# ---- lsu_ram_ctrl_flat ----
lsu_ram_ctrl_flat, placed cells, one colour a class:
(1.5 px per µm)
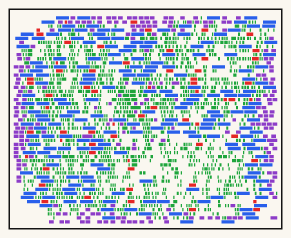

## config.mk

```make
export PLATFORM = sky130hd
export DESIGN_NAME = lsu_ram_ctrl_flat
export DESIGN_NICKNAME = d
export VERILOG_FILES = /design/src/rtl/lsu_ram_ctrl_if.sv /design/src/rtl/lsu_ram_ctrl.sv /design/src/flat_wrapper.sv
export SDC_FILE = /design/constraint.sdc
export NUM_CORES = 1
export LEC_CHECK = 0
export ABC_AREA = 1
export CAP_MARGIN = 30
export CORE_ASPECT_RATIO = 0.8
export CORE_MARGIN = 2
export CORE_UTILIZATION = 50
export CTS_BUF_LIST = sky130_fd_sc_hd__clkbuf_4 sky130_fd_sc_hd__clkbuf_8
export DETAILED_ROUTE_END_ITERATION = 7
export PLACE_DENSITY = 0.79
export SETUP_SLACK_MARGIN = 0.15
export SLEW_MARGIN = 5
export SYNTH_ARGS = -nofsm -noshare
export SYNTH_HDL_FRONTEND = slang
export SYNTH_SLANG_ARGS = --single-unit
```

## constraint.sdc

```tcl
create_clock -name clk_i -period 4.85 [get_ports clk_i]
set_input_delay 0.485 -clock clk_i [delete_from_list [all_inputs] [get_ports clk_i]]
set_output_delay 0.485 -clock clk_i [all_outputs]
set_load 0.05 [all_outputs]
```

## src/rtl/lsu_ram_ctrl_if.sv

```systemverilog
// Core-side request/response and RAM-port signals of the load/store sequencer.
// The controller takes the slave view; core and RAM side together take the master view.
interface lsu_ram_ctrl_if;
    logic        req_valid_i;
    logic        req_ready_o;
    logic        req_we_i;
    logic [1:0]  req_size_i;
    logic        req_unsigned_i;
    logic [31:0] req_addr_i;
    logic [31:0] req_wdata_i;
    logic        rsp_valid_o;
    logic        rsp_err_o;
    logic [31:0] rsp_rdata_o;
    logic        ram_en_o;
    logic [3:0]  ram_we_o;
    logic [31:0] ram_addr_o;
    logic [31:0] ram_data_o;
    logic [31:0] ram_data_i;

    modport slave (
        input  req_valid_i, req_we_i, req_size_i, req_unsigned_i,
        input  req_addr_i, req_wdata_i, ram_data_i,
        output req_ready_o, rsp_valid_o, rsp_err_o, rsp_rdata_o,
        output ram_en_o, ram_we_o, ram_addr_o, ram_data_o
    );

    modport master (
        output req_valid_i, req_we_i, req_size_i, req_unsigned_i,
        output req_addr_i, req_wdata_i, ram_data_i,
        input  req_ready_o, rsp_valid_o, rsp_err_o, rsp_rdata_o,
        input  ram_en_o, ram_we_o, ram_addr_o, ram_data_o
    );
endinterface

```

## src/rtl/lsu_ram_ctrl.sv

```systemverilog
// Load/store sequencer: splits word-crossing accesses into two RAM
// transactions, realigns and extends load data, rejects illegal requests.
module lsu_ram_ctrl #(
    parameter int unsigned DATA_DEPTH = 8192
) (
    input logic           clk_i,
    input logic           rst_ni,
    lsu_ram_ctrl_if.slave bus
);
    typedef enum logic [2:0] {
        S_IDLE, S_ACC0, S_ACC1, S_WAIT, S_RESP
    } state_t;

    localparam logic [29:0] DEPTH = 30'(DATA_DEPTH);

    state_t      state;
    logic [31:0] addr_q;
    logic [31:0] wdata_q;
    logic [31:0] w0;
    logic [1:0]  size_q;
    logic        we_q;
    logic        uns_q;

    logic        rsp_valid;
    logic        rsp_err;
    logic [31:0] rsp_rdata;
    logic        ram_en;
    logic [3:0]  ram_we;
    logic [31:0] ram_addr;
    logic [31:0] ram_data;

    logic        idle;
    logic [31:0] a;
    logic [31:0] wd;
    logic [1:0]  sz;
    logic [1:0]  off;
    logic [3:0]  smask;
    logic [2:0]  nb;
    logic        split;
    logic        err;
    logic [29:0] word0;
    logic [29:0] word1;
    logic [7:0]  mask8;
    logic [63:0] wide;
    logic [63:0] pair;
    logic [31:0] sh;
    logic [31:0] rd;

    function automatic logic [3:0] rev4(input logic [3:0] m);
        return {m[0], m[1], m[2], m[3]};
    endfunction

    // Decode the live request in IDLE, the registered one afterwards.
    always_comb begin
        idle  = (state == S_IDLE);
        a     = idle ? bus.req_addr_i  : addr_q;
        wd    = idle ? bus.req_wdata_i : wdata_q;
        sz    = idle ? bus.req_size_i  : size_q;
        off   = a[1:0];
        word0 = a[31:2];
        word1 = word0 + 30'd1;
        smask = 4'b0000;
        nb    = 3'd4;
        unique case (sz)
            2'b00:   begin smask = 4'b0001; nb = 3'd1; end
            2'b01:   begin smask = 4'b0011; nb = 3'd2; end
            2'b10:   begin smask = 4'b1111; nb = 3'd4; end
            default: begin smask = 4'b0000; nb = 3'd4; end
        endcase
        split = ({1'b0, off} + nb) > 3'd4;
        err   = (sz == 2'b11) || (word0 >= DEPTH)
             || (split && (word1 >= DEPTH));
        mask8 = {4'b0000, smask} << off;
        wide  = {32'b0, wd} << {off, 3'b000};
        pair  = split ? {bus.ram_data_i, w0}
                      : {32'b0, bus.ram_data_i};
        sh    = 32'(pair >> {off, 3'b000});
        rd    = sh;
        unique case (sz)
            2'b00:   rd = {{24{~uns_q & sh[7]}}, sh[7:0]};
            2'b01:   rd = {{16{~uns_q & sh[15]}}, sh[15:0]};
            default: rd = sh;
        endcase
    end

    always_ff @(posedge clk_i or negedge rst_ni) begin
        if (!rst_ni) begin
            state     <= S_IDLE;
            addr_q    <= '0;
            wdata_q   <= '0;
            w0        <= '0;
            size_q    <= '0;
            we_q      <= 1'b0;
            uns_q     <= 1'b0;
            rsp_valid <= 1'b0;
            rsp_err   <= 1'b0;
            rsp_rdata <= '0;
            ram_en    <= 1'b0;
            ram_we    <= '0;
            ram_addr  <= '0;
            ram_data  <= '0;
        end else begin
            unique case (state)
                S_IDLE: begin
                    if (bus.req_valid_i) begin
                        addr_q  <= bus.req_addr_i;
                        wdata_q <= bus.req_wdata_i;
                        size_q  <= bus.req_size_i;
                        we_q    <= bus.req_we_i;
                        uns_q   <= bus.req_unsigned_i;
                        if (err) begin
                            state     <= S_RESP;
                            rsp_valid <= 1'b1;
                            rsp_err   <= 1'b1;
                        end else begin
                            state    <= S_ACC0;
                            ram_en   <= 1'b1;
                            ram_we   <= bus.req_we_i ? rev4(mask8[3:0])
                                                     : 4'b0000;
                            ram_addr <= {word0, 2'b00};
                            ram_data <= wide[31:0];
                        end
                    end
                end
                S_ACC0: begin
                    if (split) begin
                        state    <= S_ACC1;
                        ram_we   <= we_q ? rev4(mask8[7:4]) : 4'b0000;
                        ram_addr <= {word1, 2'b00};
                        ram_data <= wide[63:32];
                    end else begin
                        ram_en   <= 1'b0;
                        ram_we   <= '0;
                        ram_addr <= '0;
                        ram_data <= '0;
                        if (we_q) begin
                            state     <= S_RESP;
                            rsp_valid <= 1'b1;
                        end else begin
                            state <= S_WAIT;
                        end
                    end
                end
                S_ACC1: begin
                    ram_en   <= 1'b0;
                    ram_we   <= '0;
                    ram_addr <= '0;
                    ram_data <= '0;
                    if (we_q) begin
                        state     <= S_RESP;
                        rsp_valid <= 1'b1;
                    end else begin
                        w0    <= bus.ram_data_i;
                        state <= S_WAIT;
                    end
                end
                S_WAIT: begin
                    rsp_rdata <= rd;
                    rsp_valid <= 1'b1;
                    state     <= S_RESP;
                end
                S_RESP: begin
                    rsp_valid <= 1'b0;
                    rsp_err   <= 1'b0;
                    rsp_rdata <= '0;
                    state     <= S_IDLE;
                end
                default: state <= S_IDLE;
            endcase
        end
    end

    assign bus.req_ready_o = idle;
    assign bus.rsp_valid_o = rsp_valid;
    assign bus.rsp_err_o   = rsp_err;
    assign bus.rsp_rdata_o = rsp_rdata;
    assign bus.ram_en_o    = ram_en;
    assign bus.ram_we_o    = ram_we;
    assign bus.ram_addr_o  = ram_addr;
    assign bus.ram_data_o  = ram_data;
endmodule

```

## src/flat_wrapper.sv

```systemverilog
// flat-port wrapper written by rule: the top's interface ports become plain ports
module lsu_ram_ctrl_flat 
#(
    parameter int unsigned DATA_DEPTH = 8192
)
  (clk_i, rst_ni, bus_req_valid_i, bus_req_we_i, bus_req_size_i, bus_req_unsigned_i, bus_req_addr_i, bus_req_wdata_i, bus_ram_data_i, bus_req_ready_o, bus_rsp_valid_o, bus_rsp_err_o, bus_rsp_rdata_o, bus_ram_en_o, bus_ram_we_o, bus_ram_addr_o, bus_ram_data_o);
  lsu_ram_ctrl_if bus_i ();
  input logic clk_i;
  input logic rst_ni;
  input wire logic [$bits(bus_i.req_valid_i)-1:0] bus_req_valid_i;
  input wire logic [$bits(bus_i.req_we_i)-1:0] bus_req_we_i;
  input wire logic [$bits(bus_i.req_size_i)-1:0] bus_req_size_i;
  input wire logic [$bits(bus_i.req_unsigned_i)-1:0] bus_req_unsigned_i;
  input wire logic [$bits(bus_i.req_addr_i)-1:0] bus_req_addr_i;
  input wire logic [$bits(bus_i.req_wdata_i)-1:0] bus_req_wdata_i;
  input wire logic [$bits(bus_i.ram_data_i)-1:0] bus_ram_data_i;
  output wire logic [$bits(bus_i.req_ready_o)-1:0] bus_req_ready_o;
  output wire logic [$bits(bus_i.rsp_valid_o)-1:0] bus_rsp_valid_o;
  output wire logic [$bits(bus_i.rsp_err_o)-1:0] bus_rsp_err_o;
  output wire logic [$bits(bus_i.rsp_rdata_o)-1:0] bus_rsp_rdata_o;
  output wire logic [$bits(bus_i.ram_en_o)-1:0] bus_ram_en_o;
  output wire logic [$bits(bus_i.ram_we_o)-1:0] bus_ram_we_o;
  output wire logic [$bits(bus_i.ram_addr_o)-1:0] bus_ram_addr_o;
  output wire logic [$bits(bus_i.ram_data_o)-1:0] bus_ram_data_o;
  assign bus_i.req_valid_i = bus_req_valid_i;
  assign bus_i.req_we_i = bus_req_we_i;
  assign bus_i.req_size_i = bus_req_size_i;
  assign bus_i.req_unsigned_i = bus_req_unsigned_i;
  assign bus_i.req_addr_i = bus_req_addr_i;
  assign bus_i.req_wdata_i = bus_req_wdata_i;
  assign bus_i.ram_data_i = bus_ram_data_i;
  assign bus_req_ready_o = bus_i.req_ready_o;
  assign bus_rsp_valid_o = bus_i.rsp_valid_o;
  assign bus_rsp_err_o = bus_i.rsp_err_o;
  assign bus_rsp_rdata_o = bus_i.rsp_rdata_o;
  assign bus_ram_en_o = bus_i.ram_en_o;
  assign bus_ram_we_o = bus_i.ram_we_o;
  assign bus_ram_addr_o = bus_i.ram_addr_o;
  assign bus_ram_data_o = bus_i.ram_data_o;
  lsu_ram_ctrl #(.DATA_DEPTH(DATA_DEPTH)) u_core (.clk_i(clk_i), .rst_ni(rst_ni), .bus(bus_i));
endmodule
```

# ---- parser_rule_ctrl ----
<file path="config.mk">
export PLATFORM = sky130hd
export DESIGN_NAME = parser_rule_ctrl
export DESIGN_NICKNAME = d
export VERILOG_FILES = /design/src/rtl/parser_pkg.sv /design/src/rtl/rule_rdata_mux.sv /design/src/rtl/parser_rule_ctrl.sv
export SDC_FILE = /design/constraint.sdc
export NUM_CORES = 1
export LEC_CHECK = 0
export CAP_MARGIN = 20
export CORE_UTILIZATION = 40
export CTS_CLUSTER_DIAMETER = 30
export DETAILED_ROUTE_END_ITERATION = 12
export PLACE_DENSITY = 0.85
export SLEW_MARGIN = 20
export SYNTH_ARGS = -nofsm -noshare
export SYNTH_HDL_FRONTEND = slang
export SYNTH_SLANG_ARGS = --single-unit
</file>
<file path="constraint.sdc">
create_clock -name i_clk -period 4.1 [get_ports i_clk]
set_clock_uncertainty 0.1 [all_clocks]
set_input_delay 0.82 -clock i_clk [delete_from_list [all_inputs] [get_ports i_clk]]
set_output_delay 0.82 -clock i_clk [all_outputs]
set_load 0.02 [all_outputs]
</file>
<file path="src/rtl/parser_pkg.sv">
// Shared types and constants for the parser pipeline.
// Covers the rule-configuration controller FSM, its request record and its special values.
package parser_pkg;

    typedef enum logic [1:0] {
        IDLE,
        ISSUE,
        RD_WAIT,
        RESP
    } rule_ctrl_state_e;

    localparam logic [7:0]  RULE_LAYER_BCAST     = 8'hFF;
    localparam logic [31:0] RULE_RD_TIMEOUT_DATA = 32'hDEAD_BEEF;

    typedef struct packed {
        logic        write;
        logic [31:0] addr;
        logic [31:0] wdata;
        logic [7:0]  sel;
    } rule_req_t;

endpackage

</file>
<file path="src/rtl/rule_rdata_mux.sv">
// Selects one layer's rule read data and valid by layer select.
// Out-of-range selects yield zero data and no valid.
module rule_rdata_mux #(
    parameter int LAYER_NUM = 4
) (
    input  logic [7:0]             sel,
    input  logic [LAYER_NUM*32-1:0] rule_rdata,
    input  logic [LAYER_NUM-1:0]   rule_rdata_valid,
    output logic [31:0]            rdata,
    output logic                   rdata_valid
);

    always_comb begin
        rdata       = '0;
        rdata_valid = 1'b0;
        for (int i = 0; i < LAYER_NUM; i++) begin
            if (sel == 8'(i)) begin
                rdata       = rule_rdata[i*32 +: 32];
                rdata_valid = rule_rdata_valid[i];
            end
        end
    end

endmodule

</file>
<file path="src/rtl/parser_rule_ctrl.sv">
// Host-side rule-configuration controller: one outstanding read/write per time,
// decoded to per-layer strobes, with error and read-timeout responses.
module parser_rule_ctrl
    import parser_pkg::*;
#(
    parameter int LAYER_NUM     = 4,
    parameter int LAYER_SEL_LSB = 24,
    parameter int RD_TIMEOUT    = 16
) (
    input  logic                    i_clk,
    input  logic                    i_rst_n,
    input  logic                    i_req_valid,
    output logic                    o_req_ready,
    input  logic                    i_req_write,
    input  logic [31:0]             i_req_addr,
    input  logic [31:0]             i_req_wdata,
    output logic                    o_resp_valid,
    input  logic                    i_resp_ready,
    output logic [31:0]             o_resp_rdata,
    output logic                    o_resp_err,
    output logic [LAYER_NUM-1:0]    o_rule_wren,
    output logic [LAYER_NUM-1:0]    o_rule_rden,
    output logic [31:0]             o_rule_addr,
    output logic [31:0]             o_rule_wdata,
    input  logic [LAYER_NUM-1:0]    i_rule_rdata_valid,
    input  logic [LAYER_NUM*32-1:0] i_rule_rdata,
    output logic [15:0]             o_err_cnt
);

    localparam int CNT_W = (RD_TIMEOUT < 2) ? 1 : $clog2(RD_TIMEOUT);
    localparam logic [CNT_W-1:0]     CNT_LAST = CNT_W'(RD_TIMEOUT - 1);
    localparam logic [31:0]          SEL_MASK = 32'hFF << LAYER_SEL_LSB;
    localparam logic [LAYER_NUM-1:0] ONE_HOT0 = LAYER_NUM'(1);

    rule_ctrl_state_e     state_q, state_d;
    rule_req_t            req_q, req_d;
    logic [LAYER_NUM-1:0] wren_q, wren_d, rden_q, rden_d;
    logic [CNT_W-1:0]     cnt_q, cnt_d;
    logic [31:0]          rdata_q, rdata_d;
    logic                 err_q, err_d;
    logic [15:0]          err_cnt_q, err_cnt_d;

    logic [7:0]  in_sel;
    logic        in_sel_ok, sel_ok, sel_bcast;
    logic [31:0] mux_rdata;
    logic        mux_valid;

    assign in_sel    = i_req_addr[LAYER_SEL_LSB +: 8];
    assign in_sel_ok = {24'd0, in_sel} < 32'(LAYER_NUM);
    assign sel_ok    = {24'd0, req_q.sel} < 32'(LAYER_NUM);
    assign sel_bcast = req_q.sel == RULE_LAYER_BCAST;

    rule_rdata_mux #(.LAYER_NUM(LAYER_NUM)) u_rdata_mux (
        .sel              (req_q.sel),
        .rule_rdata       (i_rule_rdata),
        .rule_rdata_valid (i_rule_rdata_valid),
        .rdata            (mux_rdata),
        .rdata_valid      (mux_valid)
    );

    // NOTE: non-blocking assignments make every flop sample pre-edge values, independent of block order.
    always_ff @(posedge i_clk or negedge i_rst_n) begin
        if (!i_rst_n) begin
            state_q   <= IDLE;
            req_q     <= '0;
            wren_q    <= '0;
            rden_q    <= '0;
            cnt_q     <= '0;
            rdata_q   <= '0;
            err_q     <= 1'b0;
            err_cnt_q <= '0;
        end else begin
            state_q   <= state_d;
            req_q     <= req_d;
            wren_q    <= wren_d;
            rden_q    <= rden_d;
            cnt_q     <= cnt_d;
            rdata_q   <= rdata_d;
            err_q     <= err_d;
            err_cnt_q <= err_cnt_d;
        end
    end

    // NOTE: every variable gets a default before the case so no path can infer a latch.
    always_comb begin
        state_d   = state_q;
        req_d     = req_q;
        wren_d    = '0;
        rden_d    = '0;
        cnt_d     = cnt_q;
        rdata_d   = rdata_q;
        err_d     = err_q;
        err_cnt_d = err_cnt_q;
        case (state_q)
            IDLE: begin
                if (i_req_valid) begin
                    req_d   = '{write: i_req_write, addr: i_req_addr, wdata: i_req_wdata, sel: in_sel};
                    state_d = ISSUE;
                    // Strobes are registered here so they appear exactly in the ISSUE cycle.
                    if (in_sel_ok && i_req_write)        wren_d = ONE_HOT0 << in_sel;
                    else if (in_sel_ok)                  rden_d = ONE_HOT0 << in_sel;
                    else if (in_sel == RULE_LAYER_BCAST && i_req_write) wren_d = '1;
                end
            end
            ISSUE: begin
                cnt_d   = '0;
                rdata_d = '0;
                err_d   = 1'b0;
                state_d = RESP;
                if (req_q.write)     err_d   = !(sel_ok || sel_bcast);
                else if (!sel_ok)    err_d   = 1'b1;
                else if (mux_valid)  rdata_d = mux_rdata;
                else                 state_d = RD_WAIT;
            end
            RD_WAIT: begin
                if (mux_valid) begin
                    rdata_d = mux_rdata;
                    state_d = RESP;
                end else if (cnt_q == CNT_LAST) begin
                    rdata_d = RULE_RD_TIMEOUT_DATA;
                    err_d   = 1'b1;
                    state_d = RESP;
                end else begin
                    cnt_d = cnt_q + 1'b1;
                end
            end
            RESP: begin
                if (i_resp_ready) begin
                    state_d = IDLE;
                    rdata_d = '0;
                    err_d   = 1'b0;
                end
            end
            default: state_d = IDLE;
        endcase
        if (state_q != RESP && state_d == RESP && err_d && err_cnt_q != 16'hFFFF)
            err_cnt_d = err_cnt_q + 16'd1;
    end

    always_comb begin
        o_req_ready  = state_q == IDLE;
        o_resp_valid = state_q == RESP;
    end

    assign o_resp_rdata = rdata_q;
    assign o_resp_err   = err_q;
    assign o_rule_wren  = wren_q;
    assign o_rule_rden  = rden_q;
    assign o_rule_addr  = req_q.addr & ~SEL_MASK;
    assign o_rule_wdata = req_q.wdata;
    assign o_err_cnt    = err_cnt_q;

endmodule

</file>
lsu_ram_ctrl_flat, clock distribution:
(2 px per µm)
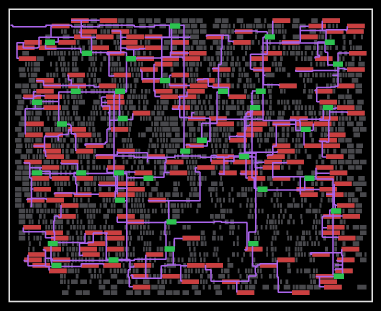
[clock wires] purple | length: 3120 µm
[cells driving clock nets] green | count: 36
[flip-flops] red | count: 204
flops lie	all over the die
P_clk: 1.68 mW
clock network latency to the later pin of the worst-skew pair: 0.56 ns
maximum clock skew at final layout: 0.0318 ns
share of power burned in the clock network: 0.183

## Picture notes: 'placed cells, one colour a class' of lsu_ram_ctrl_flat
class	colour	cells
clock drivers and dummy loads	red	61
other buffers and delay cells	purple	228
all other logic	green	1496
flip-flops	blue	204
register share of the cell area: 0.332
core region area: 24400 µm²
final core area utilization: 0.629
number of rows created at floorplan: 51
area of all placed cells without fillers: 15400 µm²

==> results.toml, lsu_ram_ctrl_flat <==
# implementation run metrics
[yosys]
synth.avg_cell_area_um2 = 6.87
post-synth-top-count-cell = "sky130_fd_sc_hd__nand2_1"
synth_cell_area_um2 = 12500
synth.area.top_cells = "sky130_fd_sc_hd__dfrtp_1 41%, sky130_fd_sc_hd__nand2_1 20%, sky130_fd_sc_hd__o21ai_0 8.8%, sky130_fd_sc_hd__nand3_1 6.9%, sky130_fd_sc_hd__inv_1 4.2%"
async_flop_share = 1.00
leading_area_contributor_after_synthesis = "sky130_fd_sc_hd__dfrtp_1"

[placement]
placed_area_um2 = 14600
gp_congestion = 0.965

[global_route]
vias_in_the_first_global_route = 11600
global_route.overflow_total = 0

[worst_setup_path]
peak_fanout_along_the_critical_path = 49
end_kind = "flop"
timing.critical_path.buf_inv = 3
worst-path-stages = 22
cp_slowest_cell = "sky130_fd_sc_hd__buf_4"
setup.reg_to_reg.worst_slack_ns = 0.49
worst_path_dominant_cell_family = "simple AND/OR/NAND/NOR gates"

[min_path]
timing.hold.worst.class = "input pin to asynchronous set/reset pin"

[run_status]
run_status = "finished, violations left"
violations = "hold timing"

[cells_and_area]
layout.buffer.nonclock.area_share = 0.147
final.signal_buffer_count = 228
comb-cell-share = 0.412

[final_timing]
drv_slew = 0
report.final.hold_viol_count = 3
holdWs_ns = -0.0121

[floorplanning]
die_w_um = 181

[pwr]
irDropWorstVdd_v = 0.000302

[route]
postRouteWirelength_um = 43600

[flow_run]
openroad.warnings = 37
-- lsu_ram_ctrl_flat: where the power goes --
part	switching, mW	internal (mW)	total [mW]
registers	0.194	2.01	2.21
clock network	0.755	0.922	1.68
logic	3.75	1.51	5.26
-- lsu_ram_ctrl_flat: per-stage QoR --
step / instances / utilization / power [mW]
final: 2307 / 0.629 / 9.15
after global routing: 2307 / 0.629 / 9.82
after CTS: 2307 / 0.629 / 9.00
after detailed placement: 2246 / 0.599 / 7.30
after global placement: 2245 / 0.598 / 7.23
after floorplan: 1819 / - / 5.83
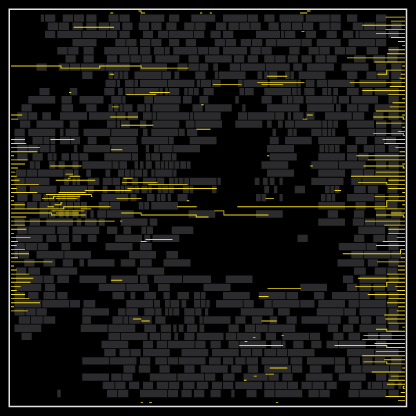
parser_rule_ctrl: M3 wires
(3 px per µm) Cells faint in the background.
longest straight run	49.7 µm
nets with wire on the layer	178
main direction	horizontal
share of all routed wire	7.7%
routed vias: 5481
overall routed net length: 19300 µm
Global Route met3 Usage: 0.0604

==> results.toml, parser_rule_ctrl <==
# implementation run metrics
[placement]
post-place-cells = 1022
placement.setup.worst_slack_ns = 0.963

[global_route]
globalRoute.busiestLayer = "met2"
global_route.overflow_total = 0

[yosys]
async_flop_share = 1.00
netlist_top_cells_count = "128 x sky130_fd_sc_hd__dfrtp_1, 65 x sky130_fd_sc_hd__mux2_2, 64 x sky130_fd_sc_hd__buf_4, 43 x sky130_fd_sc_hd__nand2_1, 42 x sky130_fd_sc_hd__nand3_1"
netlist_instances = 568

[route]
drt_drc_violations_left = 0

[clocking]
postCtsSetupBuffers = 0

[pwr]
internal-power_mw = 4.37

[cells_and_area]
logic_area_um2 = 2940
layout.cell_area.non_filler_um2 = 10300

[worst_setup_path]
critical_path_arrival_ns = 2.15

[floorplanning]
well_tap_count = 220

[run_status]
run_status = "complete, no violations"
## parser_rule_ctrl: worst paths after layout
| kind | start | end | slack [ns] |
|---|---|---|---|
| max in group asynchronous | i_rst_n | o_rule_addr[1] | 2.68 |
| hold / removal | i_rst_n | o_rule_wdata[23] | 0.38 |
| setup / recovery | state_q[1] | o_resp_valid | 1.03 |
| setup reg to reg | req_q[1] | o_err_cnt[14] | 1.17 |
| hold reg to reg | o_resp_rdata[4] | o_resp_rdata[4] | 0.38 |
| min in group i_clk | o_resp_rdata[4] | o_resp_rdata[4] | 0.38 |

# ---- wb_regfile ----
wb_regfile, clock routing:
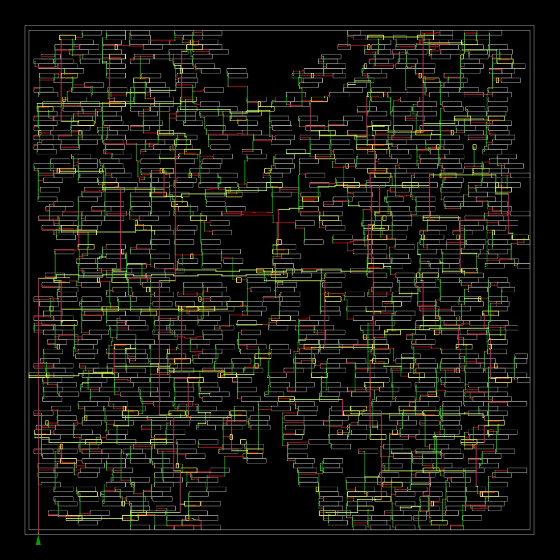

===== src/rtl/wb_regfile.sv =====
// Writeback stage and 32x32 architectural register file with bypassed decode reads.
// Syscalls (print-int, print-char, exit) execute here and stall the pipeline until their output is accepted.
module wb_regfile #(
    parameter logic [31:0] SP_INIT = 32'h0000_3FFC,
    parameter logic [31:0] GP_INIT = 32'h0000_1800
) (
    input  logic        clk,
    input  logic        rst,
    input  logic        syscall_w,
    input  logic        reg_write_w,
    input  logic        mem_to_reg_w,
    input  logic [31:0] read_data_w,
    input  logic [31:0] alu_out_w,
    input  logic [4:0]  write_reg_w,
    input  logic [4:0]  ra1,
    input  logic [4:0]  ra2,
    output logic [31:0] rd1,
    output logic [31:0] rd2,
    output logic [31:0] result_w,
    output logic        stall_wb,
    output logic        out_valid,
    input  logic        out_ready,
    output logic        out_kind,
    output logic [31:0] out_data,
    output logic        halted
);

    typedef enum logic [1:0] {RUN, SVC, HALT} state_t;

    state_t      state_reg, state_next;
    logic        out_valid_reg, out_valid_next;
    logic        out_kind_reg, out_kind_next;
    logic [31:0] out_data_reg, out_data_next;
    logic        halted_reg, halted_next;

    logic [31:0] regs [32];
    logic        wr_en;
    logic [31:0] v0, a0;

    assign result_w = mem_to_reg_w ? read_data_w : alu_out_w;
    assign wr_en    = reg_write_w && (write_reg_w != 5'd0) && (state_reg != HALT);

    // Syscall decode deliberately uses stored values: a syscall never sees its own write.
    assign v0 = regs[2];
    assign a0 = regs[4];

    always_ff @(posedge clk) begin
        if (rst) begin
            for (int i = 0; i < 32; i++) begin
                regs[i] <= 32'd0;
            end
            regs[28] <= GP_INIT;
            regs[29] <= SP_INIT;
        end else if (wr_en) begin
            regs[write_reg_w] <= result_w;
        end
    end

    logic [4:0]  ra_port [2];
    logic [31:0] rd_port [2];

    assign ra_port[0] = ra1;
    assign ra_port[1] = ra2;

    generate
        for (genvar gi = 0; gi < 2; gi++) begin : g_read_port
            assign rd_port[gi] = (ra_port[gi] == 5'd0)                   ? 32'd0 :
                                 (wr_en && (write_reg_w == ra_port[gi])) ? result_w :
                                                                           regs[ra_port[gi]];
        end
    endgenerate

    assign rd1 = rd_port[0];
    assign rd2 = rd_port[1];

    always_ff @(posedge clk) begin
        if (rst) begin
            state_reg     <= RUN;
            out_valid_reg <= 1'b0;
            out_kind_reg  <= 1'b0;
            out_data_reg  <= 32'd0;
            halted_reg    <= 1'b0;
        end else begin
            state_reg     <= state_next;
            out_valid_reg <= out_valid_next;
            out_kind_reg  <= out_kind_next;
            out_data_reg  <= out_data_next;
            halted_reg    <= halted_next;
        end
    end

    always_comb begin
        state_next     = state_reg;
        out_valid_next = out_valid_reg;
        out_kind_next  = out_kind_reg;
        out_data_next  = out_data_reg;
        halted_next    = halted_reg;
        stall_wb       = 1'b0;
        case (state_reg)
            RUN: begin
                if (syscall_w) begin
                    if (v0 == 32'd1) begin
                        state_next     = SVC;
                        out_valid_next = 1'b1;
                        out_kind_next  = 1'b0;
                        out_data_next  = a0;
                        stall_wb       = 1'b1;
                    end else if (v0 == 32'd11) begin
                        state_next     = SVC;
                        out_valid_next = 1'b1;
                        out_kind_next  = 1'b1;
                        out_data_next  = {24'd0, a0[7:0]};
                        stall_wb       = 1'b1;
                    end else if (v0 == 32'd10) begin
                        state_next  = HALT;
                        halted_next = 1'b1;
                        stall_wb    = 1'b1;
                    end
                end
            end
            SVC: begin
                // Releasing the stall in the handshake cycle lets the syscall retire exactly once.
                stall_wb = !out_ready;
                if (out_ready) begin
                    out_valid_next = 1'b0;
                    state_next     = RUN;
                end
            end
            HALT: begin
                stall_wb = 1'b1;
            end
            default: begin
                state_next = RUN;
            end
        endcase
    end

    assign out_valid = out_valid_reg;
    assign out_kind  = out_kind_reg;
    assign out_data  = out_data_reg;
    assign halted    = halted_reg;

endmodule


===== config.mk =====
export PLATFORM = sky130hd
export DESIGN_NAME = wb_regfile
export DESIGN_NICKNAME = d
export VERILOG_FILES = /design/src/rtl/wb_regfile.sv
export SDC_FILE = /design/constraint.sdc
export NUM_CORES = 2
export LEC_CHECK = 0
export CAP_MARGIN = 20
export CORE_MARGIN = 2
export CORE_UTILIZATION = 66
export DETAILED_ROUTE_END_ITERATION = 8
export PLACE_DENSITY_LB_ADDON = 0.1
export SLEW_MARGIN = 40
export SYNTH_ARGS = -nofsm -noshare
export SYNTH_HDL_FRONTEND = slang
export SYNTH_SLANG_ARGS = --single-unit

===== constraint.sdc =====
create_clock -name clk -period 5.19 [get_ports clk]
set_clock_uncertainty 0.05 [all_clocks]
set_input_delay 1.038 -clock clk [delete_from_list [all_inputs] [get_ports clk]]
set_output_delay 1.038 -clock clk [all_outputs]
set_load 0.1 [all_outputs]

# ---- fetch_unit ----
==> src/rtl/riscv_fetch_pkg.sv <==
// Shared types and constants for the instruction fetch stage.
// Latency: none (declarations only).
// Backpressure: none (declarations only).
package riscv_fetch_pkg;

    localparam int XLEN = 32;

    localparam logic [XLEN-1:0] NOP_INSTR    = 32'h0000_0013;
    localparam logic [XLEN-1:0] EBREAK_INSTR = 32'h0010_0073;

    typedef enum logic {
        RUN  = 1'b0,
        HALT = 1'b1
    } fetch_state_t;

endpackage

==> src/rtl/fetch_unit_ifid_reg.sv <==
// IF/ID pipeline register: loads a fetched word, inserts a NOP bubble, or holds.
// Latency: 1 cycle from load/bubble request to outputs.
// Backpressure: with neither load nor bubble asserted the contents are held.
module ifid_reg
    import riscv_fetch_pkg::*;
(
    input  logic            clk_i,
    input  logic            rst_i,
    input  logic            load_i,
    input  logic            bubble_i,
    input  logic [XLEN-1:0] instr_i,
    input  logic [XLEN-1:0] pc_i,
    output logic [XLEN-1:0] instr_o,
    output logic [XLEN-1:0] pc_o,
    output logic [XLEN-1:0] pc_plus4_o,
    output logic            valid_o
);

    logic [XLEN-1:0] instr_q;
    logic [XLEN-1:0] pc_q;
    logic            valid_q;

    // Bubble wins over load; the PC field is kept on a bubble since it is only meaningful when valid.
    always_ff @(posedge clk_i) begin
        if (rst_i) begin
            instr_q <= NOP_INSTR;
            pc_q    <= '0;
            valid_q <= 1'b0;
        end else if (bubble_i) begin
            instr_q <= NOP_INSTR;
            valid_q <= 1'b0;
        end else if (load_i) begin
            instr_q <= instr_i;
            pc_q    <= pc_i;
            valid_q <= 1'b1;
        end
    end

    assign instr_o    = instr_q;
    assign pc_o       = pc_q;
    assign pc_plus4_o = pc_q + 32'd4;
    assign valid_o    = valid_q;

endmodule

==> src/rtl/fetch_unit.sv <==
// Instruction fetch: owns the PC, addresses the external ROM, fills IF/ID, halts on EBREAK.
// Latency: 1 cycle PC -> IF/ID; a redirect costs exactly one bubble.
// Backpressure: STALL freezes PC, IF/ID and counter; a redirect overrides STALL.
// Optional: FETCH_MISALIGN_TRAP_EN sends misaligned redirects to TRAP_VECTOR and pulses MISALIGN_EXC.
module fetch_unit
    import riscv_fetch_pkg::*;
#(
    parameter int              POSICIONES  = 1024,
    parameter int              POS         = $clog2(POSICIONES),
    parameter logic [XLEN-1:0] RESET_PC    = 32'h0000_0000,
    parameter logic [XLEN-1:0] TRAP_VECTOR = 32'h0000_0100
) (
    input  logic            CLK,
    input  logic            RST,
    input  logic            STALL,
    input  logic            BRANCH_TAKEN,
    input  logic [XLEN-1:0] BRANCH_TARGET,
    input  logic [XLEN-1:0] INSTRUCTION,
    output logic [POS-1:0]  INSTRUCTION_ADDRESS,
    output logic [XLEN-1:0] IFID_INSTR,
    output logic [XLEN-1:0] IFID_PC,
    output logic [XLEN-1:0] IFID_PC_PLUS4,
    output logic            IFID_VALID,
    output logic            HALTED,
    output logic [XLEN-1:0] FETCH_COUNT,
    output logic            MISALIGN_EXC
);

    fetch_state_t    state_q, state_d;
    logic [XLEN-1:0] pc_q, pc_d;
    logic [XLEN-1:0] cnt_q, cnt_d;
    logic [XLEN-1:0] redirect_pc;
    logic            ifid_load;
    logic            ifid_bubble;

`ifdef FETCH_MISALIGN_TRAP_EN
    logic misalign;
    logic exc_q;

    assign misalign    = BRANCH_TAKEN && (BRANCH_TARGET[1:0] != 2'b00);
    assign redirect_pc = misalign ? TRAP_VECTOR : BRANCH_TARGET;

    // One-cycle exception pulse following a misaligned redirect.
    always_ff @(posedge CLK) begin
        if (RST) begin
            exc_q <= 1'b0;
        end else begin
            exc_q <= misalign;
        end
    end

    assign MISALIGN_EXC = exc_q;
`else
    logic unused_trap;

    // Misaligned targets are simply rounded down to a word boundary.
    assign redirect_pc  = {BRANCH_TARGET[XLEN-1:2], 2'b00};
    assign MISALIGN_EXC = 1'b0;
    assign unused_trap  = ^{TRAP_VECTOR, BRANCH_TARGET[1:0]};
`endif

    // Next-state: redirect first, then stall hold, then normal fetch (RUN) or bubbling (HALT).
    always_comb begin
        state_d     = state_q;
        pc_d        = pc_q;
        cnt_d       = cnt_q;
        ifid_load   = 1'b0;
        ifid_bubble = 1'b0;
        if (BRANCH_TAKEN) begin
            pc_d        = redirect_pc;
            ifid_bubble = 1'b1;
            state_d     = RUN;
        end else begin
            unique case (state_q)
                RUN: begin
                    if (!STALL) begin
                        ifid_load = 1'b1;
                        pc_d      = pc_q + 32'd4;
                        cnt_d     = cnt_q + 32'd1;
                        if (INSTRUCTION == EBREAK_INSTR) begin
                            state_d = HALT;
                        end
                    end
                end
                HALT: begin
                    if (!STALL) begin
                        ifid_bubble = 1'b1;
                    end
                end
                default: state_d = RUN;
            endcase
        end
    end

    // PC, FSM state and fetch counter registers.
    always_ff @(posedge CLK) begin
        if (RST) begin
            state_q <= RUN;
            pc_q    <= RESET_PC;
            cnt_q   <= '0;
        end else begin
            state_q <= state_d;
            pc_q    <= pc_d;
            cnt_q   <= cnt_d;
        end
    end

    ifid_reg u_ifid_reg (
        .clk_i      (CLK),
        .rst_i      (RST),
        .load_i     (ifid_load),
        .bubble_i   (ifid_bubble),
        .instr_i    (INSTRUCTION),
        .pc_i       (pc_q),
        .instr_o    (IFID_INSTR),
        .pc_o       (IFID_PC),
        .pc_plus4_o (IFID_PC_PLUS4),
        .valid_o    (IFID_VALID)
    );

    assign INSTRUCTION_ADDRESS = pc_q[POS+1:2];
    assign HALTED              = (state_q == HALT);
    assign FETCH_COUNT         = cnt_q;

endmodule

==> config.mk <==
export PLATFORM = sky130hd
export DESIGN_NAME = fetch_unit
export DESIGN_NICKNAME = d
export VERILOG_FILES = /design/src/rtl/riscv_fetch_pkg.sv /design/src/rtl/fetch_unit_ifid_reg.sv /design/src/rtl/fetch_unit.sv
export SDC_FILE = /design/constraint.sdc
export NUM_CORES = 1
export LEC_CHECK = 0
export CORE_MARGIN = 8
export CORE_UTILIZATION = 45
export CTS_BUF_LIST = sky130_fd_sc_hd__clkbuf_4 sky130_fd_sc_hd__clkbuf_8
export DETAILED_ROUTE_END_ITERATION = 8
export PLACE_DENSITY = 0.78
export REMOVE_ABC_BUFFERS = 1
export SLEW_MARGIN = 40
export SYNTH_ARGS = -nofsm -noshare
export SYNTH_HDL_FRONTEND = slang
export SYNTH_HIERARCHICAL = 1
export SYNTH_SLANG_ARGS = --single-unit
==> constraint.sdc <==
create_clock -name CLK -period 2.7 [get_ports CLK]
set_clock_uncertainty 0.1 [all_clocks]
set_input_delay 0.54 -clock CLK [delete_from_list [all_inputs] [get_ports CLK]]
set_output_delay 0.54 -clock CLK [all_outputs]
set_load 0.02 [all_outputs]
# ---- seq_mult_param ----
File: config.mk
export PLATFORM = sky130hd
export DESIGN_NAME = seq_mult_param
export DESIGN_NICKNAME = d
export VERILOG_FILES = /design/src/rtl/seq_mult_param.sv
export SDC_FILE = /design/constraint.sdc
export NUM_CORES = 1
export LEC_CHECK = 0
export CAP_MARGIN = 15
export CORE_ASPECT_RATIO = 1.4
export CORE_MARGIN = 2
export CORE_UTILIZATION = 40
export DETAILED_ROUTE_END_ITERATION = 16
export HOLD_SLACK_MARGIN = 0.1
export PLACE_DENSITY = 0.65
export SLEW_MARGIN = 20
export SYNTH_ARGS = -nofsm -noshare
export SYNTH_HDL_FRONTEND = slang
export SYNTH_SLANG_ARGS = --single-unit
export TNS_END_PERCENT = 100
File: constraint.sdc
create_clock -name clk -period 10.45 [get_ports clk]
set_input_delay 2.09 -clock clk [delete_from_list [all_inputs] [get_ports clk]]
set_output_delay 2.09 -clock clk [all_outputs]
set_load 0.02 [all_outputs]
File: src/rtl/seq_mult_param.sv
`default_nettype none
// ============================================================================
// Module      : seq_mult_param
// Description : Parametrised sequential radix-2 shift-add multiplier with
//               per-operation signed/unsigned mode, valid/ready handshakes on
//               input and output, and optional early termination once the
//               remaining multiplier bits are all zero.
// Revision    : 1.0 - initial release
// ============================================================================
module seq_mult_param #(
    parameter int WIDTH      = 16,
    parameter bit EARLY_TERM = 1'b0
) (
    input  logic                 clk,
    input  logic                 rst,
    input  logic                 in_valid,
    output logic                 in_ready,
    input  logic [WIDTH-1:0]     a,
    input  logic [WIDTH-1:0]     b,
    input  logic                 signed_mode,
    output logic                 out_valid,
    input  logic                 out_ready,
    output logic [2*WIDTH-1:0]   y,
    output logic                 busy
);

    // Iteration counter must hold WIDTH-1; one spare bit keeps the compare simple.
    localparam int c_CW = $clog2(WIDTH) + 1;

    localparam logic [1:0] c_IDLE = 2'd0;
    localparam logic [1:0] c_CALC = 2'd1;
    localparam logic [1:0] c_DONE = 2'd2;

    localparam logic [c_CW-1:0] c_CNT_LAST = c_CW'(WIDTH - 1);
    localparam logic [c_CW-1:0] c_CNT_ONE  = c_CW'(1);

    logic [1:0]           r_state;
    logic [WIDTH-1:0]     r_areg;
    logic [WIDTH-1:0]     r_breg;
    logic [2*WIDTH-1:0]   r_acc;
    logic [c_CW-1:0]      r_cnt;
    logic                 r_neg;
    logic [2*WIDTH-1:0]   r_y;

    logic [WIDTH-1:0]     w_a_mag;
    logic [WIDTH-1:0]     w_b_mag;
    logic                 w_neg;
    logic [2*WIDTH-1:0]   w_addend;
    logic [2*WIDTH-1:0]   w_acc_next;
    logic [WIDTH-1:0]     w_areg_next;
    logic                 w_early_done;
    logic                 w_last_iter;
    logic [2*WIDTH-1:0]   w_y_next;

    // Operand magnitudes. Negating -2^(WIDTH-1) wraps back to 2^(WIDTH-1),
    // which is exactly the correct unsigned magnitude.
    assign w_a_mag = (signed_mode && a[WIDTH-1]) ? -a : a;
    assign w_b_mag = (signed_mode && b[WIDTH-1]) ? -b : b;
    assign w_neg   = signed_mode & (a[WIDTH-1] ^ b[WIDTH-1]);

    // One shift-add step: the multiplicand is shifted into place by the
    // iteration count instead of shifting the accumulator.
    assign w_addend    = r_areg[0] ? ({{WIDTH{1'b0}}, r_breg} << r_cnt) : '0;
    assign w_acc_next  = r_acc + w_addend;
    assign w_areg_next = r_areg >> 1;

    generate
        if (EARLY_TERM) begin : g_early_term
            // Nothing left to add once the shifted multiplier is empty.
            assign w_early_done = (w_areg_next == '0);
        end else begin : g_full_term
            assign w_early_done = 1'b0;
        end
    endgenerate

    assign w_last_iter = (r_cnt == c_CNT_LAST) || w_early_done;

    // Sign is applied once on the way out, in full 2*WIDTH two's complement.
    assign w_y_next = r_neg ? -w_acc_next : w_acc_next;

    // Control FSM and datapath registers; reset discards any in-flight work.
    always_ff @(posedge clk) begin
        if (rst) begin
            r_state <= c_IDLE;
            r_areg  <= '0;
            r_breg  <= '0;
            r_acc   <= '0;
            r_cnt   <= '0;
            r_neg   <= 1'b0;
            r_y     <= '0;
        end else begin
            case (r_state)
                c_IDLE: begin
                    if (in_valid) begin
                        r_areg  <= w_a_mag;
                        r_breg  <= w_b_mag;
                        r_neg   <= w_neg;
                        r_acc   <= '0;
                        r_cnt   <= '0;
                        r_state <= c_CALC;
                    end
                end
                c_CALC: begin
                    r_acc  <= w_acc_next;
                    r_areg <= w_areg_next;
                    r_cnt  <= r_cnt + c_CNT_ONE;
                    if (w_last_iter) begin
                        r_y     <= w_y_next;
                        r_state <= c_DONE;
                    end
                end
                c_DONE: begin
                    // New operands are only taken from IDLE, never bypassed here.
                    if (out_ready) begin
                        r_state <= c_IDLE;
                    end
                end
                default: begin
                    r_state <= c_IDLE;
                end
            endcase
        end
    end

    assign in_ready  = (r_state == c_IDLE);
    assign out_valid = (r_state == c_DONE);
    assign busy      = (r_state != c_IDLE);
    assign y         = r_y;

endmodule
`default_nettype wire
# ---- instr_fetch_unit ----
**src/rtl/instr_fetch_unit.sv**
```systemverilog
// instr_fetch_unit: instruction fetch stage of a single-cycle MIPS datapath.
//
// Holds the PC and fetches one instruction per step over a req/ack handshake.
// It presents the instruction and its opcode, then computes the next PC from
// Jump/Branch/Zero during EXEC.
//
// Optional feature macro: FETCH_TIMEOUT_EN. When it is defined, a FETCH watchdog
// is built and an ERR state is added. The watchdog trips after TIMEOUT cycles
// without an ack.
//
// Ports:
//   CLK, RESET        clock, synchronous active-high reset
//   Jump, Branch      control-unit decode, sampled in EXEC
//   Zero              ALU zero flag, sampled in EXEC
//   ImemReq/ImemAddr  fetch request and address (address == PC)
//   ImemAck/ImemData  memory response strobe and instruction word
//   PC, PCPlus4       current program counter and PC + 4
//   Instr, Op         instruction register and its opcode field [31:26]
//   InstrValid        one-cycle pulse per fetched instruction (EXEC)
//   FetchErr          sticky fetch-timeout flag (0 without FETCH_TIMEOUT_EN)
module instr_fetch_unit #(
  parameter logic [31:0] RESET_PC = 32'h0000_0000,
  parameter int unsigned TIMEOUT  = 16
) (
  input  logic        CLK,
  input  logic        RESET,
  input  logic        Jump,
  input  logic        Branch,
  input  logic        Zero,
  output logic        ImemReq,
  output logic [31:0] ImemAddr,
  input  logic        ImemAck,
  input  logic [31:0] ImemData,
  output logic [31:0] PC,
  output logic [31:0] PCPlus4,
  output logic [31:0] Instr,
  output logic [5:0]  Op,
  output logic        InstrValid,
  output logic        FetchErr
);

`ifdef FETCH_TIMEOUT_EN
  typedef enum logic [1:0] {StIdle, StFetch, StExec, StErr} state_e;
`else
  typedef enum logic [1:0] {StIdle, StFetch, StExec} state_e;
`endif

  state_e      r_state;
  state_e      w_state_d;
  logic [31:0] r_pc;
  logic [31:0] r_instr;
  logic [31:0] w_pc_plus4;
  logic [31:0] w_br_off;
  logic [31:0] w_pc_next;

`ifdef FETCH_TIMEOUT_EN
  // Watchdog holds the number of ack-less FETCH cycles already elapsed.
  // Seeing TIMEOUT-1 with no ack in the current cycle means this is cycle TIMEOUT.
  localparam logic [15:0] WdogLast = 16'(TIMEOUT - 1);
  logic [15:0] r_wdog;

  always_ff @(posedge CLK) begin
    if (RESET) begin
      r_wdog <= 16'd0;
    end else if (r_state != StFetch) begin
      r_wdog <= 16'd0;  // zero on every entry into FETCH
    end else if (!ImemAck) begin
      r_wdog <= r_wdog + 16'd1;
    end
  end
`else
  logic w_unused_timeout;
  assign w_unused_timeout = ^TIMEOUT;
`endif

  // State register
  always_ff @(posedge CLK) begin
    if (RESET) begin
      r_state <= StIdle;
    end else begin
      r_state <= w_state_d;
    end
  end

  // Next-state logic
  always_comb begin
    w_state_d = r_state;
    unique case (r_state)
      StIdle:  w_state_d = StFetch;
      StFetch: begin
        if (ImemAck) begin
          w_state_d = StExec;
`ifdef FETCH_TIMEOUT_EN
        end else if (r_wdog == WdogLast) begin
          w_state_d = StErr;
`endif
        end
      end
      StExec:  w_state_d = StFetch;
`ifdef FETCH_TIMEOUT_EN
      StErr:   w_state_d = StErr;
`endif
      default: w_state_d = StIdle;
    endcase
  end

  // Outputs decoded from state
  always_comb begin
    ImemReq    = 1'b0;
    InstrValid = 1'b0;
    FetchErr   = 1'b0;
    unique case (r_state)
      StFetch: ImemReq    = 1'b1;
      StExec:  InstrValid = 1'b1;
`ifdef FETCH_TIMEOUT_EN
      StErr:   FetchErr   = 1'b1;
`endif
      default: ;
    endcase
  end

  // Next-PC: jump beats taken branch beats sequential; all arithmetic wraps.
  assign w_pc_plus4 = r_pc + 32'd4;
  assign w_br_off   = {{14{r_instr[15]}}, r_instr[15:0], 2'b00};

  always_comb begin
    w_pc_next = w_pc_plus4;
    if (Jump) begin
      w_pc_next = {w_pc_plus4[31:28], r_instr[25:0], 2'b00};
    end else if (Branch && Zero) begin
      w_pc_next = w_pc_plus4 + w_br_off;
    end
  end

  // PC and instruction register
  always_ff @(posedge CLK) begin
    if (RESET) begin
      r_pc    <= RESET_PC;
      r_instr <= 32'd0;
    end else begin
      if (r_state == StFetch && ImemAck) begin
        r_instr <= ImemData;
      end
      if (r_state == StExec) begin
        r_pc <= w_pc_next;
      end
    end
  end

  assign PC       = r_pc;
  assign ImemAddr = r_pc;
  assign PCPlus4  = w_pc_plus4;
  assign Instr    = r_instr;
  assign Op       = r_instr[31:26];

endmodule
```
**config.mk**
```make
export PLATFORM = sky130hd
export DESIGN_NAME = instr_fetch_unit
export DESIGN_NICKNAME = d
export VERILOG_FILES = /design/src/rtl/instr_fetch_unit.sv
export SDC_FILE = /design/constraint.sdc
export NUM_CORES = 1
export LEC_CHECK = 0
export CORE_ASPECT_RATIO = 1.1
export CORE_MARGIN = 2
export CORE_UTILIZATION = 25
export CTS_CLUSTER_DIAMETER = 200
export DETAILED_ROUTE_END_ITERATION = 10
export GPL_TIMING_DRIVEN = 0
export PLACE_DENSITY = 0.56
export SYNTH_ARGS = -nofsm -noshare
export SYNTH_HDL_FRONTEND = slang
export SYNTH_SLANG_ARGS = --single-unit
```
**constraint.sdc**
```tcl
create_clock -name CLK -period 4.4 [get_ports CLK]
set_input_delay 0.88 -clock CLK [delete_from_list [all_inputs] [get_ports CLK]]
set_output_delay 0.88 -clock CLK [all_outputs]
set_load 0.02 [all_outputs]
```

==> notes/layouts.md <==
Pictures saved along the way, in no particular order.

Wires at chosen ports, followed through buffers.
panel A
(3 px per µm)
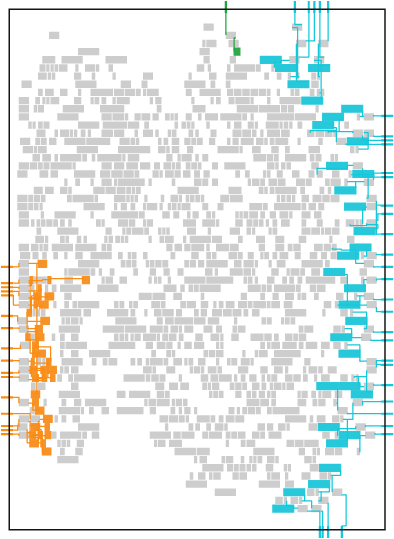
panel B
(1.5 px per µm)
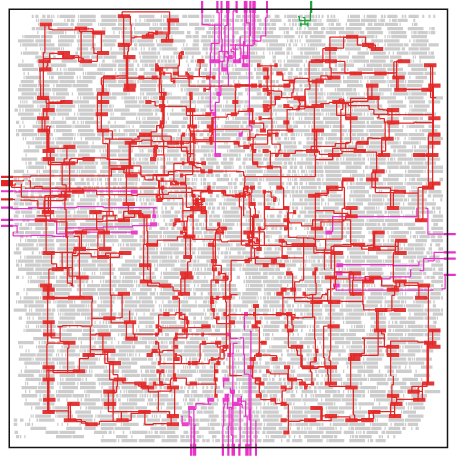
panel C
(3 px per µm)
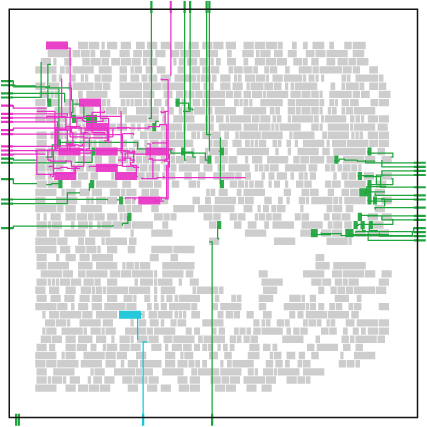
panel D
(3 px per µm)
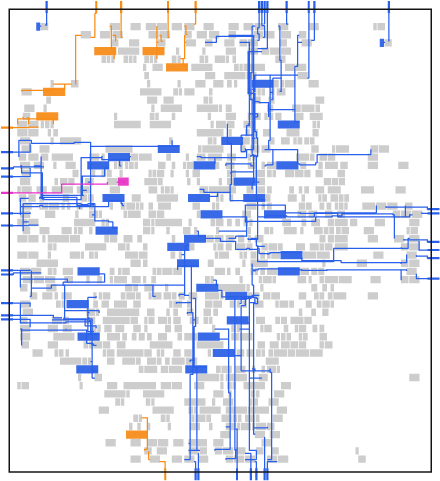
panel A: seq_mult_param
panel C: fetch_unit
panel D: instr_fetch_unit
panel B: wb_regfile

Key to panel B:
port	colour	bits	direction	end cells	buffers	wire
`ra2`	red	5	input	434	44	10000 µm
`out_ready`	green	1	input	2	1	29.1 µm
`rd1`	magenta	32	output	32	34	1990 µm

fetch_unit, M3 wires:
(3 px per µm) Cells faint in the background.
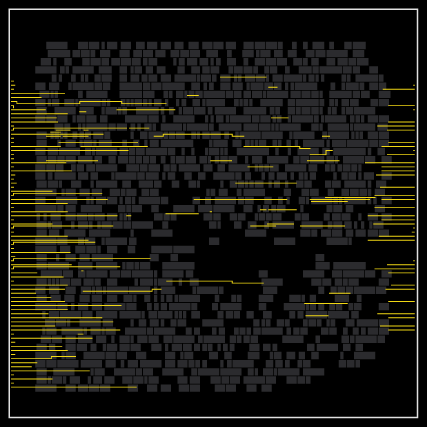
main direction	horizontal
nets with wire on the layer	139
Global Route met3 Usage: 0.0946
routed vias: 6636
overall routed net length: 20100 µm

==> results.toml, fetch_unit <==
# implementation run metrics
[final_timing]
worst-slew-pin-transition_ns = 0.586
finalSetupViolations = 1
report.final.hold_viol_count = 0
timing.setup.tns_ns = -0.00145
final_critical_path_setup_slack_ns = -0.00145

[cells_and_area]
n_sequential_cell = 128
n_multi_input_combinational_cell = 574
comb-cell-share = 0.382
num_antenna_cells = 0

[worst_setup_path]
worst_path_dominant_cell_family = "simple AND/OR/NAND/NOR gates"
crit_path_category = "flop to output port"
worst-path-stages = 6
cp_slowest_cell = "sky130_fd_sc_hd__dfxtp_1"
worstSetupStartpointType = "flop"

[yosys]
async_flop_share = 0
synth.area.top_cells = "sky130_fd_sc_hd__dfxtp_1 40%, sky130_fd_sc_hd__nand2_1 6.2%, sky130_fd_sc_hd__mux2i_1 5.3%, sky130_fd_sc_hd__nor2_1 4.6%, sky130_fd_sc_hd__a21oi_1 4.2%"
synth_cell_area_um2 = 6430
netlist_top_cells_count = "128 x sky130_fd_sc_hd__dfxtp_1, 106 x sky130_fd_sc_hd__nand2_1, 79 x sky130_fd_sc_hd__nor2_1, 54 x sky130_fd_sc_hd__a21oi_1, 34 x sky130_fd_sc_hd__mux2i_1"
synth_top_flop_cell = "sky130_fd_sc_hd__dfxtp_1"
yosys.stat.seqShare = 0.398

[global_route]
global_route_wire_length_before_repair_um = 31800
global_route.overflow_total = 0

[route]
drt_drc_violations_left = 0
firstDrtPassIters = 4
routedLengthMet1_um = 8360

[run_status]
run_status = "finished, violations left"
violations = "setup timing"

[min_path]
min_delay_path_depth = 2

[placement]
post-place-cells = 1164
gp_congestion = 0.822

[clocking]
cts_resized = 69

[floorplanning]
placement_rows = 43
die-area_um2 = 18400

[pwr]
powerDensity_nw_per_um2 = 467
[fetch_unit: cell families after synthesis]
| group | after synthesis | synth area share |
|---|---|---|
| mux | 36 | 0.0564 |
| flops | 128 | 0.398 |
| other cells | 1 | 0.000583 |
| simple gates | 362 | 0.299 |
| fa+ha+maj | 3 | 0.00583 |
| compound gates | 123 | 0.122 |
| xor+xnor | 46 | 0.0626 |
| buf+inv | 76 | 0.0556 |
[fetch_unit: where the power goes]
part	leakage, nW	switching (mW)	internal (mW)
Combinational	2.24	0.264	0.263
Sequential	1.05	0.0573	1.94
Clock	0.237	0.792	1.14
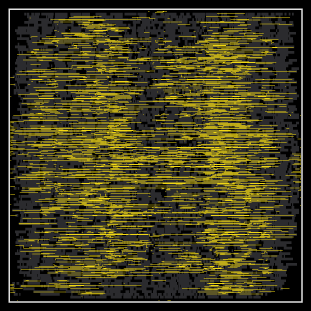
wb_regfile: M3 wires
(1 px per µm) Cells faint in the background.
wire length on this layer	32.3 mm
nets with wire on the layer	992
longest straight run	159 µm
main direction	horizontal
share of all routed wire	18%
overall routed net length: 182000 µm
routed vias: 40300
Global Route met3 Usage: 0.146

Notes on 'clock routing' of wb_regfile above:
clock network latency to the later pin of the worst-skew pair: 0.69 ns
P_clk: 7.79 mW

==> results.toml, wb_regfile <==
# implementation run metrics
[run_status]
run_status = "finished, violations left"
violations = "setup timing"

[placement]
placement.setup.worst_slack_ns = 0.121
place.port_buffers = 216
post-place-cells = 5254

[global_route]
grt.met2_usage = 0.642
groute.usage.overall = 0.430

[floorplanning]
die-area_um2 = 84800
well_tap_count = 1070
die_w_um = 291
ios = 217
coreArea_um2 = 81800

[yosys]
async_flop_share = 0
netlist_top_cells_count = "1145 x sky130_fd_sc_hd__nor2_1, 1024 x sky130_fd_sc_hd__edfxtp_1, 387 x sky130_fd_sc_hd__mux4_2, 280 x sky130_fd_sc_hd__clkbuf_1, 155 x sky130_fd_sc_hd__o22ai_1"

[route]
routed_wl_met3_um = 32300
met2_length_um = 82000
firstDrtPassIters = 6

[pwr]
sw_frac_of_total = 0.275
power.combinational.total_mw = 3.58
design_power_total_mw = 21.1
power.sequential.total_mw = 9.76
combPwrFrac = 0.170

[clocking]
h_tree_level_count = 3
cts_root_buf = "sky130_fd_sc_hd__clkbuf_16"
cts_num_sinks = 1061

[min_path]
timing.hold.worst.class = "flop to flop"
min_delay_path_depth = 2
hp-start = "out_kind"

[worst_setup_path]
setup.reg_to_reg.worst_slack_ns = 1.71
cp_slowest_cell = "sky130_fd_sc_hd__or2_2"
end_kind = "output port"
peak_fanout_along_the_critical_path = 20
worst_path_dominant_cell_family = "simple AND/OR/NAND/NOR gates"

[final_timing]
timing.setup.tns_ns = -0.0411
final_critical_path_setup_slack_ns = -0.0411
finalSetupViolations = 1

[cells_and_area]
n_multi_input_combinational_cell = 2585
layout.cell_area.non_filler_um2 = 63400
postLayoutCoreUtil = 0.775
layout.buffer.nonclock.area_share = 0.0839
layout_top_cells_excl_fill_tap = "1145 x sky130_fd_sc_hd__nor2_1, 1024 x sky130_fd_sc_hd__edfxtp_1, 387 x sky130_fd_sc_hd__mux4_2, 269 x sky130_fd_sc_hd__buf_4, 155 x sky130_fd_sc_hd__o22ai_1"
clock_cell_share_of_area = 0.0546

[flow_run]
openroad.warnings = 31
## wb_regfile: kinds of logic (layout without fill, tap and decap cells)
family                    count (synthesis)  count (layout)  synth area share
and+or+nand+nor                        1512            1512             0.118
xor gates and xnor gates                 10              10           0.00161
other                                     1              37         0.0000689
muxes                                   647             647             0.212
buffers and inverters                   474             735            0.0395
AOI/OAI and AO/OA                       384             384            0.0511
DFF                                    1061            1061             0.579
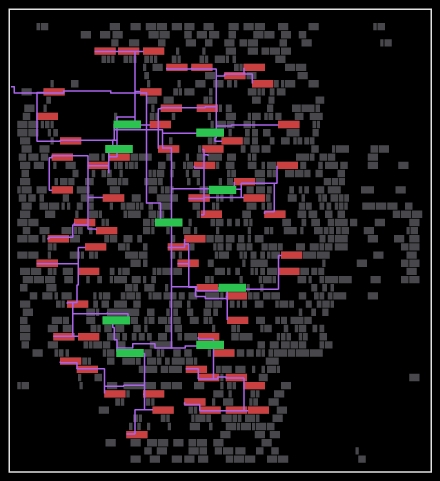
instr_fetch_unit: clock distribution
(3 px per µm)
[cells driving clock nets] green | count: 9
[clock wires] purple | length: 1030 µm
[flip-flops] red | count: 64
routed clock nets	10
clock network latency to the later pin of the worst-skew pair: 0.33 ns
P_clk: 0.780 mW
maximum clock skew at final layout: 0.00551 ns
share of power burned in the clock network: 0.452

==> results.toml, instr_fetch_unit <==
# implementation run metrics
[route]
post_drt_via_cell_ratio = 4.96
drt_drc_violations_left = 4
routed_wl_met3_um = 1060
met2_length_um = 9160

[pwr]
power.sequential.fraction = 0.363

[yosys]
enable_flop_cells = 0
netlist_top_cells_count = "121 x sky130_fd_sc_hd__nand2_1, 91 x sky130_fd_sc_hd__a21oi_1, 64 x sky130_fd_sc_hd__dfxtp_1, 43 x sky130_fd_sc_hd__buf_4, 42 x sky130_fd_sc_hd__nor2_1"
netlist_instances = 683

[floorplanning]
die_w_um = 140
chipHeight_um = 154

[worst_setup_path]
crit_path_cell_trace = "and3_1, and3_1, nand3_2, nor2_1, and4_1, xor2_1, clkdlybuf4s50_1"
timing.critical_path.mode_cell = "sky130_fd_sc_hd__and3_1"

[global_route]
grt_use_met3 = 0.0346
groute.layer.met1.usage = 0.225

[cells_and_area]
n_multi_input_combinational_cell = 541

[run_status]
run_status = "finished, violations left"
violations = "DRC"

[clocking]
cts_resized = 0
[instr_fetch_unit: logic make-up (layout without fill, tap and decap cells)]
logic type      Yosys count  in the layout  share of synthesized area
compound gates          217            217                      0.270
xor+xnor                 54             54                     0.0928
fa+ha+maj                37             37                     0.0923
buf+inv                  84            265                     0.0935
flops                    64             64                      0.251
mux                       3              3                    0.00589
other cells               1              7                   0.000735
simple gates            223            223                      0.193
[instr_fetch_unit: registers in the layout, indices dropped and copies added, names as in the netlist]
signal	count
ImemAddr	30
Instr	32
r_state	2
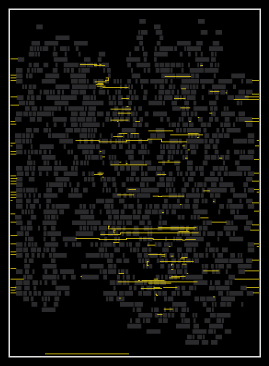
seq_mult_param: M3 wires
(2 px per µm) Cells faint in the background.
main direction	horizontal
wire length on this layer	867 µm
overall routed net length: 23400 µm
routed vias: 8040

==> results.toml, seq_mult_param <==
# implementation run metrics
[clocking]
clock.latency.late_pin_ns = 0.37
cts_num_sinks = 104
numCtsBuffers = 9
cts_tree = "yes"

[floorplanning]
die_w_um = 125
placement_rows = 61
initial_core_util = 0.410

[placement]
place.port_buffers = 71

[yosys]
async_flop_share = 0
yosys.stat.seqShare = 0.255
yosys_cells = 1112
post_synth_ao_oa_area_fraction = 0.266
netlist_instances = 1112

[global_route]
grt_antenna_before_repair = 0

[final_timing]
final_critical_path_setup_slack_ns = 4.30
timing.final.crit_period_ns = 6.15

[min_path]
timing.hold.worst.class = "flop to flop"

[cells_and_area]
clock_cell_share_of_area = 0.0327
regArea_um2 = 2080

[worst_setup_path]
critical_path_arrival_ns = 6.45
worst-path-stages = 14
critical_path_startpoint = "r_cnt[0]"
critical_path.reg2reg.startpoint = "r_cnt[0]"

[route]
post_drt_via_cell_ratio = 5.82
firstDrtPassIters = 5
ant_nets = 0

[run_status]
run_status = "complete, no violations"
-- seq_mult_param: metal layers --
metal  global-route usage  part of all wire  up-vias
li1                     -                 -     4068
met1                0.251              0.42     3707
met2                0.373              0.49      209
met3               0.0275             0.037       56
met4                0.112             0.046        0
met5                    0                 0        -
-- seq_mult_param: power breakdown --
part | internal, mW | switching, mW
Combinational | 0.0667 | 0.103
Clock | 0.188 | 0.166
Sequential | 0.408 | 0.0136
Total | 0.662 | 0.282
-- seq_mult_param: flip-flops by register name, indices dropped and copies added (netlist names) --
register  cells
r_acc        32
y            32
r_areg       16
r_breg       16
r_cnt         5
r_state       2
r_neg         1

# ---- column_scan_reader ----
column_scan_reader, clock distribution:
(3 px per µm)
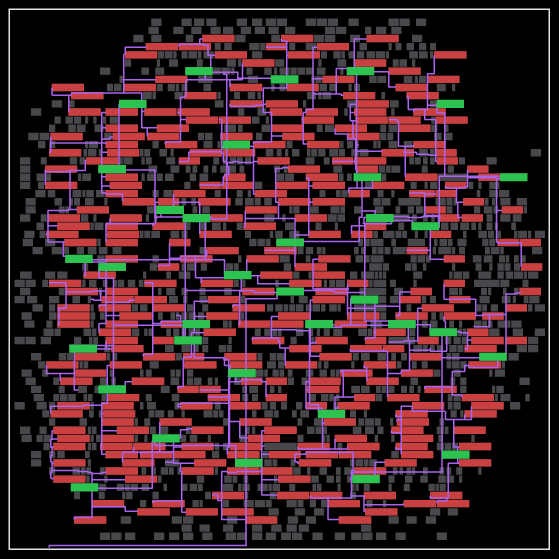

[config.mk]
export PLATFORM = sky130hd
export DESIGN_NAME = column_scan_reader
export DESIGN_NICKNAME = d
export VERILOG_FILES = /design/src/rtl/column_scan_reader_pkg.sv /design/src/rtl/column_scan_reader_scan_timer.sv /design/src/rtl/column_scan_reader.sv
export SDC_FILE = /design/constraint.sdc
export NUM_CORES = 1
export LEC_CHECK = 0
export CAP_MARGIN = 25
export CORE_UTILIZATION = 45
export DETAILED_ROUTE_END_ITERATION = 8
export PLACE_DENSITY = 0.66
export SETUP_SLACK_MARGIN = 0.15
export SLEW_MARGIN = 25
export SYNTH_ARGS = -nofsm -noshare
export SYNTH_HDL_FRONTEND = slang
export SYNTH_SLANG_ARGS = --single-unit
[constraint.sdc]
create_clock -name i_clock -period 13.5 [get_ports i_clock]
set_clock_uncertainty 0.15 [all_clocks]
set_input_delay 4.05 -clock i_clock [delete_from_list [all_inputs] [get_ports i_clock]]
set_output_delay 4.05 -clock i_clock [all_outputs]
set_load 0.01 [all_outputs]
[src/rtl/column_scan_reader_pkg.sv]
// ============================================================================
// Module      : column_scan_reader_pkg
// Description : Shared geometry, scan state encoding and row slicing helper.
// Revision    : 1.0 - initial release
// ============================================================================
`default_nettype none

package column_scan_reader_pkg;

  localparam int PANELS = 5;
  localparam int ROWS   = 5;
  localparam int COLS   = 5;
  localparam int WORD_W = 25;
  localparam int COL_W  = 25;

  typedef enum logic {
    ST_BLANK = 1'b0,
    ST_SHOW  = 1'b1
  } scan_state_t;

  // Out-of-range rows fall back to row 0 rather than producing garbage.
  function automatic logic [COLS-1:0] row_slice(input logic [WORD_W-1:0] word,
                                                input logic [2:0]        row);
    logic [COLS-1:0] s;
    s = word[COLS-1:0];
    for (int r = 1; r < ROWS; r++) begin
      if (row == 3'(r)) s = word[r*COLS +: COLS];
    end
    return s;
  endfunction

endpackage

`default_nettype wire

[src/rtl/column_scan_reader_scan_timer.sv]
// ============================================================================
// Module      : column_scan_reader_scan_timer
// Description : Row slot sequencer: BLANK then SHOW per row, rows 0..4 cyclic.
// Revision    : 1.0 - initial release
// ============================================================================
`default_nettype none

module column_scan_reader_scan_timer
  import column_scan_reader_pkg::*;
#(
  parameter int DWELL = 1000,
  parameter int BLANK = 8
) (
  input  logic        i_clock,
  input  logic        i_reset,
  input  logic        i_enable,
  output logic [2:0]  o_row,
  output scan_state_t o_state,
  output logic        o_last_row_clk,
  output logic        o_frame_boundary
);

  localparam logic [15:0] C_DWELL_LAST = 16'(DWELL - 1);
  localparam logic [15:0] C_BLANK_LAST = 16'(BLANK - 1);
  localparam logic [2:0]  C_ROW_LAST   = 3'(ROWS - 1);

  scan_state_t r_state;
  logic [15:0] r_phase;
  logic [2:0]  r_row;
  logic [2:0]  w_row;

  assign w_row            = (r_row > C_ROW_LAST) ? 3'd0 : r_row;
  assign o_row            = w_row;
  assign o_state          = r_state;
  assign o_last_row_clk   = (r_state == ST_SHOW) && (r_phase == C_DWELL_LAST);
  assign o_frame_boundary = o_last_row_clk && (w_row == C_ROW_LAST);

  always_ff @(posedge i_clock) begin
    if (i_reset) begin
      r_state <= ST_BLANK;
      r_phase <= '0;
      r_row   <= '0;
    end else if (i_enable) begin
      case (r_state)
        ST_BLANK: begin
          if (r_phase == C_BLANK_LAST) begin
            r_state <= ST_SHOW;
            r_phase <= '0;
          end else begin
            r_phase <= r_phase + 16'd1;
          end
        end
        ST_SHOW: begin
          if (r_phase == C_DWELL_LAST) begin
            r_state <= ST_BLANK;
            r_phase <= '0;
            r_row   <= (w_row == C_ROW_LAST) ? 3'd0 : w_row + 3'd1;
          end else begin
            r_phase <= r_phase + 16'd1;
          end
        end
        default: begin
          r_state <= ST_BLANK;
          r_phase <= '0;
        end
      endcase
    end
  end

endmodule

`default_nettype wire

[src/rtl/column_scan_reader.sv]
// ============================================================================
// Module      : column_scan_reader
// Description : Frame buffer with valid/ready intake driving a row-scanned
//               5x25 LED matrix with per-row blanking.
// Revision    : 1.0 - initial release
// ============================================================================
`default_nettype none

module column_scan_reader
  import column_scan_reader_pkg::*;
#(
  parameter int DWELL = 1000,
  parameter int BLANK = 8
) (
  input  logic              i_clock,
  input  logic              i_reset,
  input  logic              i_enable,
  input  logic              i_frame_valid,
  output logic              o_frame_ready,
  input  logic [WORD_W-1:0] i_in0,
  input  logic [WORD_W-1:0] i_in1,
  input  logic [WORD_W-1:0] i_in2,
  input  logic [WORD_W-1:0] i_in3,
  input  logic [WORD_W-1:0] i_in4,
  output logic [ROWS-1:0]   o_row_sel,
  output logic [COL_W-1:0]  o_col_data,
  output logic              o_frame_start
);

  logic [2:0]  w_row;
  scan_state_t w_state;
  logic        w_last_row_clk;
  logic        w_frame_boundary;

  column_scan_reader_scan_timer #(
    .DWELL (DWELL),
    .BLANK (BLANK)
  ) u_scan_timer (
    .i_clock          (i_clock),
    .i_reset          (i_reset),
    .i_enable         (i_enable),
    .o_row            (w_row),
    .o_state          (w_state),
    .o_last_row_clk   (w_last_row_clk),
    .o_frame_boundary (w_frame_boundary)
  );

  logic [WORD_W-1:0] w_in      [PANELS];
  logic [WORD_W-1:0] r_active  [PANELS];
  logic [WORD_W-1:0] r_pending [PANELS];
  logic              r_pending_full;
  logic              r_frame_ready;
  logic              w_pending_full_next;
  logic              w_xfer;
  logic              w_swap;
  logic [ROWS-1:0]   w_row_sel;
  logic [COL_W-1:0]  w_col_data;
  logic [ROWS-1:0]   r_row_sel;
  logic [COL_W-1:0]  r_col_data;
  logic              r_frame_start;

  assign w_in[0] = i_in0;
  assign w_in[1] = i_in1;
  assign w_in[2] = i_in2;
  assign w_in[3] = i_in3;
  assign w_in[4] = i_in4;

  assign w_xfer = i_frame_valid & r_frame_ready;
  assign w_swap = i_enable & w_last_row_clk & w_frame_boundary;

  // A swap always empties pending; a transfer on that same cycle bypasses it.
  always_comb begin
    w_pending_full_next = r_pending_full;
    if (w_swap)      w_pending_full_next = 1'b0;
    else if (w_xfer) w_pending_full_next = 1'b1;
  end

  always_comb begin
    w_row_sel  = '0;
    w_col_data = '0;
    if (w_state == ST_SHOW) begin
      w_row_sel = ROWS'(1) << w_row;
      for (int k = 0; k < PANELS; k++) begin
        w_col_data[k*COLS +: COLS] = row_slice(r_active[k], w_row);
      end
    end
  end

  always_ff @(posedge i_clock) begin
    if (i_reset) begin
      for (int k = 0; k < PANELS; k++) begin
        r_active[k]  <= '0;
        r_pending[k] <= '0;
      end
      r_pending_full <= 1'b0;
      r_frame_ready  <= 1'b1;
      r_row_sel      <= '0;
      r_col_data     <= '0;
      r_frame_start  <= 1'b0;
    end else begin
      if (w_swap && r_pending_full) begin
        for (int k = 0; k < PANELS; k++) r_active[k] <= r_pending[k];
      end else if (w_swap && w_xfer) begin
        for (int k = 0; k < PANELS; k++) r_active[k] <= w_in[k];
      end else if (w_xfer) begin
        for (int k = 0; k < PANELS; k++) r_pending[k] <= w_in[k];
      end
      r_pending_full <= w_pending_full_next;
      r_frame_ready  <= !w_pending_full_next;
      if (i_enable) begin
        r_row_sel     <= w_row_sel;
        r_col_data    <= w_col_data;
        r_frame_start <= w_swap;
      end
    end
  end

  assign o_frame_ready = r_frame_ready;
  assign o_row_sel     = r_row_sel;
  assign o_col_data    = r_col_data;
  assign o_frame_start = r_frame_start;

endmodule

`default_nettype wire

# ---- ov7670_sccb_config ----
[config.mk]
export PLATFORM = sky130hd
export DESIGN_NAME = ov7670_sccb_config
export DESIGN_NICKNAME = d
export VERILOG_FILES = /design/src/rtl/sccb_pkg.sv /design/src/rtl/sccb_cfg_rom.sv /design/src/rtl/ov7670_sccb_config.sv
export SDC_FILE = /design/constraint.sdc
export NUM_CORES = 1
export LEC_CHECK = 0
export CAP_MARGIN = 20
export CORE_MARGIN = 1
export CORE_UTILIZATION = 30
export CTS_BUF_LIST = sky130_fd_sc_hd__clkbuf_4
export DETAILED_ROUTE_END_ITERATION = 16
export GPL_ROUTABILITY_DRIVEN = 1
export MAX_ROUTING_LAYER = met4
export SLEW_MARGIN = 40
export SYNTH_ARGS = -nofsm -noshare
export SYNTH_HDL_FRONTEND = slang
export SYNTH_SLANG_ARGS = --single-unit
[constraint.sdc]
create_clock -name clk -period 6.21 [get_ports clk]
set_input_delay 1.5525 -clock clk [delete_from_list [all_inputs] [get_ports clk]]
set_output_delay 1.5525 -clock clk [all_outputs]
set_load 0.05 [all_outputs]
[src/rtl/sccb_pkg.sv]
// rtl/sccb_pkg.sv - shared constants, state encoding and divider helper for the OV7670 SCCB sequencer
package sccb_pkg;

  localparam logic [7:0]  SCCB_WRITE_ID = 8'h42;
  localparam logic [15:0] MARK_END      = 16'hFFFF;
  localparam logic [15:0] MARK_DELAY    = 16'hFFF0;

  typedef enum logic [2:0] {
    S_IDLE,
    S_LOAD,
    S_START,
    S_BIT,
    S_STOP,
    S_GAP,
    S_DELAY,
    S_DONE
  } sccb_state_t;

  // Quarter-bit divider, floored, never below one clk cycle.
  function automatic int sccb_div(input int clk_hz, input int sccb_hz);
    int d;
    d = clk_hz / (4 * sccb_hz);
    return (d < 1) ? 1 : d;
  endfunction

endpackage

[src/rtl/sccb_cfg_rom.sv]
// rtl/sccb_cfg_rom.sv - synchronous register table for OV7670 QQVGA/RGB565 bring-up
module sccb_cfg_rom
  import sccb_pkg::*;
#(
  parameter int          ROM_AW    = 6,
  parameter bit          ALT_EN    = 1'b0,
  parameter logic [63:0] ALT_TABLE = {4{16'hFFFF}}
) (
  input  logic              clk,
  input  logic [ROM_AW-1:0] addr,
  output logic [15:0]       data
);

  logic [15:0] rom_word;

  // ALT_EN swaps in a four-entry table; unused slots read as the end marker.
  always_comb begin
    rom_word = MARK_END;
    if (ALT_EN) begin
      if (32'(addr) < 32'd4) rom_word = ALT_TABLE[{addr[1:0], 4'b0000} +: 16];
    end else begin
      case (addr)
        ROM_AW'(0):  rom_word = 16'h1280;
        ROM_AW'(1):  rom_word = MARK_DELAY;
        ROM_AW'(2):  rom_word = 16'h1204;
        ROM_AW'(3):  rom_word = 16'h1101;
        ROM_AW'(4):  rom_word = 16'h0C04;
        ROM_AW'(5):  rom_word = 16'h3E1A;
        ROM_AW'(6):  rom_word = 16'h703A;
        ROM_AW'(7):  rom_word = 16'h7135;
        ROM_AW'(8):  rom_word = 16'h7222;
        ROM_AW'(9):  rom_word = 16'h73F2;
        ROM_AW'(10): rom_word = 16'hA202;
        ROM_AW'(11): rom_word = 16'h40D0;
        ROM_AW'(12): rom_word = 16'h8C00;
        ROM_AW'(13): rom_word = 16'h1500;
        ROM_AW'(14): rom_word = 16'h3A04;
        ROM_AW'(15): rom_word = 16'h1716;
        ROM_AW'(16): rom_word = 16'h1804;
        ROM_AW'(17): rom_word = 16'h3224;
        ROM_AW'(18): rom_word = 16'h1902;
        ROM_AW'(19): rom_word = 16'h1A7A;
        ROM_AW'(20): rom_word = 16'h030A;
        default:     rom_word = MARK_END;
      endcase
    end
  end

  always_ff @(posedge clk) begin
    data <= rom_word;
  end

endmodule

[src/rtl/ov7670_sccb_config.sv]
// rtl/ov7670_sccb_config.sv - walks the register table and writes each entry to the OV7670 over 3-phase SCCB
module ov7670_sccb_config
  import sccb_pkg::*;
#(
  parameter int          CLK_HZ       = 25000000,
  parameter int          SCCB_HZ      = 100000,
  parameter int          ROM_AW       = 6,
  parameter int          DELAY_CYCLES = 25000,
  parameter bit          ALT_EN       = 1'b0,
  parameter logic [63:0] ALT_TABLE    = {4{16'hFFFF}}
) (
  input  logic              clk,
  input  logic              rst,
  input  logic              start,
  output logic              sioc,
  output logic              siod_o,
  output logic              siod_oe,
  output logic              busy,
  output logic              done,
  output logic [ROM_AW-1:0] reg_idx
);

  localparam int DIV = sccb_div(CLK_HZ, SCCB_HZ);
  localparam int TW  = $clog2(DIV + 1);
  localparam int DW  = $clog2(DELAY_CYCLES + 1);
  localparam logic [ROM_AW-1:0] LAST_IDX = '1;

  sccb_state_t       state;
  logic [TW-1:0]     tick_cnt;
  logic              tick;
  logic [1:0]        q;
  logic [1:0]        phase;
  logic [3:0]        pos;
  logic [1:0]        nxt_phase;
  logic [3:0]        nxt_pos;
  logic              last_pos;
  logic [DW-1:0]     delay_cnt;
  logic [ROM_AW-1:0] rom_addr;
  logic [15:0]       rom_data;

  assign tick      = (tick_cnt == TW'(DIV - 1));
  assign last_pos  = (pos == 4'd8);
  assign nxt_pos   = last_pos ? 4'd0 : pos + 4'd1;
  assign nxt_phase = last_pos ? phase + 2'd1 : phase;

  // Present the next index one cycle early so LOAD sees its entry after a single cycle.
  always_comb begin
    rom_addr = reg_idx;
    if (state == S_IDLE || state == S_DONE) rom_addr = '0;
    else if (state == S_GAP || state == S_DELAY) rom_addr = reg_idx + 1'b1;
  end

  sccb_cfg_rom #(
    .ROM_AW   (ROM_AW),
    .ALT_EN   (ALT_EN),
    .ALT_TABLE(ALT_TABLE)
  ) u_rom (
    .clk (clk),
    .addr(rom_addr),
    .data(rom_data)
  );

  // {oe, o} for one bit slot; slot 8 of each phase releases the line.
  function automatic logic [1:0] bit_drive(input logic [1:0] ph, input logic [3:0] p,
                                           input logic [15:0] e);
    logic [7:0] b;
    b = (ph == 2'd0) ? SCCB_WRITE_ID : (ph == 2'd1) ? e[15:8] : e[7:0];
    if (p == 4'd8) return 2'b00;
    return {1'b1, b[3'd7 - p[2:0]]};
  endfunction

  always_ff @(posedge clk) begin
    if (!rst) begin
      state     <= S_IDLE;
      sioc      <= 1'b1;
      siod_o    <= 1'b0;
      siod_oe   <= 1'b0;
      busy      <= 1'b0;
      done      <= 1'b0;
      reg_idx   <= '0;
      tick_cnt  <= '0;
      q         <= '0;
      phase     <= '0;
      pos       <= '0;
      delay_cnt <= '0;
    end else begin
      if (state inside {S_LOAD, S_START, S_BIT, S_STOP, S_GAP})
        tick_cnt <= tick ? '0 : tick_cnt + 1'b1;

      case (state)
        S_IDLE: begin
          if (start) begin
            state   <= S_LOAD;
            busy    <= 1'b1;
            done    <= 1'b0;
            reg_idx <= '0;
          end
        end

        S_LOAD: begin
          case (rom_data)
            MARK_END: state <= S_DONE;
            MARK_DELAY: begin
              state     <= S_DELAY;
              delay_cnt <= '0;
            end
            default: begin
              state    <= S_START;
              tick_cnt <= '0;
              q        <= '0;
              sioc     <= 1'b1;
              siod_oe  <= 1'b1;
              siod_o   <= 1'b1;
            end
          endcase
        end

        S_START: begin
          if (tick) begin
            if (q == 2'd0) begin
              siod_o <= 1'b0;
              q      <= 2'd1;
            end else begin
              state              <= S_BIT;
              tick_cnt           <= '0;
              q                  <= '0;
              phase              <= '0;
              pos                <= '0;
              sioc               <= 1'b0;
              {siod_oe, siod_o}  <= bit_drive(2'd0, 4'd0, rom_data);
            end
          end
        end

        S_BIT: begin
          if (tick) begin
            q <= q + 2'd1;
            case (q)
              2'd0:    sioc <= 1'b1;
              2'd1:    sioc <= 1'b1;
              2'd2:    sioc <= 1'b0;
              default: begin
                if (phase == 2'd2 && last_pos) begin
                  state   <= S_STOP;
                  sioc    <= 1'b1;
                  siod_oe <= 1'b1;
                  siod_o  <= 1'b0;
                end else begin
                  phase             <= nxt_phase;
                  pos               <= nxt_pos;
                  {siod_oe, siod_o} <= bit_drive(nxt_phase, nxt_pos, rom_data);
                end
              end
            endcase
          end
        end

        S_STOP: begin
          if (tick) begin
            if (q == 2'd0) begin
              siod_o <= 1'b1;
              q      <= 2'd1;
            end else begin
              state   <= S_GAP;
              siod_oe <= 1'b0;
              q       <= '0;
            end
          end
        end

        S_GAP: begin
          if (tick) begin
            q <= q + 2'd1;
            if (q == 2'd3) begin
              if (reg_idx == LAST_IDX) state <= S_DONE;
              else begin
                reg_idx <= reg_idx + 1'b1;
                state   <= S_LOAD;
              end
            end
          end
        end

        S_DELAY: begin
          if (delay_cnt == DW'(DELAY_CYCLES - 1)) begin
            if (reg_idx == LAST_IDX) state <= S_DONE;
            else begin
              reg_idx <= reg_idx + 1'b1;
              state   <= S_LOAD;
            end
          end else begin
            delay_cnt <= delay_cnt + 1'b1;
          end
        end

        S_DONE: begin
          busy <= 1'b0;
          done <= 1'b1;
          if (start && !busy) begin
            state   <= S_LOAD;
            busy    <= 1'b1;
            done    <= 1'b0;
            reg_idx <= '0;
          end
        end
      endcase
    end
  end

endmodule

# ---- zoom_frame_loader_flat ----
[src/rtl/zoom_frame_loader_if.sv]
`default_nettype none
// ============================================================================
// Module      : zoom_frame_loader_if
// Description : Raster pixel stream handshake (valid/ready, sof, eol, data).
// Revision    : 1.0 - initial release
// ============================================================================
interface zoom_frame_loader_if;
    logic       s_valid;
    logic       s_ready;
    logic [7:0] s_data;
    logic       s_sof;
    logic       s_eol;

    modport master (output s_valid, s_data, s_sof, s_eol, input s_ready);
    modport slave  (input s_valid, s_data, s_sof, s_eol, output s_ready);
endinterface
`default_nettype wire

[src/rtl/zoom_frame_loader.sv]
`default_nettype none
// ============================================================================
// Module      : zoom_frame_loader
// Description : Loads a raster pixel stream into the zoom input frame memory
//               and holds the completed frame until the zoom stage acks it.
// Revision    : 1.0 - initial release
// ============================================================================
module zoom_frame_loader #(
    parameter int LARGURA = 2,
    parameter int ALTURA  = 2,
    parameter int ADDR_W  = 2
) (
    input  wire logic              clk,
    input  wire logic              rst,
    zoom_frame_loader_if.slave     s,
    output logic                   wr_en,
    output logic [ADDR_W-1:0]      wr_addr,
    output logic [7:0]             wr_data,
    output logic                   frame_valid,
    input  wire logic              frame_ack,
    output logic                   err_sof,
    output logic                   err_eol,
    output logic [7:0]             frame_count
);

    localparam int c_XW = (LARGURA > 1) ? $clog2(LARGURA) : 1;
    localparam int c_YW = (ALTURA  > 1) ? $clog2(ALTURA)  : 1;
    localparam logic [c_XW-1:0] c_X_LAST = c_XW'(LARGURA - 1);
    localparam logic [c_YW-1:0] c_Y_LAST = c_YW'(ALTURA - 1);

    typedef enum logic [1:0] {
        ST_IDLE = 2'd0,
        ST_LOAD = 2'd1,
        ST_FULL = 2'd2
    } state_t;

    state_t              r_state;
    logic [c_XW-1:0]     r_x;
    logic [c_YW-1:0]     r_y;
    logic                r_wr_en;
    logic [ADDR_W-1:0]   r_wr_addr;
    logic [7:0]          r_wr_data;
    logic                r_frame_valid;
    logic                r_err_sof;
    logic                r_err_eol;
    logic [7:0]          r_frame_count;

    state_t              w_state_nxt;
    logic [c_XW-1:0]     w_x_nxt;
    logic [c_YW-1:0]     w_y_nxt;
    logic [c_XW-1:0]     w_px;
    logic [c_YW-1:0]     w_py;
    logic                w_ready;
    logic                w_accept;
    logic                w_step;
    logic                w_wr;
    logic [ADDR_W-1:0]   w_addr;
    logic                w_err_sof;
    logic                w_err_eol;
    logic                w_frame_done;
    logic                w_x_last;

    assign w_ready   = (r_state != ST_FULL);
    assign w_accept  = s.s_valid & w_ready;
    assign s.s_ready = w_ready;

    always_comb begin
        w_state_nxt  = r_state;
        w_x_nxt      = r_x;
        w_y_nxt      = r_y;
        w_px         = r_x;
        w_py         = r_y;
        w_step       = 1'b0;
        w_wr         = 1'b0;
        w_addr       = '0;
        w_err_sof    = 1'b0;
        w_err_eol    = 1'b0;
        w_frame_done = 1'b0;
        w_x_last     = 1'b0;

        case (r_state)
            ST_IDLE: begin
                // A frame opens as an ordinary pixel at (0,0), so eol still counts here
                if (w_accept && s.s_sof) begin
                    w_px        = '0;
                    w_py        = '0;
                    w_step      = 1'b1;
                    w_state_nxt = ST_LOAD;
                end
            end
            ST_LOAD: begin
                if (w_accept) begin
                    if (s.s_sof) begin
                        w_wr      = 1'b1;
                        w_addr    = '0;
                        w_x_nxt   = c_XW'(1);
                        w_y_nxt   = '0;
                        w_err_sof = 1'b1;
                    end else begin
                        w_step = 1'b1;
                    end
                end
            end
            ST_FULL: begin
                if (frame_ack) begin
                    w_state_nxt = ST_IDLE;
                    w_x_nxt     = '0;
                    w_y_nxt     = '0;
                end
            end
            default: begin
                w_state_nxt = ST_IDLE;
                w_x_nxt     = '0;
                w_y_nxt     = '0;
            end
        endcase

        if (w_step) begin
            w_wr      = 1'b1;
            w_addr    = ADDR_W'(32'(w_py) * 32'(LARGURA) + 32'(w_px));
            w_x_last  = (w_px == c_X_LAST);
            // Error when eol disagrees with the pixel count, in either direction
            w_err_eol = w_x_last ^ s.s_eol;
            if (w_x_last || s.s_eol) begin
                w_x_nxt = '0;
                if (w_py == c_Y_LAST) begin
                    w_y_nxt      = '0;
                    w_frame_done = 1'b1;
                    w_state_nxt  = ST_FULL;
                end else begin
                    w_y_nxt = w_py + c_YW'(1);
                end
            end else begin
                w_x_nxt = w_px + c_XW'(1);
            end
        end
    end

    always_ff @(posedge clk or negedge rst) begin
        if (!rst) begin
            r_state       <= ST_IDLE;
            r_x           <= '0;
            r_y           <= '0;
            r_wr_en       <= 1'b0;
            r_wr_addr     <= '0;
            r_wr_data     <= '0;
            r_frame_valid <= 1'b0;
            r_err_sof     <= 1'b0;
            r_err_eol     <= 1'b0;
            r_frame_count <= '0;
        end else begin
            r_state   <= w_state_nxt;
            r_x       <= w_x_nxt;
            r_y       <= w_y_nxt;
            r_wr_en   <= w_wr;
            r_err_sof <= w_err_sof;
            r_err_eol <= w_err_eol;
            if (w_wr) begin
                r_wr_addr <= w_addr;
                r_wr_data <= s.s_data;
            end
            if (w_frame_done) begin
                r_frame_count <= r_frame_count + 8'd1;
            end
            // Lags the state by one cycle so it rises only after the final write lands
            r_frame_valid <= (r_state == ST_FULL) && !frame_ack;
        end
    end

    assign wr_en       = r_wr_en;
    assign wr_addr     = r_wr_addr;
    assign wr_data     = r_wr_data;
    assign frame_valid = r_frame_valid;
    assign err_sof     = r_err_sof;
    assign err_eol     = r_err_eol;
    assign frame_count = r_frame_count;

endmodule
`default_nettype wire

[src/flat_wrapper.sv]
// flat-port wrapper written by rule: the top's interface ports become plain ports
module zoom_frame_loader_flat 
#(
    parameter int LARGURA = 2,
    parameter int ALTURA  = 2,
    parameter int ADDR_W  = 2
)
  (clk, rst, wr_en, wr_addr, wr_data, frame_valid, frame_ack, err_sof, err_eol, frame_count, s_s_valid, s_s_data, s_s_sof, s_s_eol, s_s_ready);
  zoom_frame_loader_if s_i ();
  input  wire logic clk;
  input  wire logic rst;
  output logic wr_en;
  output logic [ADDR_W-1:0] wr_addr;
  output logic [7:0] wr_data;
  output logic frame_valid;
  input  wire logic frame_ack;
  output logic err_sof;
  output logic err_eol;
  output logic [7:0] frame_count;
  input wire logic [$bits(s_i.s_valid)-1:0] s_s_valid;
  input wire logic [$bits(s_i.s_data)-1:0] s_s_data;
  input wire logic [$bits(s_i.s_sof)-1:0] s_s_sof;
  input wire logic [$bits(s_i.s_eol)-1:0] s_s_eol;
  output wire logic [$bits(s_i.s_ready)-1:0] s_s_ready;
  assign s_i.s_valid = s_s_valid;
  assign s_i.s_data = s_s_data;
  assign s_i.s_sof = s_s_sof;
  assign s_i.s_eol = s_s_eol;
  assign s_s_ready = s_i.s_ready;
  zoom_frame_loader #(.LARGURA(LARGURA), .ALTURA(ALTURA), .ADDR_W(ADDR_W)) u_core (.clk(clk), .rst(rst), .s(s_i), .wr_en(wr_en), .wr_addr(wr_addr), .wr_data(wr_data), .frame_valid(frame_valid), .frame_ack(frame_ack), .err_sof(err_sof), .err_eol(err_eol), .frame_count(frame_count));
endmodule
[config.mk]
export PLATFORM = sky130hd
export DESIGN_NAME = zoom_frame_loader_flat
export DESIGN_NICKNAME = d
export VERILOG_FILES = /design/src/rtl/zoom_frame_loader_if.sv /design/src/rtl/zoom_frame_loader.sv /design/src/flat_wrapper.sv
export SDC_FILE = /design/constraint.sdc
export NUM_CORES = 1
export LEC_CHECK = 0
export CAP_MARGIN = 20
export CORE_MARGIN = 5
export CORE_UTILIZATION = 40
export DETAILED_ROUTE_END_ITERATION = 8
export PLACE_DENSITY = 0.7
export RECOVER_POWER = 50
export SLEW_MARGIN = 15
export SYNTH_ARGS = -nofsm -noshare
export SYNTH_HDL_FRONTEND = slang
export SYNTH_SLANG_ARGS = --single-unit
[constraint.sdc]
create_clock -name clk -period 2.5 [get_ports clk]
set_input_delay 0.625 -clock clk [delete_from_list [all_inputs] [get_ports clk]]
set_output_delay 0.625 -clock clk [all_outputs]
set_load 0.01 [all_outputs]
# ---- dac_tx ----
[src/rtl/dac_tx.sv]
// dac_tx: two-channel serial transmitter for a pair of DAC121S101-class DACs
// that share SCLK and SYNC. One sample is taken per valid/ready handshake. Two
// 16-bit frames {2'b00, pd_mode, code} are shifted out MSB first, in lockstep.
// Optional build macro DAC_HOLD_EN: keeps the last accepted frames and re-sends
// them from IDLE whenever no new sample is offered (auto-refresh).
module dac_tx #(
    parameter int CLK_DIV    = 2,
    parameter int GAP_CYCLES = 4,
    parameter int DATA_WIDTH = 12
) (
    input  logic                  clk,
    input  logic                  rst,
    input  logic                  d_valid,
    output logic                  d_ready,
    input  logic [DATA_WIDTH-1:0] d_ch0,
    input  logic [DATA_WIDTH-1:0] d_ch1,
    input  logic [1:0]            pd_mode,
    output logic                  dac_clk,
    output logic                  dac_sync,
    output logic                  dac_d0,
    output logic                  dac_d1,
    output logic                  busy
);

    localparam int HW = $clog2(CLK_DIV) + 1;
    localparam int GW = $clog2(GAP_CYCLES) + 1;
    localparam logic [HW-1:0] H_LAST = HW'(CLK_DIV - 1);
    localparam logic [GW-1:0] G_LAST = GW'(GAP_CYCLES - 1);

    typedef enum logic [1:0] {S_IDLE, S_LOAD, S_SHIFT, S_GAP} state_t;

    state_t        state_q, state_d;
    logic [HW-1:0] hcnt_q, hcnt_d;     // cycles spent in current half-period
    logic [3:0]    bcnt_q, bcnt_d;     // bit index within the frame, 0..15
    logic [GW-1:0] gcnt_q, gcnt_d;
    logic          phase_q, phase_d;   // 0: SCLK low half, 1: SCLK high half
    logic [15:0]   sh0_q, sh0_d;       // bit 15 drives the data line directly
    logic [15:0]   sh1_q, sh1_d;
    logic          sclk_q, sclk_d;
    logic          sync_q, sync_d;
    logic          rdy_q, rdy_d;
    logic          busy_q, busy_d;

    logic [15:0]   frm0, frm1;
    logic [15:0]   src0, src1;
    logic          start;

`ifdef DAC_HOLD_EN
    logic [15:0]   held0_q, held0_d;
    logic [15:0]   held1_q, held1_d;
    logic          have_q, have_d;
`endif

    assign frm0 = {2'b00, pd_mode, d_ch0};
    assign frm1 = {2'b00, pd_mode, d_ch1};

    assign dac_clk  = sclk_q;
    assign dac_sync = sync_q;
    assign dac_d0   = sh0_q[15];
    assign dac_d1   = sh1_q[15];
    assign d_ready  = rdy_q;
    assign busy     = busy_q;

    // Next-state and next-output logic; every register holds by default.
    always_comb begin
        state_d = state_q;
        hcnt_d  = hcnt_q;
        bcnt_d  = bcnt_q;
        gcnt_d  = gcnt_q;
        phase_d = phase_q;
        sh0_d   = sh0_q;
        sh1_d   = sh1_q;
        sclk_d  = sclk_q;
        sync_d  = sync_q;
        rdy_d   = rdy_q;
        busy_d  = busy_q;
        start   = 1'b0;
        src0    = frm0;
        src1    = frm1;
`ifdef DAC_HOLD_EN
        held0_d = held0_q;
        held1_d = held1_q;
        have_d  = have_q;
`endif
        case (state_q)
            S_IDLE: begin
                if (d_valid) begin
                    start = 1'b1;
`ifdef DAC_HOLD_EN
                    // A fresh sample always beats the refresh of the held one.
                    held0_d = frm0;
                    held1_d = frm1;
                    have_d  = 1'b1;
                end else if (have_q) begin
                    start = 1'b1;
                    src0  = held0_q;
                    src1  = held1_q;
`endif
                end
                if (start) begin
                    state_d = S_LOAD;
                    hcnt_d  = '0;
                    sh0_d   = src0;
                    sh1_d   = src1;
                    sync_d  = 1'b0;
                    sclk_d  = 1'b1;
                    rdy_d   = 1'b0;
                    busy_d  = 1'b1;
                end
            end
            S_LOAD: begin
                // SYNC-to-SCLK setup, then the first falling edge.
                if (hcnt_q == H_LAST) begin
                    state_d = S_SHIFT;
                    hcnt_d  = '0;
                    bcnt_d  = '0;
                    phase_d = 1'b0;
                    sclk_d  = 1'b0;
                end else begin
                    hcnt_d = hcnt_q + 1'b1;
                end
            end
            S_SHIFT: begin
                if (hcnt_q != H_LAST) begin
                    hcnt_d = hcnt_q + 1'b1;
                end else begin
                    hcnt_d = '0;
                    if (!phase_q) begin
                        // Rising edge: data advances, keeping it stable a full
                        // half-period on either side of each falling edge.
                        phase_d = 1'b1;
                        sclk_d  = 1'b1;
                        sh0_d   = {sh0_q[14:0], 1'b0};
                        sh1_d   = {sh1_q[14:0], 1'b0};
                    end else if (bcnt_q == 4'd15) begin
                        // Sixteen shifts have emptied the registers, so the
                        // data lines are already 0 for the gap.
                        state_d = S_GAP;
                        gcnt_d  = '0;
                        sync_d  = 1'b1;
                    end else begin
                        bcnt_d  = bcnt_q + 1'b1;
                        phase_d = 1'b0;
                        sclk_d  = 1'b0;
                    end
                end
            end
            S_GAP: begin
                if (gcnt_q == G_LAST) begin
                    state_d = S_IDLE;
                    rdy_d   = 1'b1;
                    busy_d  = 1'b0;
                end else begin
                    gcnt_d = gcnt_q + 1'b1;
                end
            end
            default: begin
                state_d = S_IDLE;
                rdy_d   = 1'b1;
                busy_d  = 1'b0;
                sync_d  = 1'b1;
                sclk_d  = 1'b1;
            end
        endcase
    end

    // State and output registers; reset aborts any frame in progress at once.
    always_ff @(posedge clk or posedge rst) begin
        if (rst) begin
            state_q <= S_IDLE;
            hcnt_q  <= '0;
            bcnt_q  <= '0;
            gcnt_q  <= '0;
            phase_q <= 1'b0;
            sh0_q   <= '0;
            sh1_q   <= '0;
            sclk_q  <= 1'b1;
            sync_q  <= 1'b1;
            rdy_q   <= 1'b1;
            busy_q  <= 1'b0;
        end else begin
            state_q <= state_d;
            hcnt_q  <= hcnt_d;
            bcnt_q  <= bcnt_d;
            gcnt_q  <= gcnt_d;
            phase_q <= phase_d;
            sh0_q   <= sh0_d;
            sh1_q   <= sh1_d;
            sclk_q  <= sclk_d;
            sync_q  <= sync_d;
            rdy_q   <= rdy_d;
            busy_q  <= busy_d;
        end
    end

`ifdef DAC_HOLD_EN
    // Held-sample storage for auto-refresh.
    always_ff @(posedge clk or posedge rst) begin
        if (rst) begin
            held0_q <= '0;
            held1_q <= '0;
            have_q  <= 1'b0;
        end else begin
            held0_q <= held0_d;
            held1_q <= held1_d;
            have_q  <= have_d;
        end
    end
`endif

endmodule

[config.mk]
export PLATFORM = sky130hd
export DESIGN_NAME = dac_tx
export DESIGN_NICKNAME = d
export VERILOG_FILES = /design/src/rtl/dac_tx.sv
export SDC_FILE = /design/constraint.sdc
export NUM_CORES = 1
export LEC_CHECK = 0
export ABC_AREA = 1
export CORE_MARGIN = 10
export CORE_UTILIZATION = 31
export DETAILED_ROUTE_END_ITERATION = 7
export PLACE_DENSITY = 0.55
export REMOVE_ABC_BUFFERS = 1
export SYNTH_ARGS = -nofsm -noshare
export SYNTH_HDL_FRONTEND = slang
export SYNTH_SLANG_ARGS = --single-unit
[constraint.sdc]
create_clock -name clk -period 1.7 [get_ports clk]
set_clock_uncertainty 0.2 [all_clocks]
set_input_delay 0.34 -clock clk [delete_from_list [all_inputs] [get_ports clk]]
set_output_delay 0.34 -clock clk [all_outputs]
set_load 0.01 [all_outputs]
column_scan_reader, clock routing:
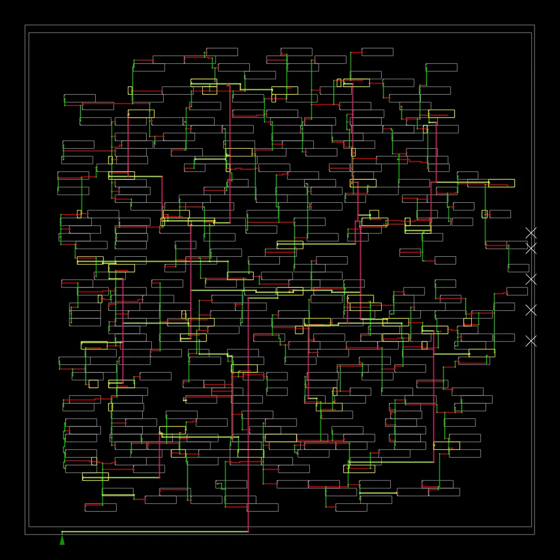
flop count: 303
clock network latency to the later pin of the worst-skew pair: 0.51 ns

Notes on 'clock distribution' of column_scan_reader above:
[clock wires] purple | length: 3720 µm
[cells driving clock nets] green | count: 34
[flip-flops] red | count: 303
flops lie	all over the die
routed clock nets	35
share of power burned in the clock network: 0.418
P_clk: 0.892 mW

==> results.toml, column_scan_reader <==
# implementation run metrics
[route]
drt_drc_violations_left = 10
postRouteWirelength_um = 34500

[cells_and_area]
layout.clock_buffers = 47
comb-cell-share = 0.296
postLayoutCoreUtil = 0.552

[yosys]
synth_cell_area_um2 = 14200
enable_flop_cells = 250

[run_status]
run_status = "finished, violations left"
violations = "DRC"

[placement]
place.port_buffers = 160

[final_timing]
drv_slew = 0
grt_setup_unrepaired = "false"
holdWs_ns = 0.332
maxSlewHeadroom = 0.326

[clocking]
postCtsSetupBuffers = 0

[worst_setup_path]
timing.critical_path.buf_inv = 4
-- column_scan_reader: worst paths after layout --
kind	start	endpoint	slack, ns	cells after the start
worst min register to register	o_row_sel[4]	o_row_sel[4]	0.33	2
worst min-delay path	o_row_sel[4]	o_row_sel[4]	0.33	2
worst max-delay path	i_enable	r_active[0][66]	6.45	8
worst max register to register	u_scan_timer.r_row[2]	r_active[0][66]	9.30	7
-- column_scan_reader: layer usage --
metal,GRT usage,up-vias
li1,-,4839
met1,0.299,4971
met2,0.345,320
met3,0.0290,49
met4,0.0555,0
met5,0,-
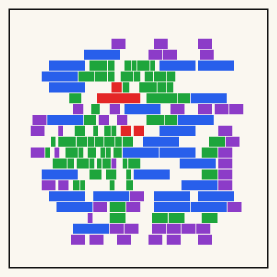
zoom_frame_loader_flat: placed cells, one colour a class
(4 px per µm)
class	colour	cells
flip-flops	blue	26
all other logic	green	67
other buffers and delay cells	purple	45
clock drivers and dummy loads	red	4
final core area utilization: 0.592
register share of the cell area: 0.395
area of all placed cells without fillers: 1650 µm²
number of rows created at floorplan: 19
core region area: 2780 µm²

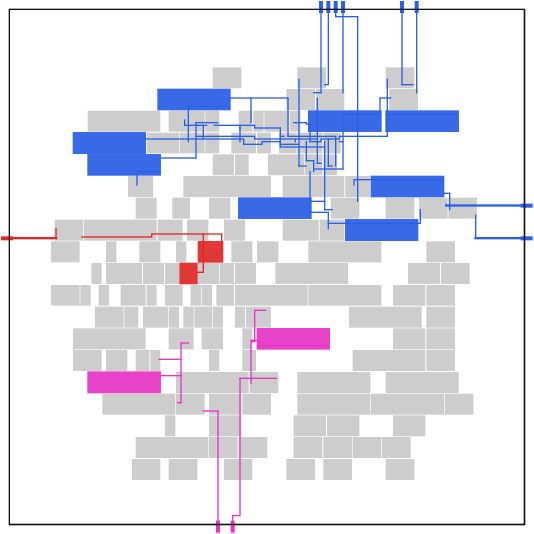
zoom_frame_loader_flat: wires at chosen ports, followed through buffers
(8 px per µm)
port	colour	bits	direction	end cells	buffers	wire
`frame_count`	blue	8	output	8	8	335 µm
`frame_ack`	red	1	input	3	1	32.4 µm
`wr_addr`	magenta	2	output	2	2	74.7 µm
count of buffers from port buffering: 36
I/O pin count: 37

==> results.toml, zoom_frame_loader_flat <==
# implementation run metrics
[run_status]
run_status = "complete, no violations"

[yosys]
yosys.stat.seqShare = 0.553
netlist_top_cells_count = "26 x sky130_fd_sc_hd__dfrtp_1, 7 x sky130_fd_sc_hd__mux2_2, 7 x sky130_fd_sc_hd__nand2_1, 7 x sky130_fd_sc_hd__xor2_1"
ys_area_um2 = 1180
yosysWarningCount = 0
synth_cell_area_um2 = 1180
post_synth_ao_oa_area_fraction = 0.0734
netlist_instances = 97
post_synth_xor_area_fraction = 0.0596

[route]
drt_first_iter_violations = 25
firstDrtPassIters = 4

[worst_setup_path]
critical-path-max-stage-delay_ns = 0.55
cp.required_ns = 1.88
r2r_cells = 6
crit_path_cell_trace = "inv_1, nand2_1, clkdlybuf4s50_1"

[cells_and_area]
final.signal_buffer_count = 45
final_layout_size_suffix_gt1_frac = 0.141
comb-cell-share = 0.290
area_delta_synth_final_pct = 40.0
n_multi_input_combinational_cell = 63
instances_no_fill = 173

[min_path]
min_delay_path_depth = 1

[placement]
post-place-cells = 169
placement.setup.worst_slack_ns = -0.0461

[final_timing]
clock-skew-final_ns = 0.00361

[global_route]
vias_in_the_first_global_route = 891
global_route.overflow_total = 0
groute.usage.overall = 0.122

[pwr]
power.sequential.total_mw = 0.654
power.combinational.total_mw = 0.550
pg_clk_mw = 0.281
internal-power_mw = 1.01

[clocking]
cts_root_buf = "sky130_fd_sc_hd__clkbuf_4"
-- zoom_frame_loader_flat: layer usage --
layer  vias up  routed length [µm]  GRT usage
li1        435                   -          -
met1       435                1070      0.145
met2        24                1150      0.215
met3         4                 110     0.0263
met4         0                  36     0.0458
met5         -                   0          0
-- zoom_frame_loader_flat: stage by stage --
step	hold WS, ns	area, µm²
global placement	0.464	1620
finish	0.481	1650
detailed placement	0.466	1620
CTS	0.485	1670
floorplan	0.329	1180
global route	0.518	1650
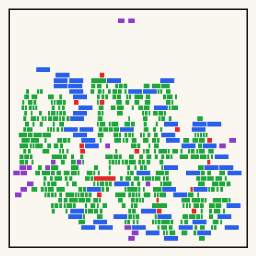
ov7670_sccb_config: placed cells, one colour a class
(2 px per µm)
class	colour	cells
all other logic	green	434
flip-flops	blue	59
other buffers and delay cells	purple	19
clock drivers and dummy loads	red	15
number of rows created at floorplan: 42
core region area: 13200 µm²
area of all placed cells without fillers: 4430 µm²
final core area utilization: 0.336
register share of the cell area: 0.267

==> results.toml, ov7670_sccb_config <==
# implementation run metrics
[run_status]
run_status = "complete, no violations"

[cells_and_area]
num_antenna_cells = 1
logic_area_um2 = 2640
regArea_um2 = 1180
layout.buffer.nonclock.area_share = 0.0395
final.signal_buffer_count = 19

[floorplanning]
die_w_um = 118

[final_timing]
finalCritPeriodShare = 0.567
timing.setup.tns_ns = 0
report.final.hold_viol_count = 0

[placement]
placed_area_um2 = 4300

[global_route]
grt_max_degree = 37
grt_use_met3 = 0.0357

[yosys]
synth.avg_cell_area_um2 = 7.77
yosys.area.top_type_share = 0.291
yosysWarningCount = 0
net_count_synth = 543
synth_cell_type_count = 74
synthAdderAreaFrac = 0.0556
leading_area_contributor_after_synthesis = "sky130_fd_sc_hd__dfxtp_1"

[pwr]
internal-power_mw = 0.697

[worst_setup_path]
crit_path_category = "flop to output port"
critical_path.reg2reg.startpoint = "state[0]"
setup.reg_to_reg.worst_slack_ns = 2.89
worst_path_dominant_cell_family = "buffers and inverters"
worstSetupStartpointType = "flop"
cp.required_ns = 4.66
timing.critical_path.buf_inv = 1

[route]
drt_drc_violations_left = 0
met2_length_um = 5090

[clocking]
max-clock-path-buffers = 2
==> ov7670_sccb_config: stage by stage <==
stage                     utilization  total power, mW  worst slack (ns)  hold slack, ns
after floorplan                     -            0.818              3.34           0.478
after global placement          0.326            0.908              2.49           0.465
after detailed placement        0.326            0.917              2.42           0.480
after CTS                       0.336             1.19              2.63           0.512
after global routing            0.336             1.26              2.57           0.541
final                           0.336             1.18              2.69           0.513
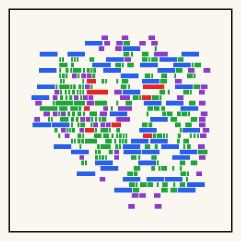
dac_tx: placed cells, one colour a class
(2 px per µm)
class	colour	cells
clock drivers and dummy loads	red	8
flip-flops	blue	48
all other logic	green	211
other buffers and delay cells	purple	64
register share of the cell area: 0.351
area of all placed cells without fillers: 3430 µm²

==> results.toml, dac_tx <==
# implementation run metrics
[run_status]
run_status = "finished, violations left"
violations = "setup timing"

[pwr]
maxPowerGroup = "combinational logic"
clock_power_share = 0.157
power.combinational.total_mw = 3.51

[cells_and_area]
clock_cell_share_of_area = 0.0401
n_sequential_cell = 48
area_delta_synth_final_pct = 35.2

[clocking]
cts_root_buf = "sky130_fd_sc_hd__clkbuf_8"

[final_timing]
final_critical_path_setup_slack_ns = -0.0257
finalSetupViolations = 21

[yosys]
async_flop_share = 1.00
synth_simple_gate_area_share = 0.175
yosysWarningCount = 0

[global_route]
global_route_wire_length_before_repair_um = 9110
global_route.overflow_total = 0
groute.usage.overall = 0.0860

[route]
ant_nets = 0
post_drt_via_cell_ratio = 4.48

[worst_setup_path]
timing.critical_path.buf_inv = 2

[floorplanning]
well_tap_count = 102
## dac_tx: stage by stage
stage | instance area [µm²] | hold slack (ns)
floorplan | 2440 | 0.242
global placement | 3110 | 0.257
detailed placement | 3110 | 0.259
CTS | 3320 | 0.195
global route | 3430 | 0.196
finish | 3430 | 0.177
## dac_tx: layer usage
| metal | vias to the layer above | share of wire | track usage |
|---|---|---|---|
| li1 | 999 | - | - |
| met1 | 912 | 0.48 | 0.112 |
| met2 | 27 | 0.48 | 0.135 |
| met3 | 4 | 0.029 | 0.0211 |
| met4 | 0 | 0.0097 | 0.0285 |
| met5 | - | 0 | 0 |

==> notes/layouts.md <==
Pictures saved along the way, in no particular order.

M3 wires.
picture 1
(3 px per µm) Cells faint in the background.
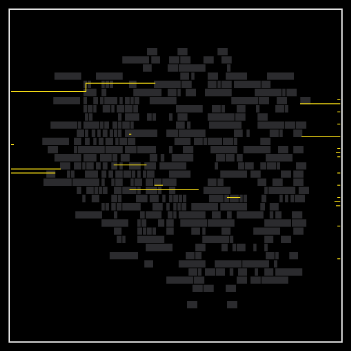
picture 2
(2 px per µm) Cells faint in the background.
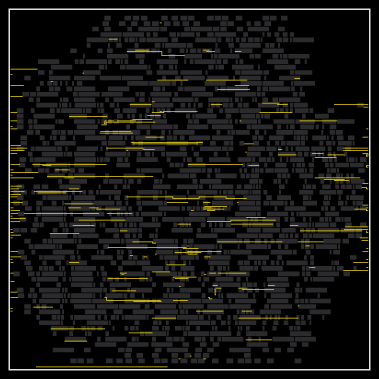
picture 3
(6 px per µm) Cells faint in the background.
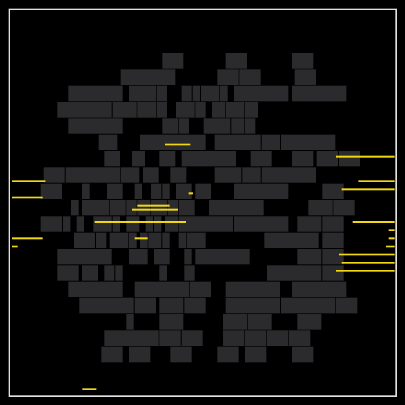
picture 4
(3 px per µm) Cells faint in the background.
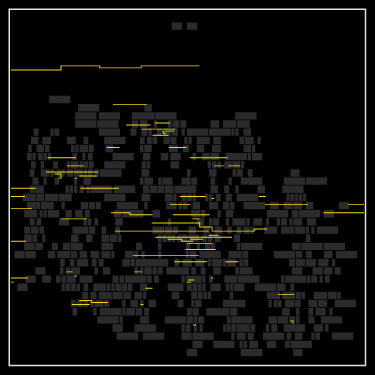
| from | picture |
|---|---|
| ov7670_sccb_config | picture 4 |
| zoom_frame_loader_flat | picture 3 |
| column_scan_reader | picture 2 |
| dac_tx | picture 1 |


# ---- array_stream_loader_flat ----
array_stream_loader_flat, clock distribution:
(4 px per µm)
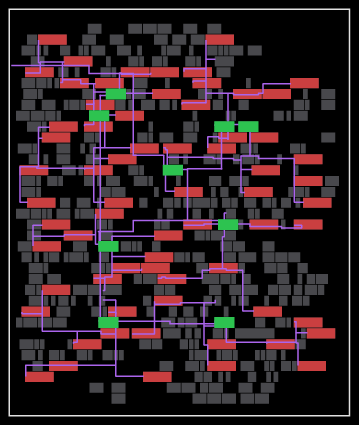
array_stream_loader_flat, wires at chosen ports, followed through buffers:
(4 px per µm)
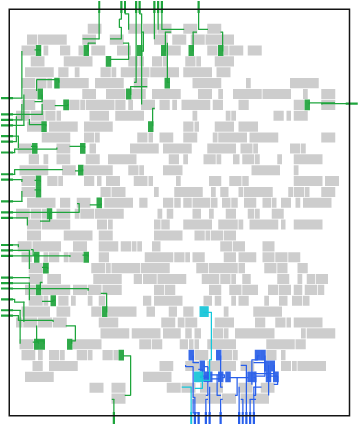
array_stream_loader_flat, placed cells, one colour a class:
(3 px per µm)
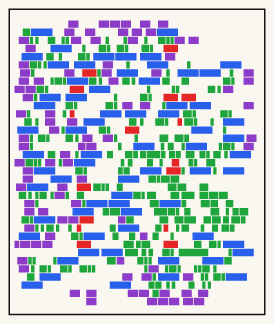
## config.mk

```make
export PLATFORM = sky130hd
export DESIGN_NAME = array_stream_loader_flat
export DESIGN_NICKNAME = d
export VERILOG_FILES = /design/src/rtl/loader_pkg.sv /design/src/rtl/array_stream_loader_if.sv /design/src/rtl/array_stream_loader.sv /design/src/flat_wrapper.sv
export SDC_FILE = /design/constraint.sdc
export NUM_CORES = 1
export LEC_CHECK = 0
export CAP_MARGIN = 20
export CORE_ASPECT_RATIO = 1.2
export CORE_UTILIZATION = 35
export CTS_CLUSTER_DIAMETER = 40
export DETAILED_ROUTE_END_ITERATION = 8
export SLEW_MARGIN = 40
export SYNTH_ARGS = -nofsm -noshare
export SYNTH_HDL_FRONTEND = slang
export SYNTH_SLANG_ARGS = --single-unit
```

## constraint.sdc

```tcl
create_clock -name clk -period 4 [get_ports clk]
set_input_delay 0.4 -clock clk [delete_from_list [all_inputs] [get_ports clk]]
set_output_delay 0.4 -clock clk [all_outputs]
set_load 0.005 [all_outputs]
```

## src/rtl/loader_pkg.sv

```systemverilog
// ---------------------------------------------------------------------------
// loader_pkg
// Shared definitions for the array stream loader: FSM state encoding,
// default BRAM geometry and the word type used on the stream/BRAM data path.
// ---------------------------------------------------------------------------
package loader_pkg;

    localparam int unsigned ADDR_W_DEF = 10;
    localparam int unsigned DATA_W_DEF = 32;

    typedef logic [DATA_W_DEF-1:0] word_t;

    typedef enum logic [1:0] {
        IDLE = 2'd0,
        LOAD = 2'd1,
        DONE = 2'd2
    } state_t;

endpackage

```

## src/rtl/array_stream_loader_if.sv

```systemverilog
// ---------------------------------------------------------------------------
// array_stream_loader_if
// Bundles the loader's input stream (valid/ready/data) and the BRAM write
// port it drives.
//   master : loader side  - consumes the stream, drives the BRAM write port
//   slave  : environment  - produces the stream, observes the write port
// Parameters: ADDR_W (BRAM address width), DATA_W (word width).
// ---------------------------------------------------------------------------
interface array_stream_loader_if
    import loader_pkg::*;
#(
    parameter int unsigned ADDR_W = ADDR_W_DEF,
    parameter int unsigned DATA_W = DATA_W_DEF
);

    logic              in_valid;
    logic              in_ready;
    logic [DATA_W-1:0] in_data;
    logic              arr_write_en;
    logic [ADDR_W-1:0] arr_write_addr;
    logic [DATA_W-1:0] arr_write_val;

    modport master (
        input  in_valid,
        input  in_data,
        output in_ready,
        output arr_write_en,
        output arr_write_addr,
        output arr_write_val
    );

    modport slave (
        output in_valid,
        output in_data,
        input  in_ready,
        input  arr_write_en,
        input  arr_write_addr,
        input  arr_write_val
    );

endinterface

```

## src/rtl/array_stream_loader.sv

```systemverilog
// ---------------------------------------------------------------------------
// array_stream_loader
// Upstream fill stage for the sum-of-array kernel. On an accepted start it
// latches n and writes the next n stream words to BRAM addresses 0..n-1,
// then pulses finish once the last word has been committed.
//
// Ports:
//   clk       : system clock, rising edge
//   rst_n     : synchronous active-low reset
//   start     : begin a load (sampled only in IDLE)
//   n         : element count, latched on accepted start
//   finish    : one-cycle pulse, load complete
//   bus       : array_stream_loader_if.master
//               (in_valid/in_ready/in_data stream,
//                arr_write_en/arr_write_addr/arr_write_val BRAM write port)
//   checksum  : running sum of accepted words mod 2^DATA_W
//               (present only when LOADER_CHECKSUM_EN is defined)
//
// Optional feature macro: LOADER_CHECKSUM_EN
// ---------------------------------------------------------------------------
module array_stream_loader
    import loader_pkg::*;
#(
    parameter int unsigned ADDR_W = ADDR_W_DEF,
    parameter int unsigned DATA_W = DATA_W_DEF
) (
    input  logic                  clk,
    input  logic                  rst_n,
    input  logic                  start,
    input  logic [ADDR_W-1:0]     n,
    output logic                  finish,
    array_stream_loader_if.master bus
`ifdef LOADER_CHECKSUM_EN
    ,
    output logic [DATA_W-1:0]     checksum
`endif
);

    state_t            state;
    logic [ADDR_W-1:0] idx;
    logic [ADDR_W-1:0] n_q;
    logic              handshake;

    // in_ready is a register, so the handshake has no combinational path
    // from in_valid back to in_ready.
    assign handshake = bus.in_valid && bus.in_ready;

    always_ff @(posedge clk) begin
        if (!rst_n) begin
            state              <= IDLE;
            bus.in_ready       <= 1'b0;
            finish             <= 1'b0;
            bus.arr_write_en   <= 1'b0;
            bus.arr_write_addr <= '0;
            bus.arr_write_val  <= '0;
            idx                <= '0;
            n_q                <= '0;
`ifdef LOADER_CHECKSUM_EN
            checksum           <= '0;
`endif
        end else begin
            finish           <= 1'b0;
            bus.arr_write_en <= 1'b0;

            case (state)
                IDLE: begin
                    if (start) begin
                        n_q <= n;
                        idx <= '0;
`ifdef LOADER_CHECKSUM_EN
                        checksum <= '0;
`endif
                        if (n == '0) begin
                            state <= DONE;
                        end else begin
                            state        <= LOAD;
                            bus.in_ready <= 1'b1;
                        end
                    end
                end

                LOAD: begin
                    if (handshake) begin
                        bus.arr_write_en   <= 1'b1;
                        bus.arr_write_addr <= idx;
                        bus.arr_write_val  <= bus.in_data;
                        idx                <= idx + 1'b1;
`ifdef LOADER_CHECKSUM_EN
                        checksum <= checksum + bus.in_data;
`endif
                        // Dropping in_ready here caps acceptance at n_q words.
                        if (idx == n_q - 1'b1) begin
                            state        <= DONE;
                            bus.in_ready <= 1'b0;
                        end
                    end
                end

                // The final write strobe is visible during DONE; finish is
                // raised one cycle later so it never precedes the commit.
                DONE: begin
                    state  <= IDLE;
                    finish <= 1'b1;
                end

                default: begin
                    state        <= IDLE;
                    bus.in_ready <= 1'b0;
                end
            endcase
        end
    end

endmodule

```

## src/flat_wrapper.sv

```systemverilog
// flat-port wrapper written by rule: the top's interface ports become plain ports
module array_stream_loader_flat import loader_pkg::*;
#(
    parameter int unsigned ADDR_W = ADDR_W_DEF,
    parameter int unsigned DATA_W = DATA_W_DEF
)
  (clk, rst_n, start, n, finish, bus_in_valid, bus_in_data, bus_in_ready, bus_arr_write_en, bus_arr_write_addr, bus_arr_write_val);
  array_stream_loader_if #(.ADDR_W(ADDR_W), .DATA_W(DATA_W)) bus_i ();
  input  logic clk;
  input  logic rst_n;
  input  logic start;
  input  logic [ADDR_W-1:0] n;
  output logic finish;
  input wire logic [$bits(bus_i.in_valid)-1:0] bus_in_valid;
  input wire logic [$bits(bus_i.in_data)-1:0] bus_in_data;
  output wire logic [$bits(bus_i.in_ready)-1:0] bus_in_ready;
  output wire logic [$bits(bus_i.arr_write_en)-1:0] bus_arr_write_en;
  output wire logic [$bits(bus_i.arr_write_addr)-1:0] bus_arr_write_addr;
  output wire logic [$bits(bus_i.arr_write_val)-1:0] bus_arr_write_val;
  assign bus_i.in_valid = bus_in_valid;
  assign bus_i.in_data = bus_in_data;
  assign bus_in_ready = bus_i.in_ready;
  assign bus_arr_write_en = bus_i.arr_write_en;
  assign bus_arr_write_addr = bus_i.arr_write_addr;
  assign bus_arr_write_val = bus_i.arr_write_val;
  array_stream_loader #(.ADDR_W(ADDR_W), .DATA_W(DATA_W)) u_core (.clk(clk), .rst_n(rst_n), .start(start), .n(n), .finish(finish), .bus(bus_i));
endmodule
```

==> results.toml <==
# implementation run metrics
[worst_setup_path]
cp_slowest_cell = "sky130_fd_sc_hd__or4_1"
worst_path_dominant_cell_family = "simple AND/OR/NAND/NOR gates"
critical_path_arrival_ns = 2.52
critical-path-max-stage-delay_ns = 0.56

[floorplanning]
die_w_um = 84.7
initial_core_util = 0.369

[yosys]
netlist_instances = 339
synth_top_flop_cell = "sky130_fd_sc_hd__dfxtp_1"
leading_area_contributor_after_synthesis = "sky130_fd_sc_hd__dfxtp_1"
synth.area.top_cells = "sky130_fd_sc_hd__dfxtp_1 47%, sky130_fd_sc_hd__nand2_1 14%, sky130_fd_sc_hd__a21boi_0 9.7%, sky130_fd_sc_hd__a21boi_1 4.2%, sky130_fd_sc_hd__xnor2_1 3.4%"
enable_flop_cells = 0
synth_cell_area_um2 = 2870
synth_cell_type_count = 39
post-synth-top-count-cell = "sky130_fd_sc_hd__nand2_1"

[pwr]
sw_frac_of_total = 0.255
power.sequential.fraction = 0.501
combPwrFrac = 0.136
design_power_total_mw = 1.41

[final_timing]
worst-slew-pin-transition_ns = 0.602
timing.final.crit_period_ns = 2.28
report.final.hold_viol_count = 0
max_freq_mhz = 439

[global_route]
grt_antenna_before_repair = 0
groute.layer.met1.usage = 0.196
globalRoute.busiestLayer = "met2"

[cells_and_area]
final.signal_buffer_count = 94
flip_flop_count_of_the_largest_register_after_layout = 32
area_delta_synth_final_pct = 39.8

[route]
vias = 2543
route.detailed.wl_per_inst_um = 13.2
post_drt_via_cell_ratio = 4.88
ant_nets = 0

[placement]
placement.setup.worst_slack_ns = 1.52

[clocking]
numCtsBuffers = 9
cts_num_sinks = 67

[run_status]
run_status = "complete, no violations"
About 'clock distribution' of array_stream_loader_flat:
[flip-flops] red | count: 67
[cells driving clock nets] green | count: 9
[clock wires] purple | length: 910 µm
flops lie	all over the die
routed clock nets	10
P_clk: 0.513 mW
share of power burned in the clock network: 0.363
maximum clock skew at final layout: 0.00483 ns
clock network latency to the later pin of the worst-skew pair: 0.34 ns

About 'wires at chosen ports, followed through buffers' of array_stream_loader_flat:
port	colour	bits	direction	end cells	buffers	wire
`start`	cyan	1	input	2	1	34.8 µm
`n`	blue	10	input	13	10	166 µm
`bus_in_data`	green	32	input	32	32	467 µm
count of buffers from port buffering: 90
I/O pin count: 91

About 'placed cells, one colour a class' of array_stream_loader_flat:
class	colour	cells
flip-flops	blue	67
clock drivers and dummy loads	red	16
all other logic	green	252
other buffers and delay cells	purple	94
register share of the cell area: 0.334
core region area: 7790 µm²
final core area utilization: 0.515
number of rows created at floorplan: 35

[worst paths after layout]
path / start / end / slack, ns / cells after the start
worst max-delay path: u_core.n_q[0] / u_core.state[0] / 1.72 / 8
worst min-delay path: u_core.bus.arr_write_val[11] / u_core.bus.arr_write_val[11] / 0.45 / 2
worst max register to register: u_core.n_q[0] / u_core.state[0] / 1.72 / 8
worst min register to register: u_core.bus.arr_write_val[11] / u_core.bus.arr_write_val[11] / 0.45 / 2
[stage by stage]
stage,std cells,area (µm²)
final,521,4020
after global routing,521,4020
after CTS,521,4020
after detailed placement,505,3840
after global placement,505,3840
after floorplan,339,2870


==> layout pictures side by side <==
Wires at chosen ports, followed through buffers.
Plate I
(4 px per µm)
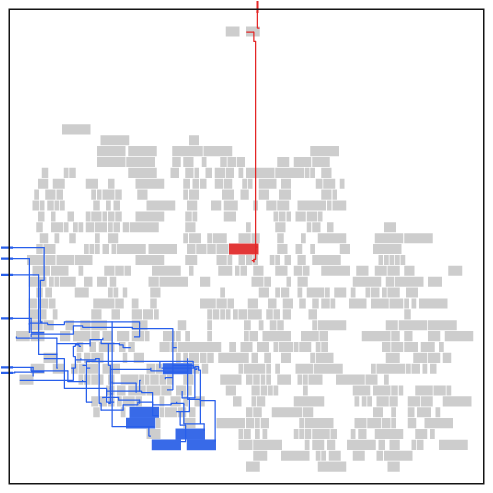
Plate II
(4 px per µm)
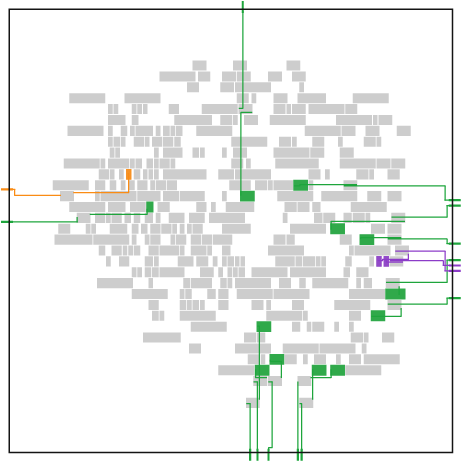
Plate III
(3 px per µm)
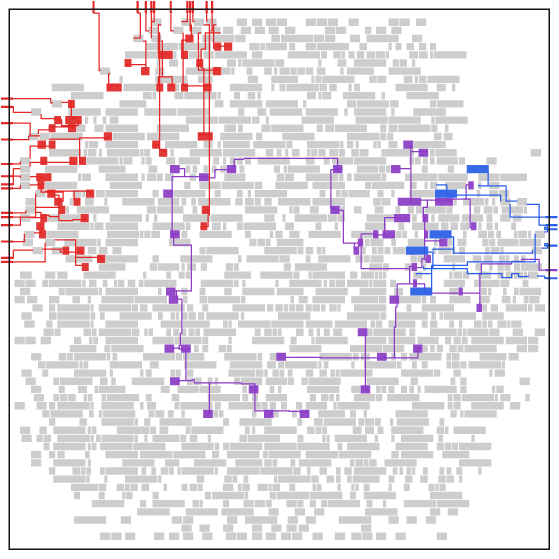
Plate IV
(4 px per µm)
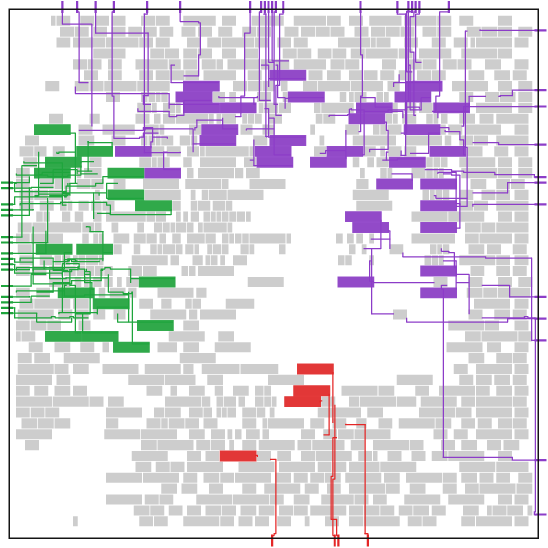
Plate V
(2 px per µm)
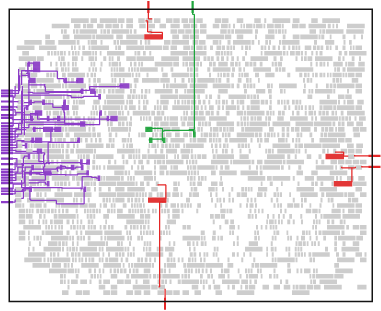
- lsu_ram_ctrl_flat = Plate V
- ov7670_sccb_config = Plate I
- dac_tx = Plate II
- parser_rule_ctrl = Plate IV
- column_scan_reader = Plate III
The one with the largest die is Plate III.
The one with the most cells is Plate V.


==> notes/layouts.md <==
Pictures saved along the way, in no particular order.

Placed cells, one colour a class.
shot_01.png
(1.5 px per µm)
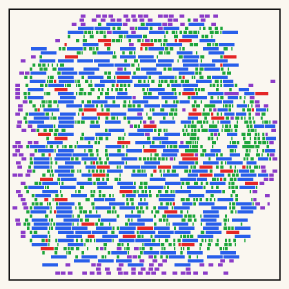
shot_02.png
(1.5 px per µm)
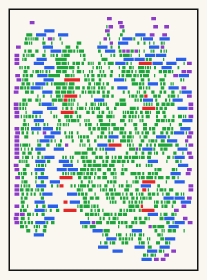
shot_03.png
(2 px per µm)
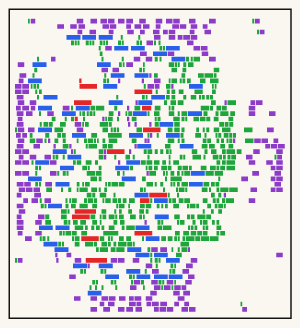
shot_04.png
(2 px per µm)
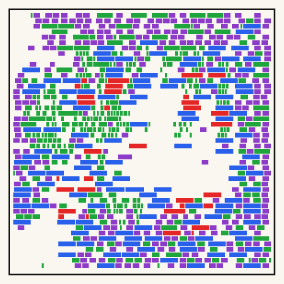
shot_05.png
(2 px per µm)
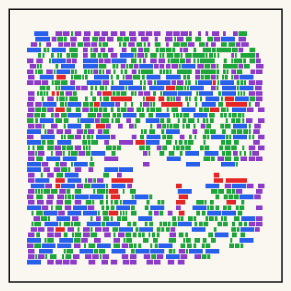
shot_06.png
(1 px per µm)
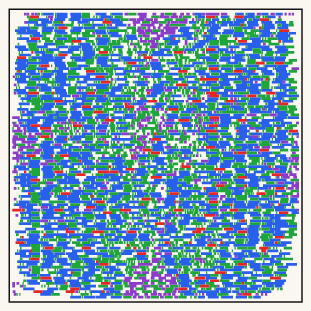
- most cells: shot_06.png
shot_05.png comes from fetch_unit.
shot_02.png comes from seq_mult_param.
shot_03.png comes from instr_fetch_unit.
shot_01.png comes from column_scan_reader.
shot_06.png comes from wb_regfile.
shot_04.png comes from parser_rule_ctrl.

Key to shot_06.png:
class	colour	cells
other buffers and delay cells	purple	504
clock drivers and dummy loads	red	196
all other logic	green	2620
flip-flops	blue	1061

No activity file was given, so power comes from the tool's default toggle rates.
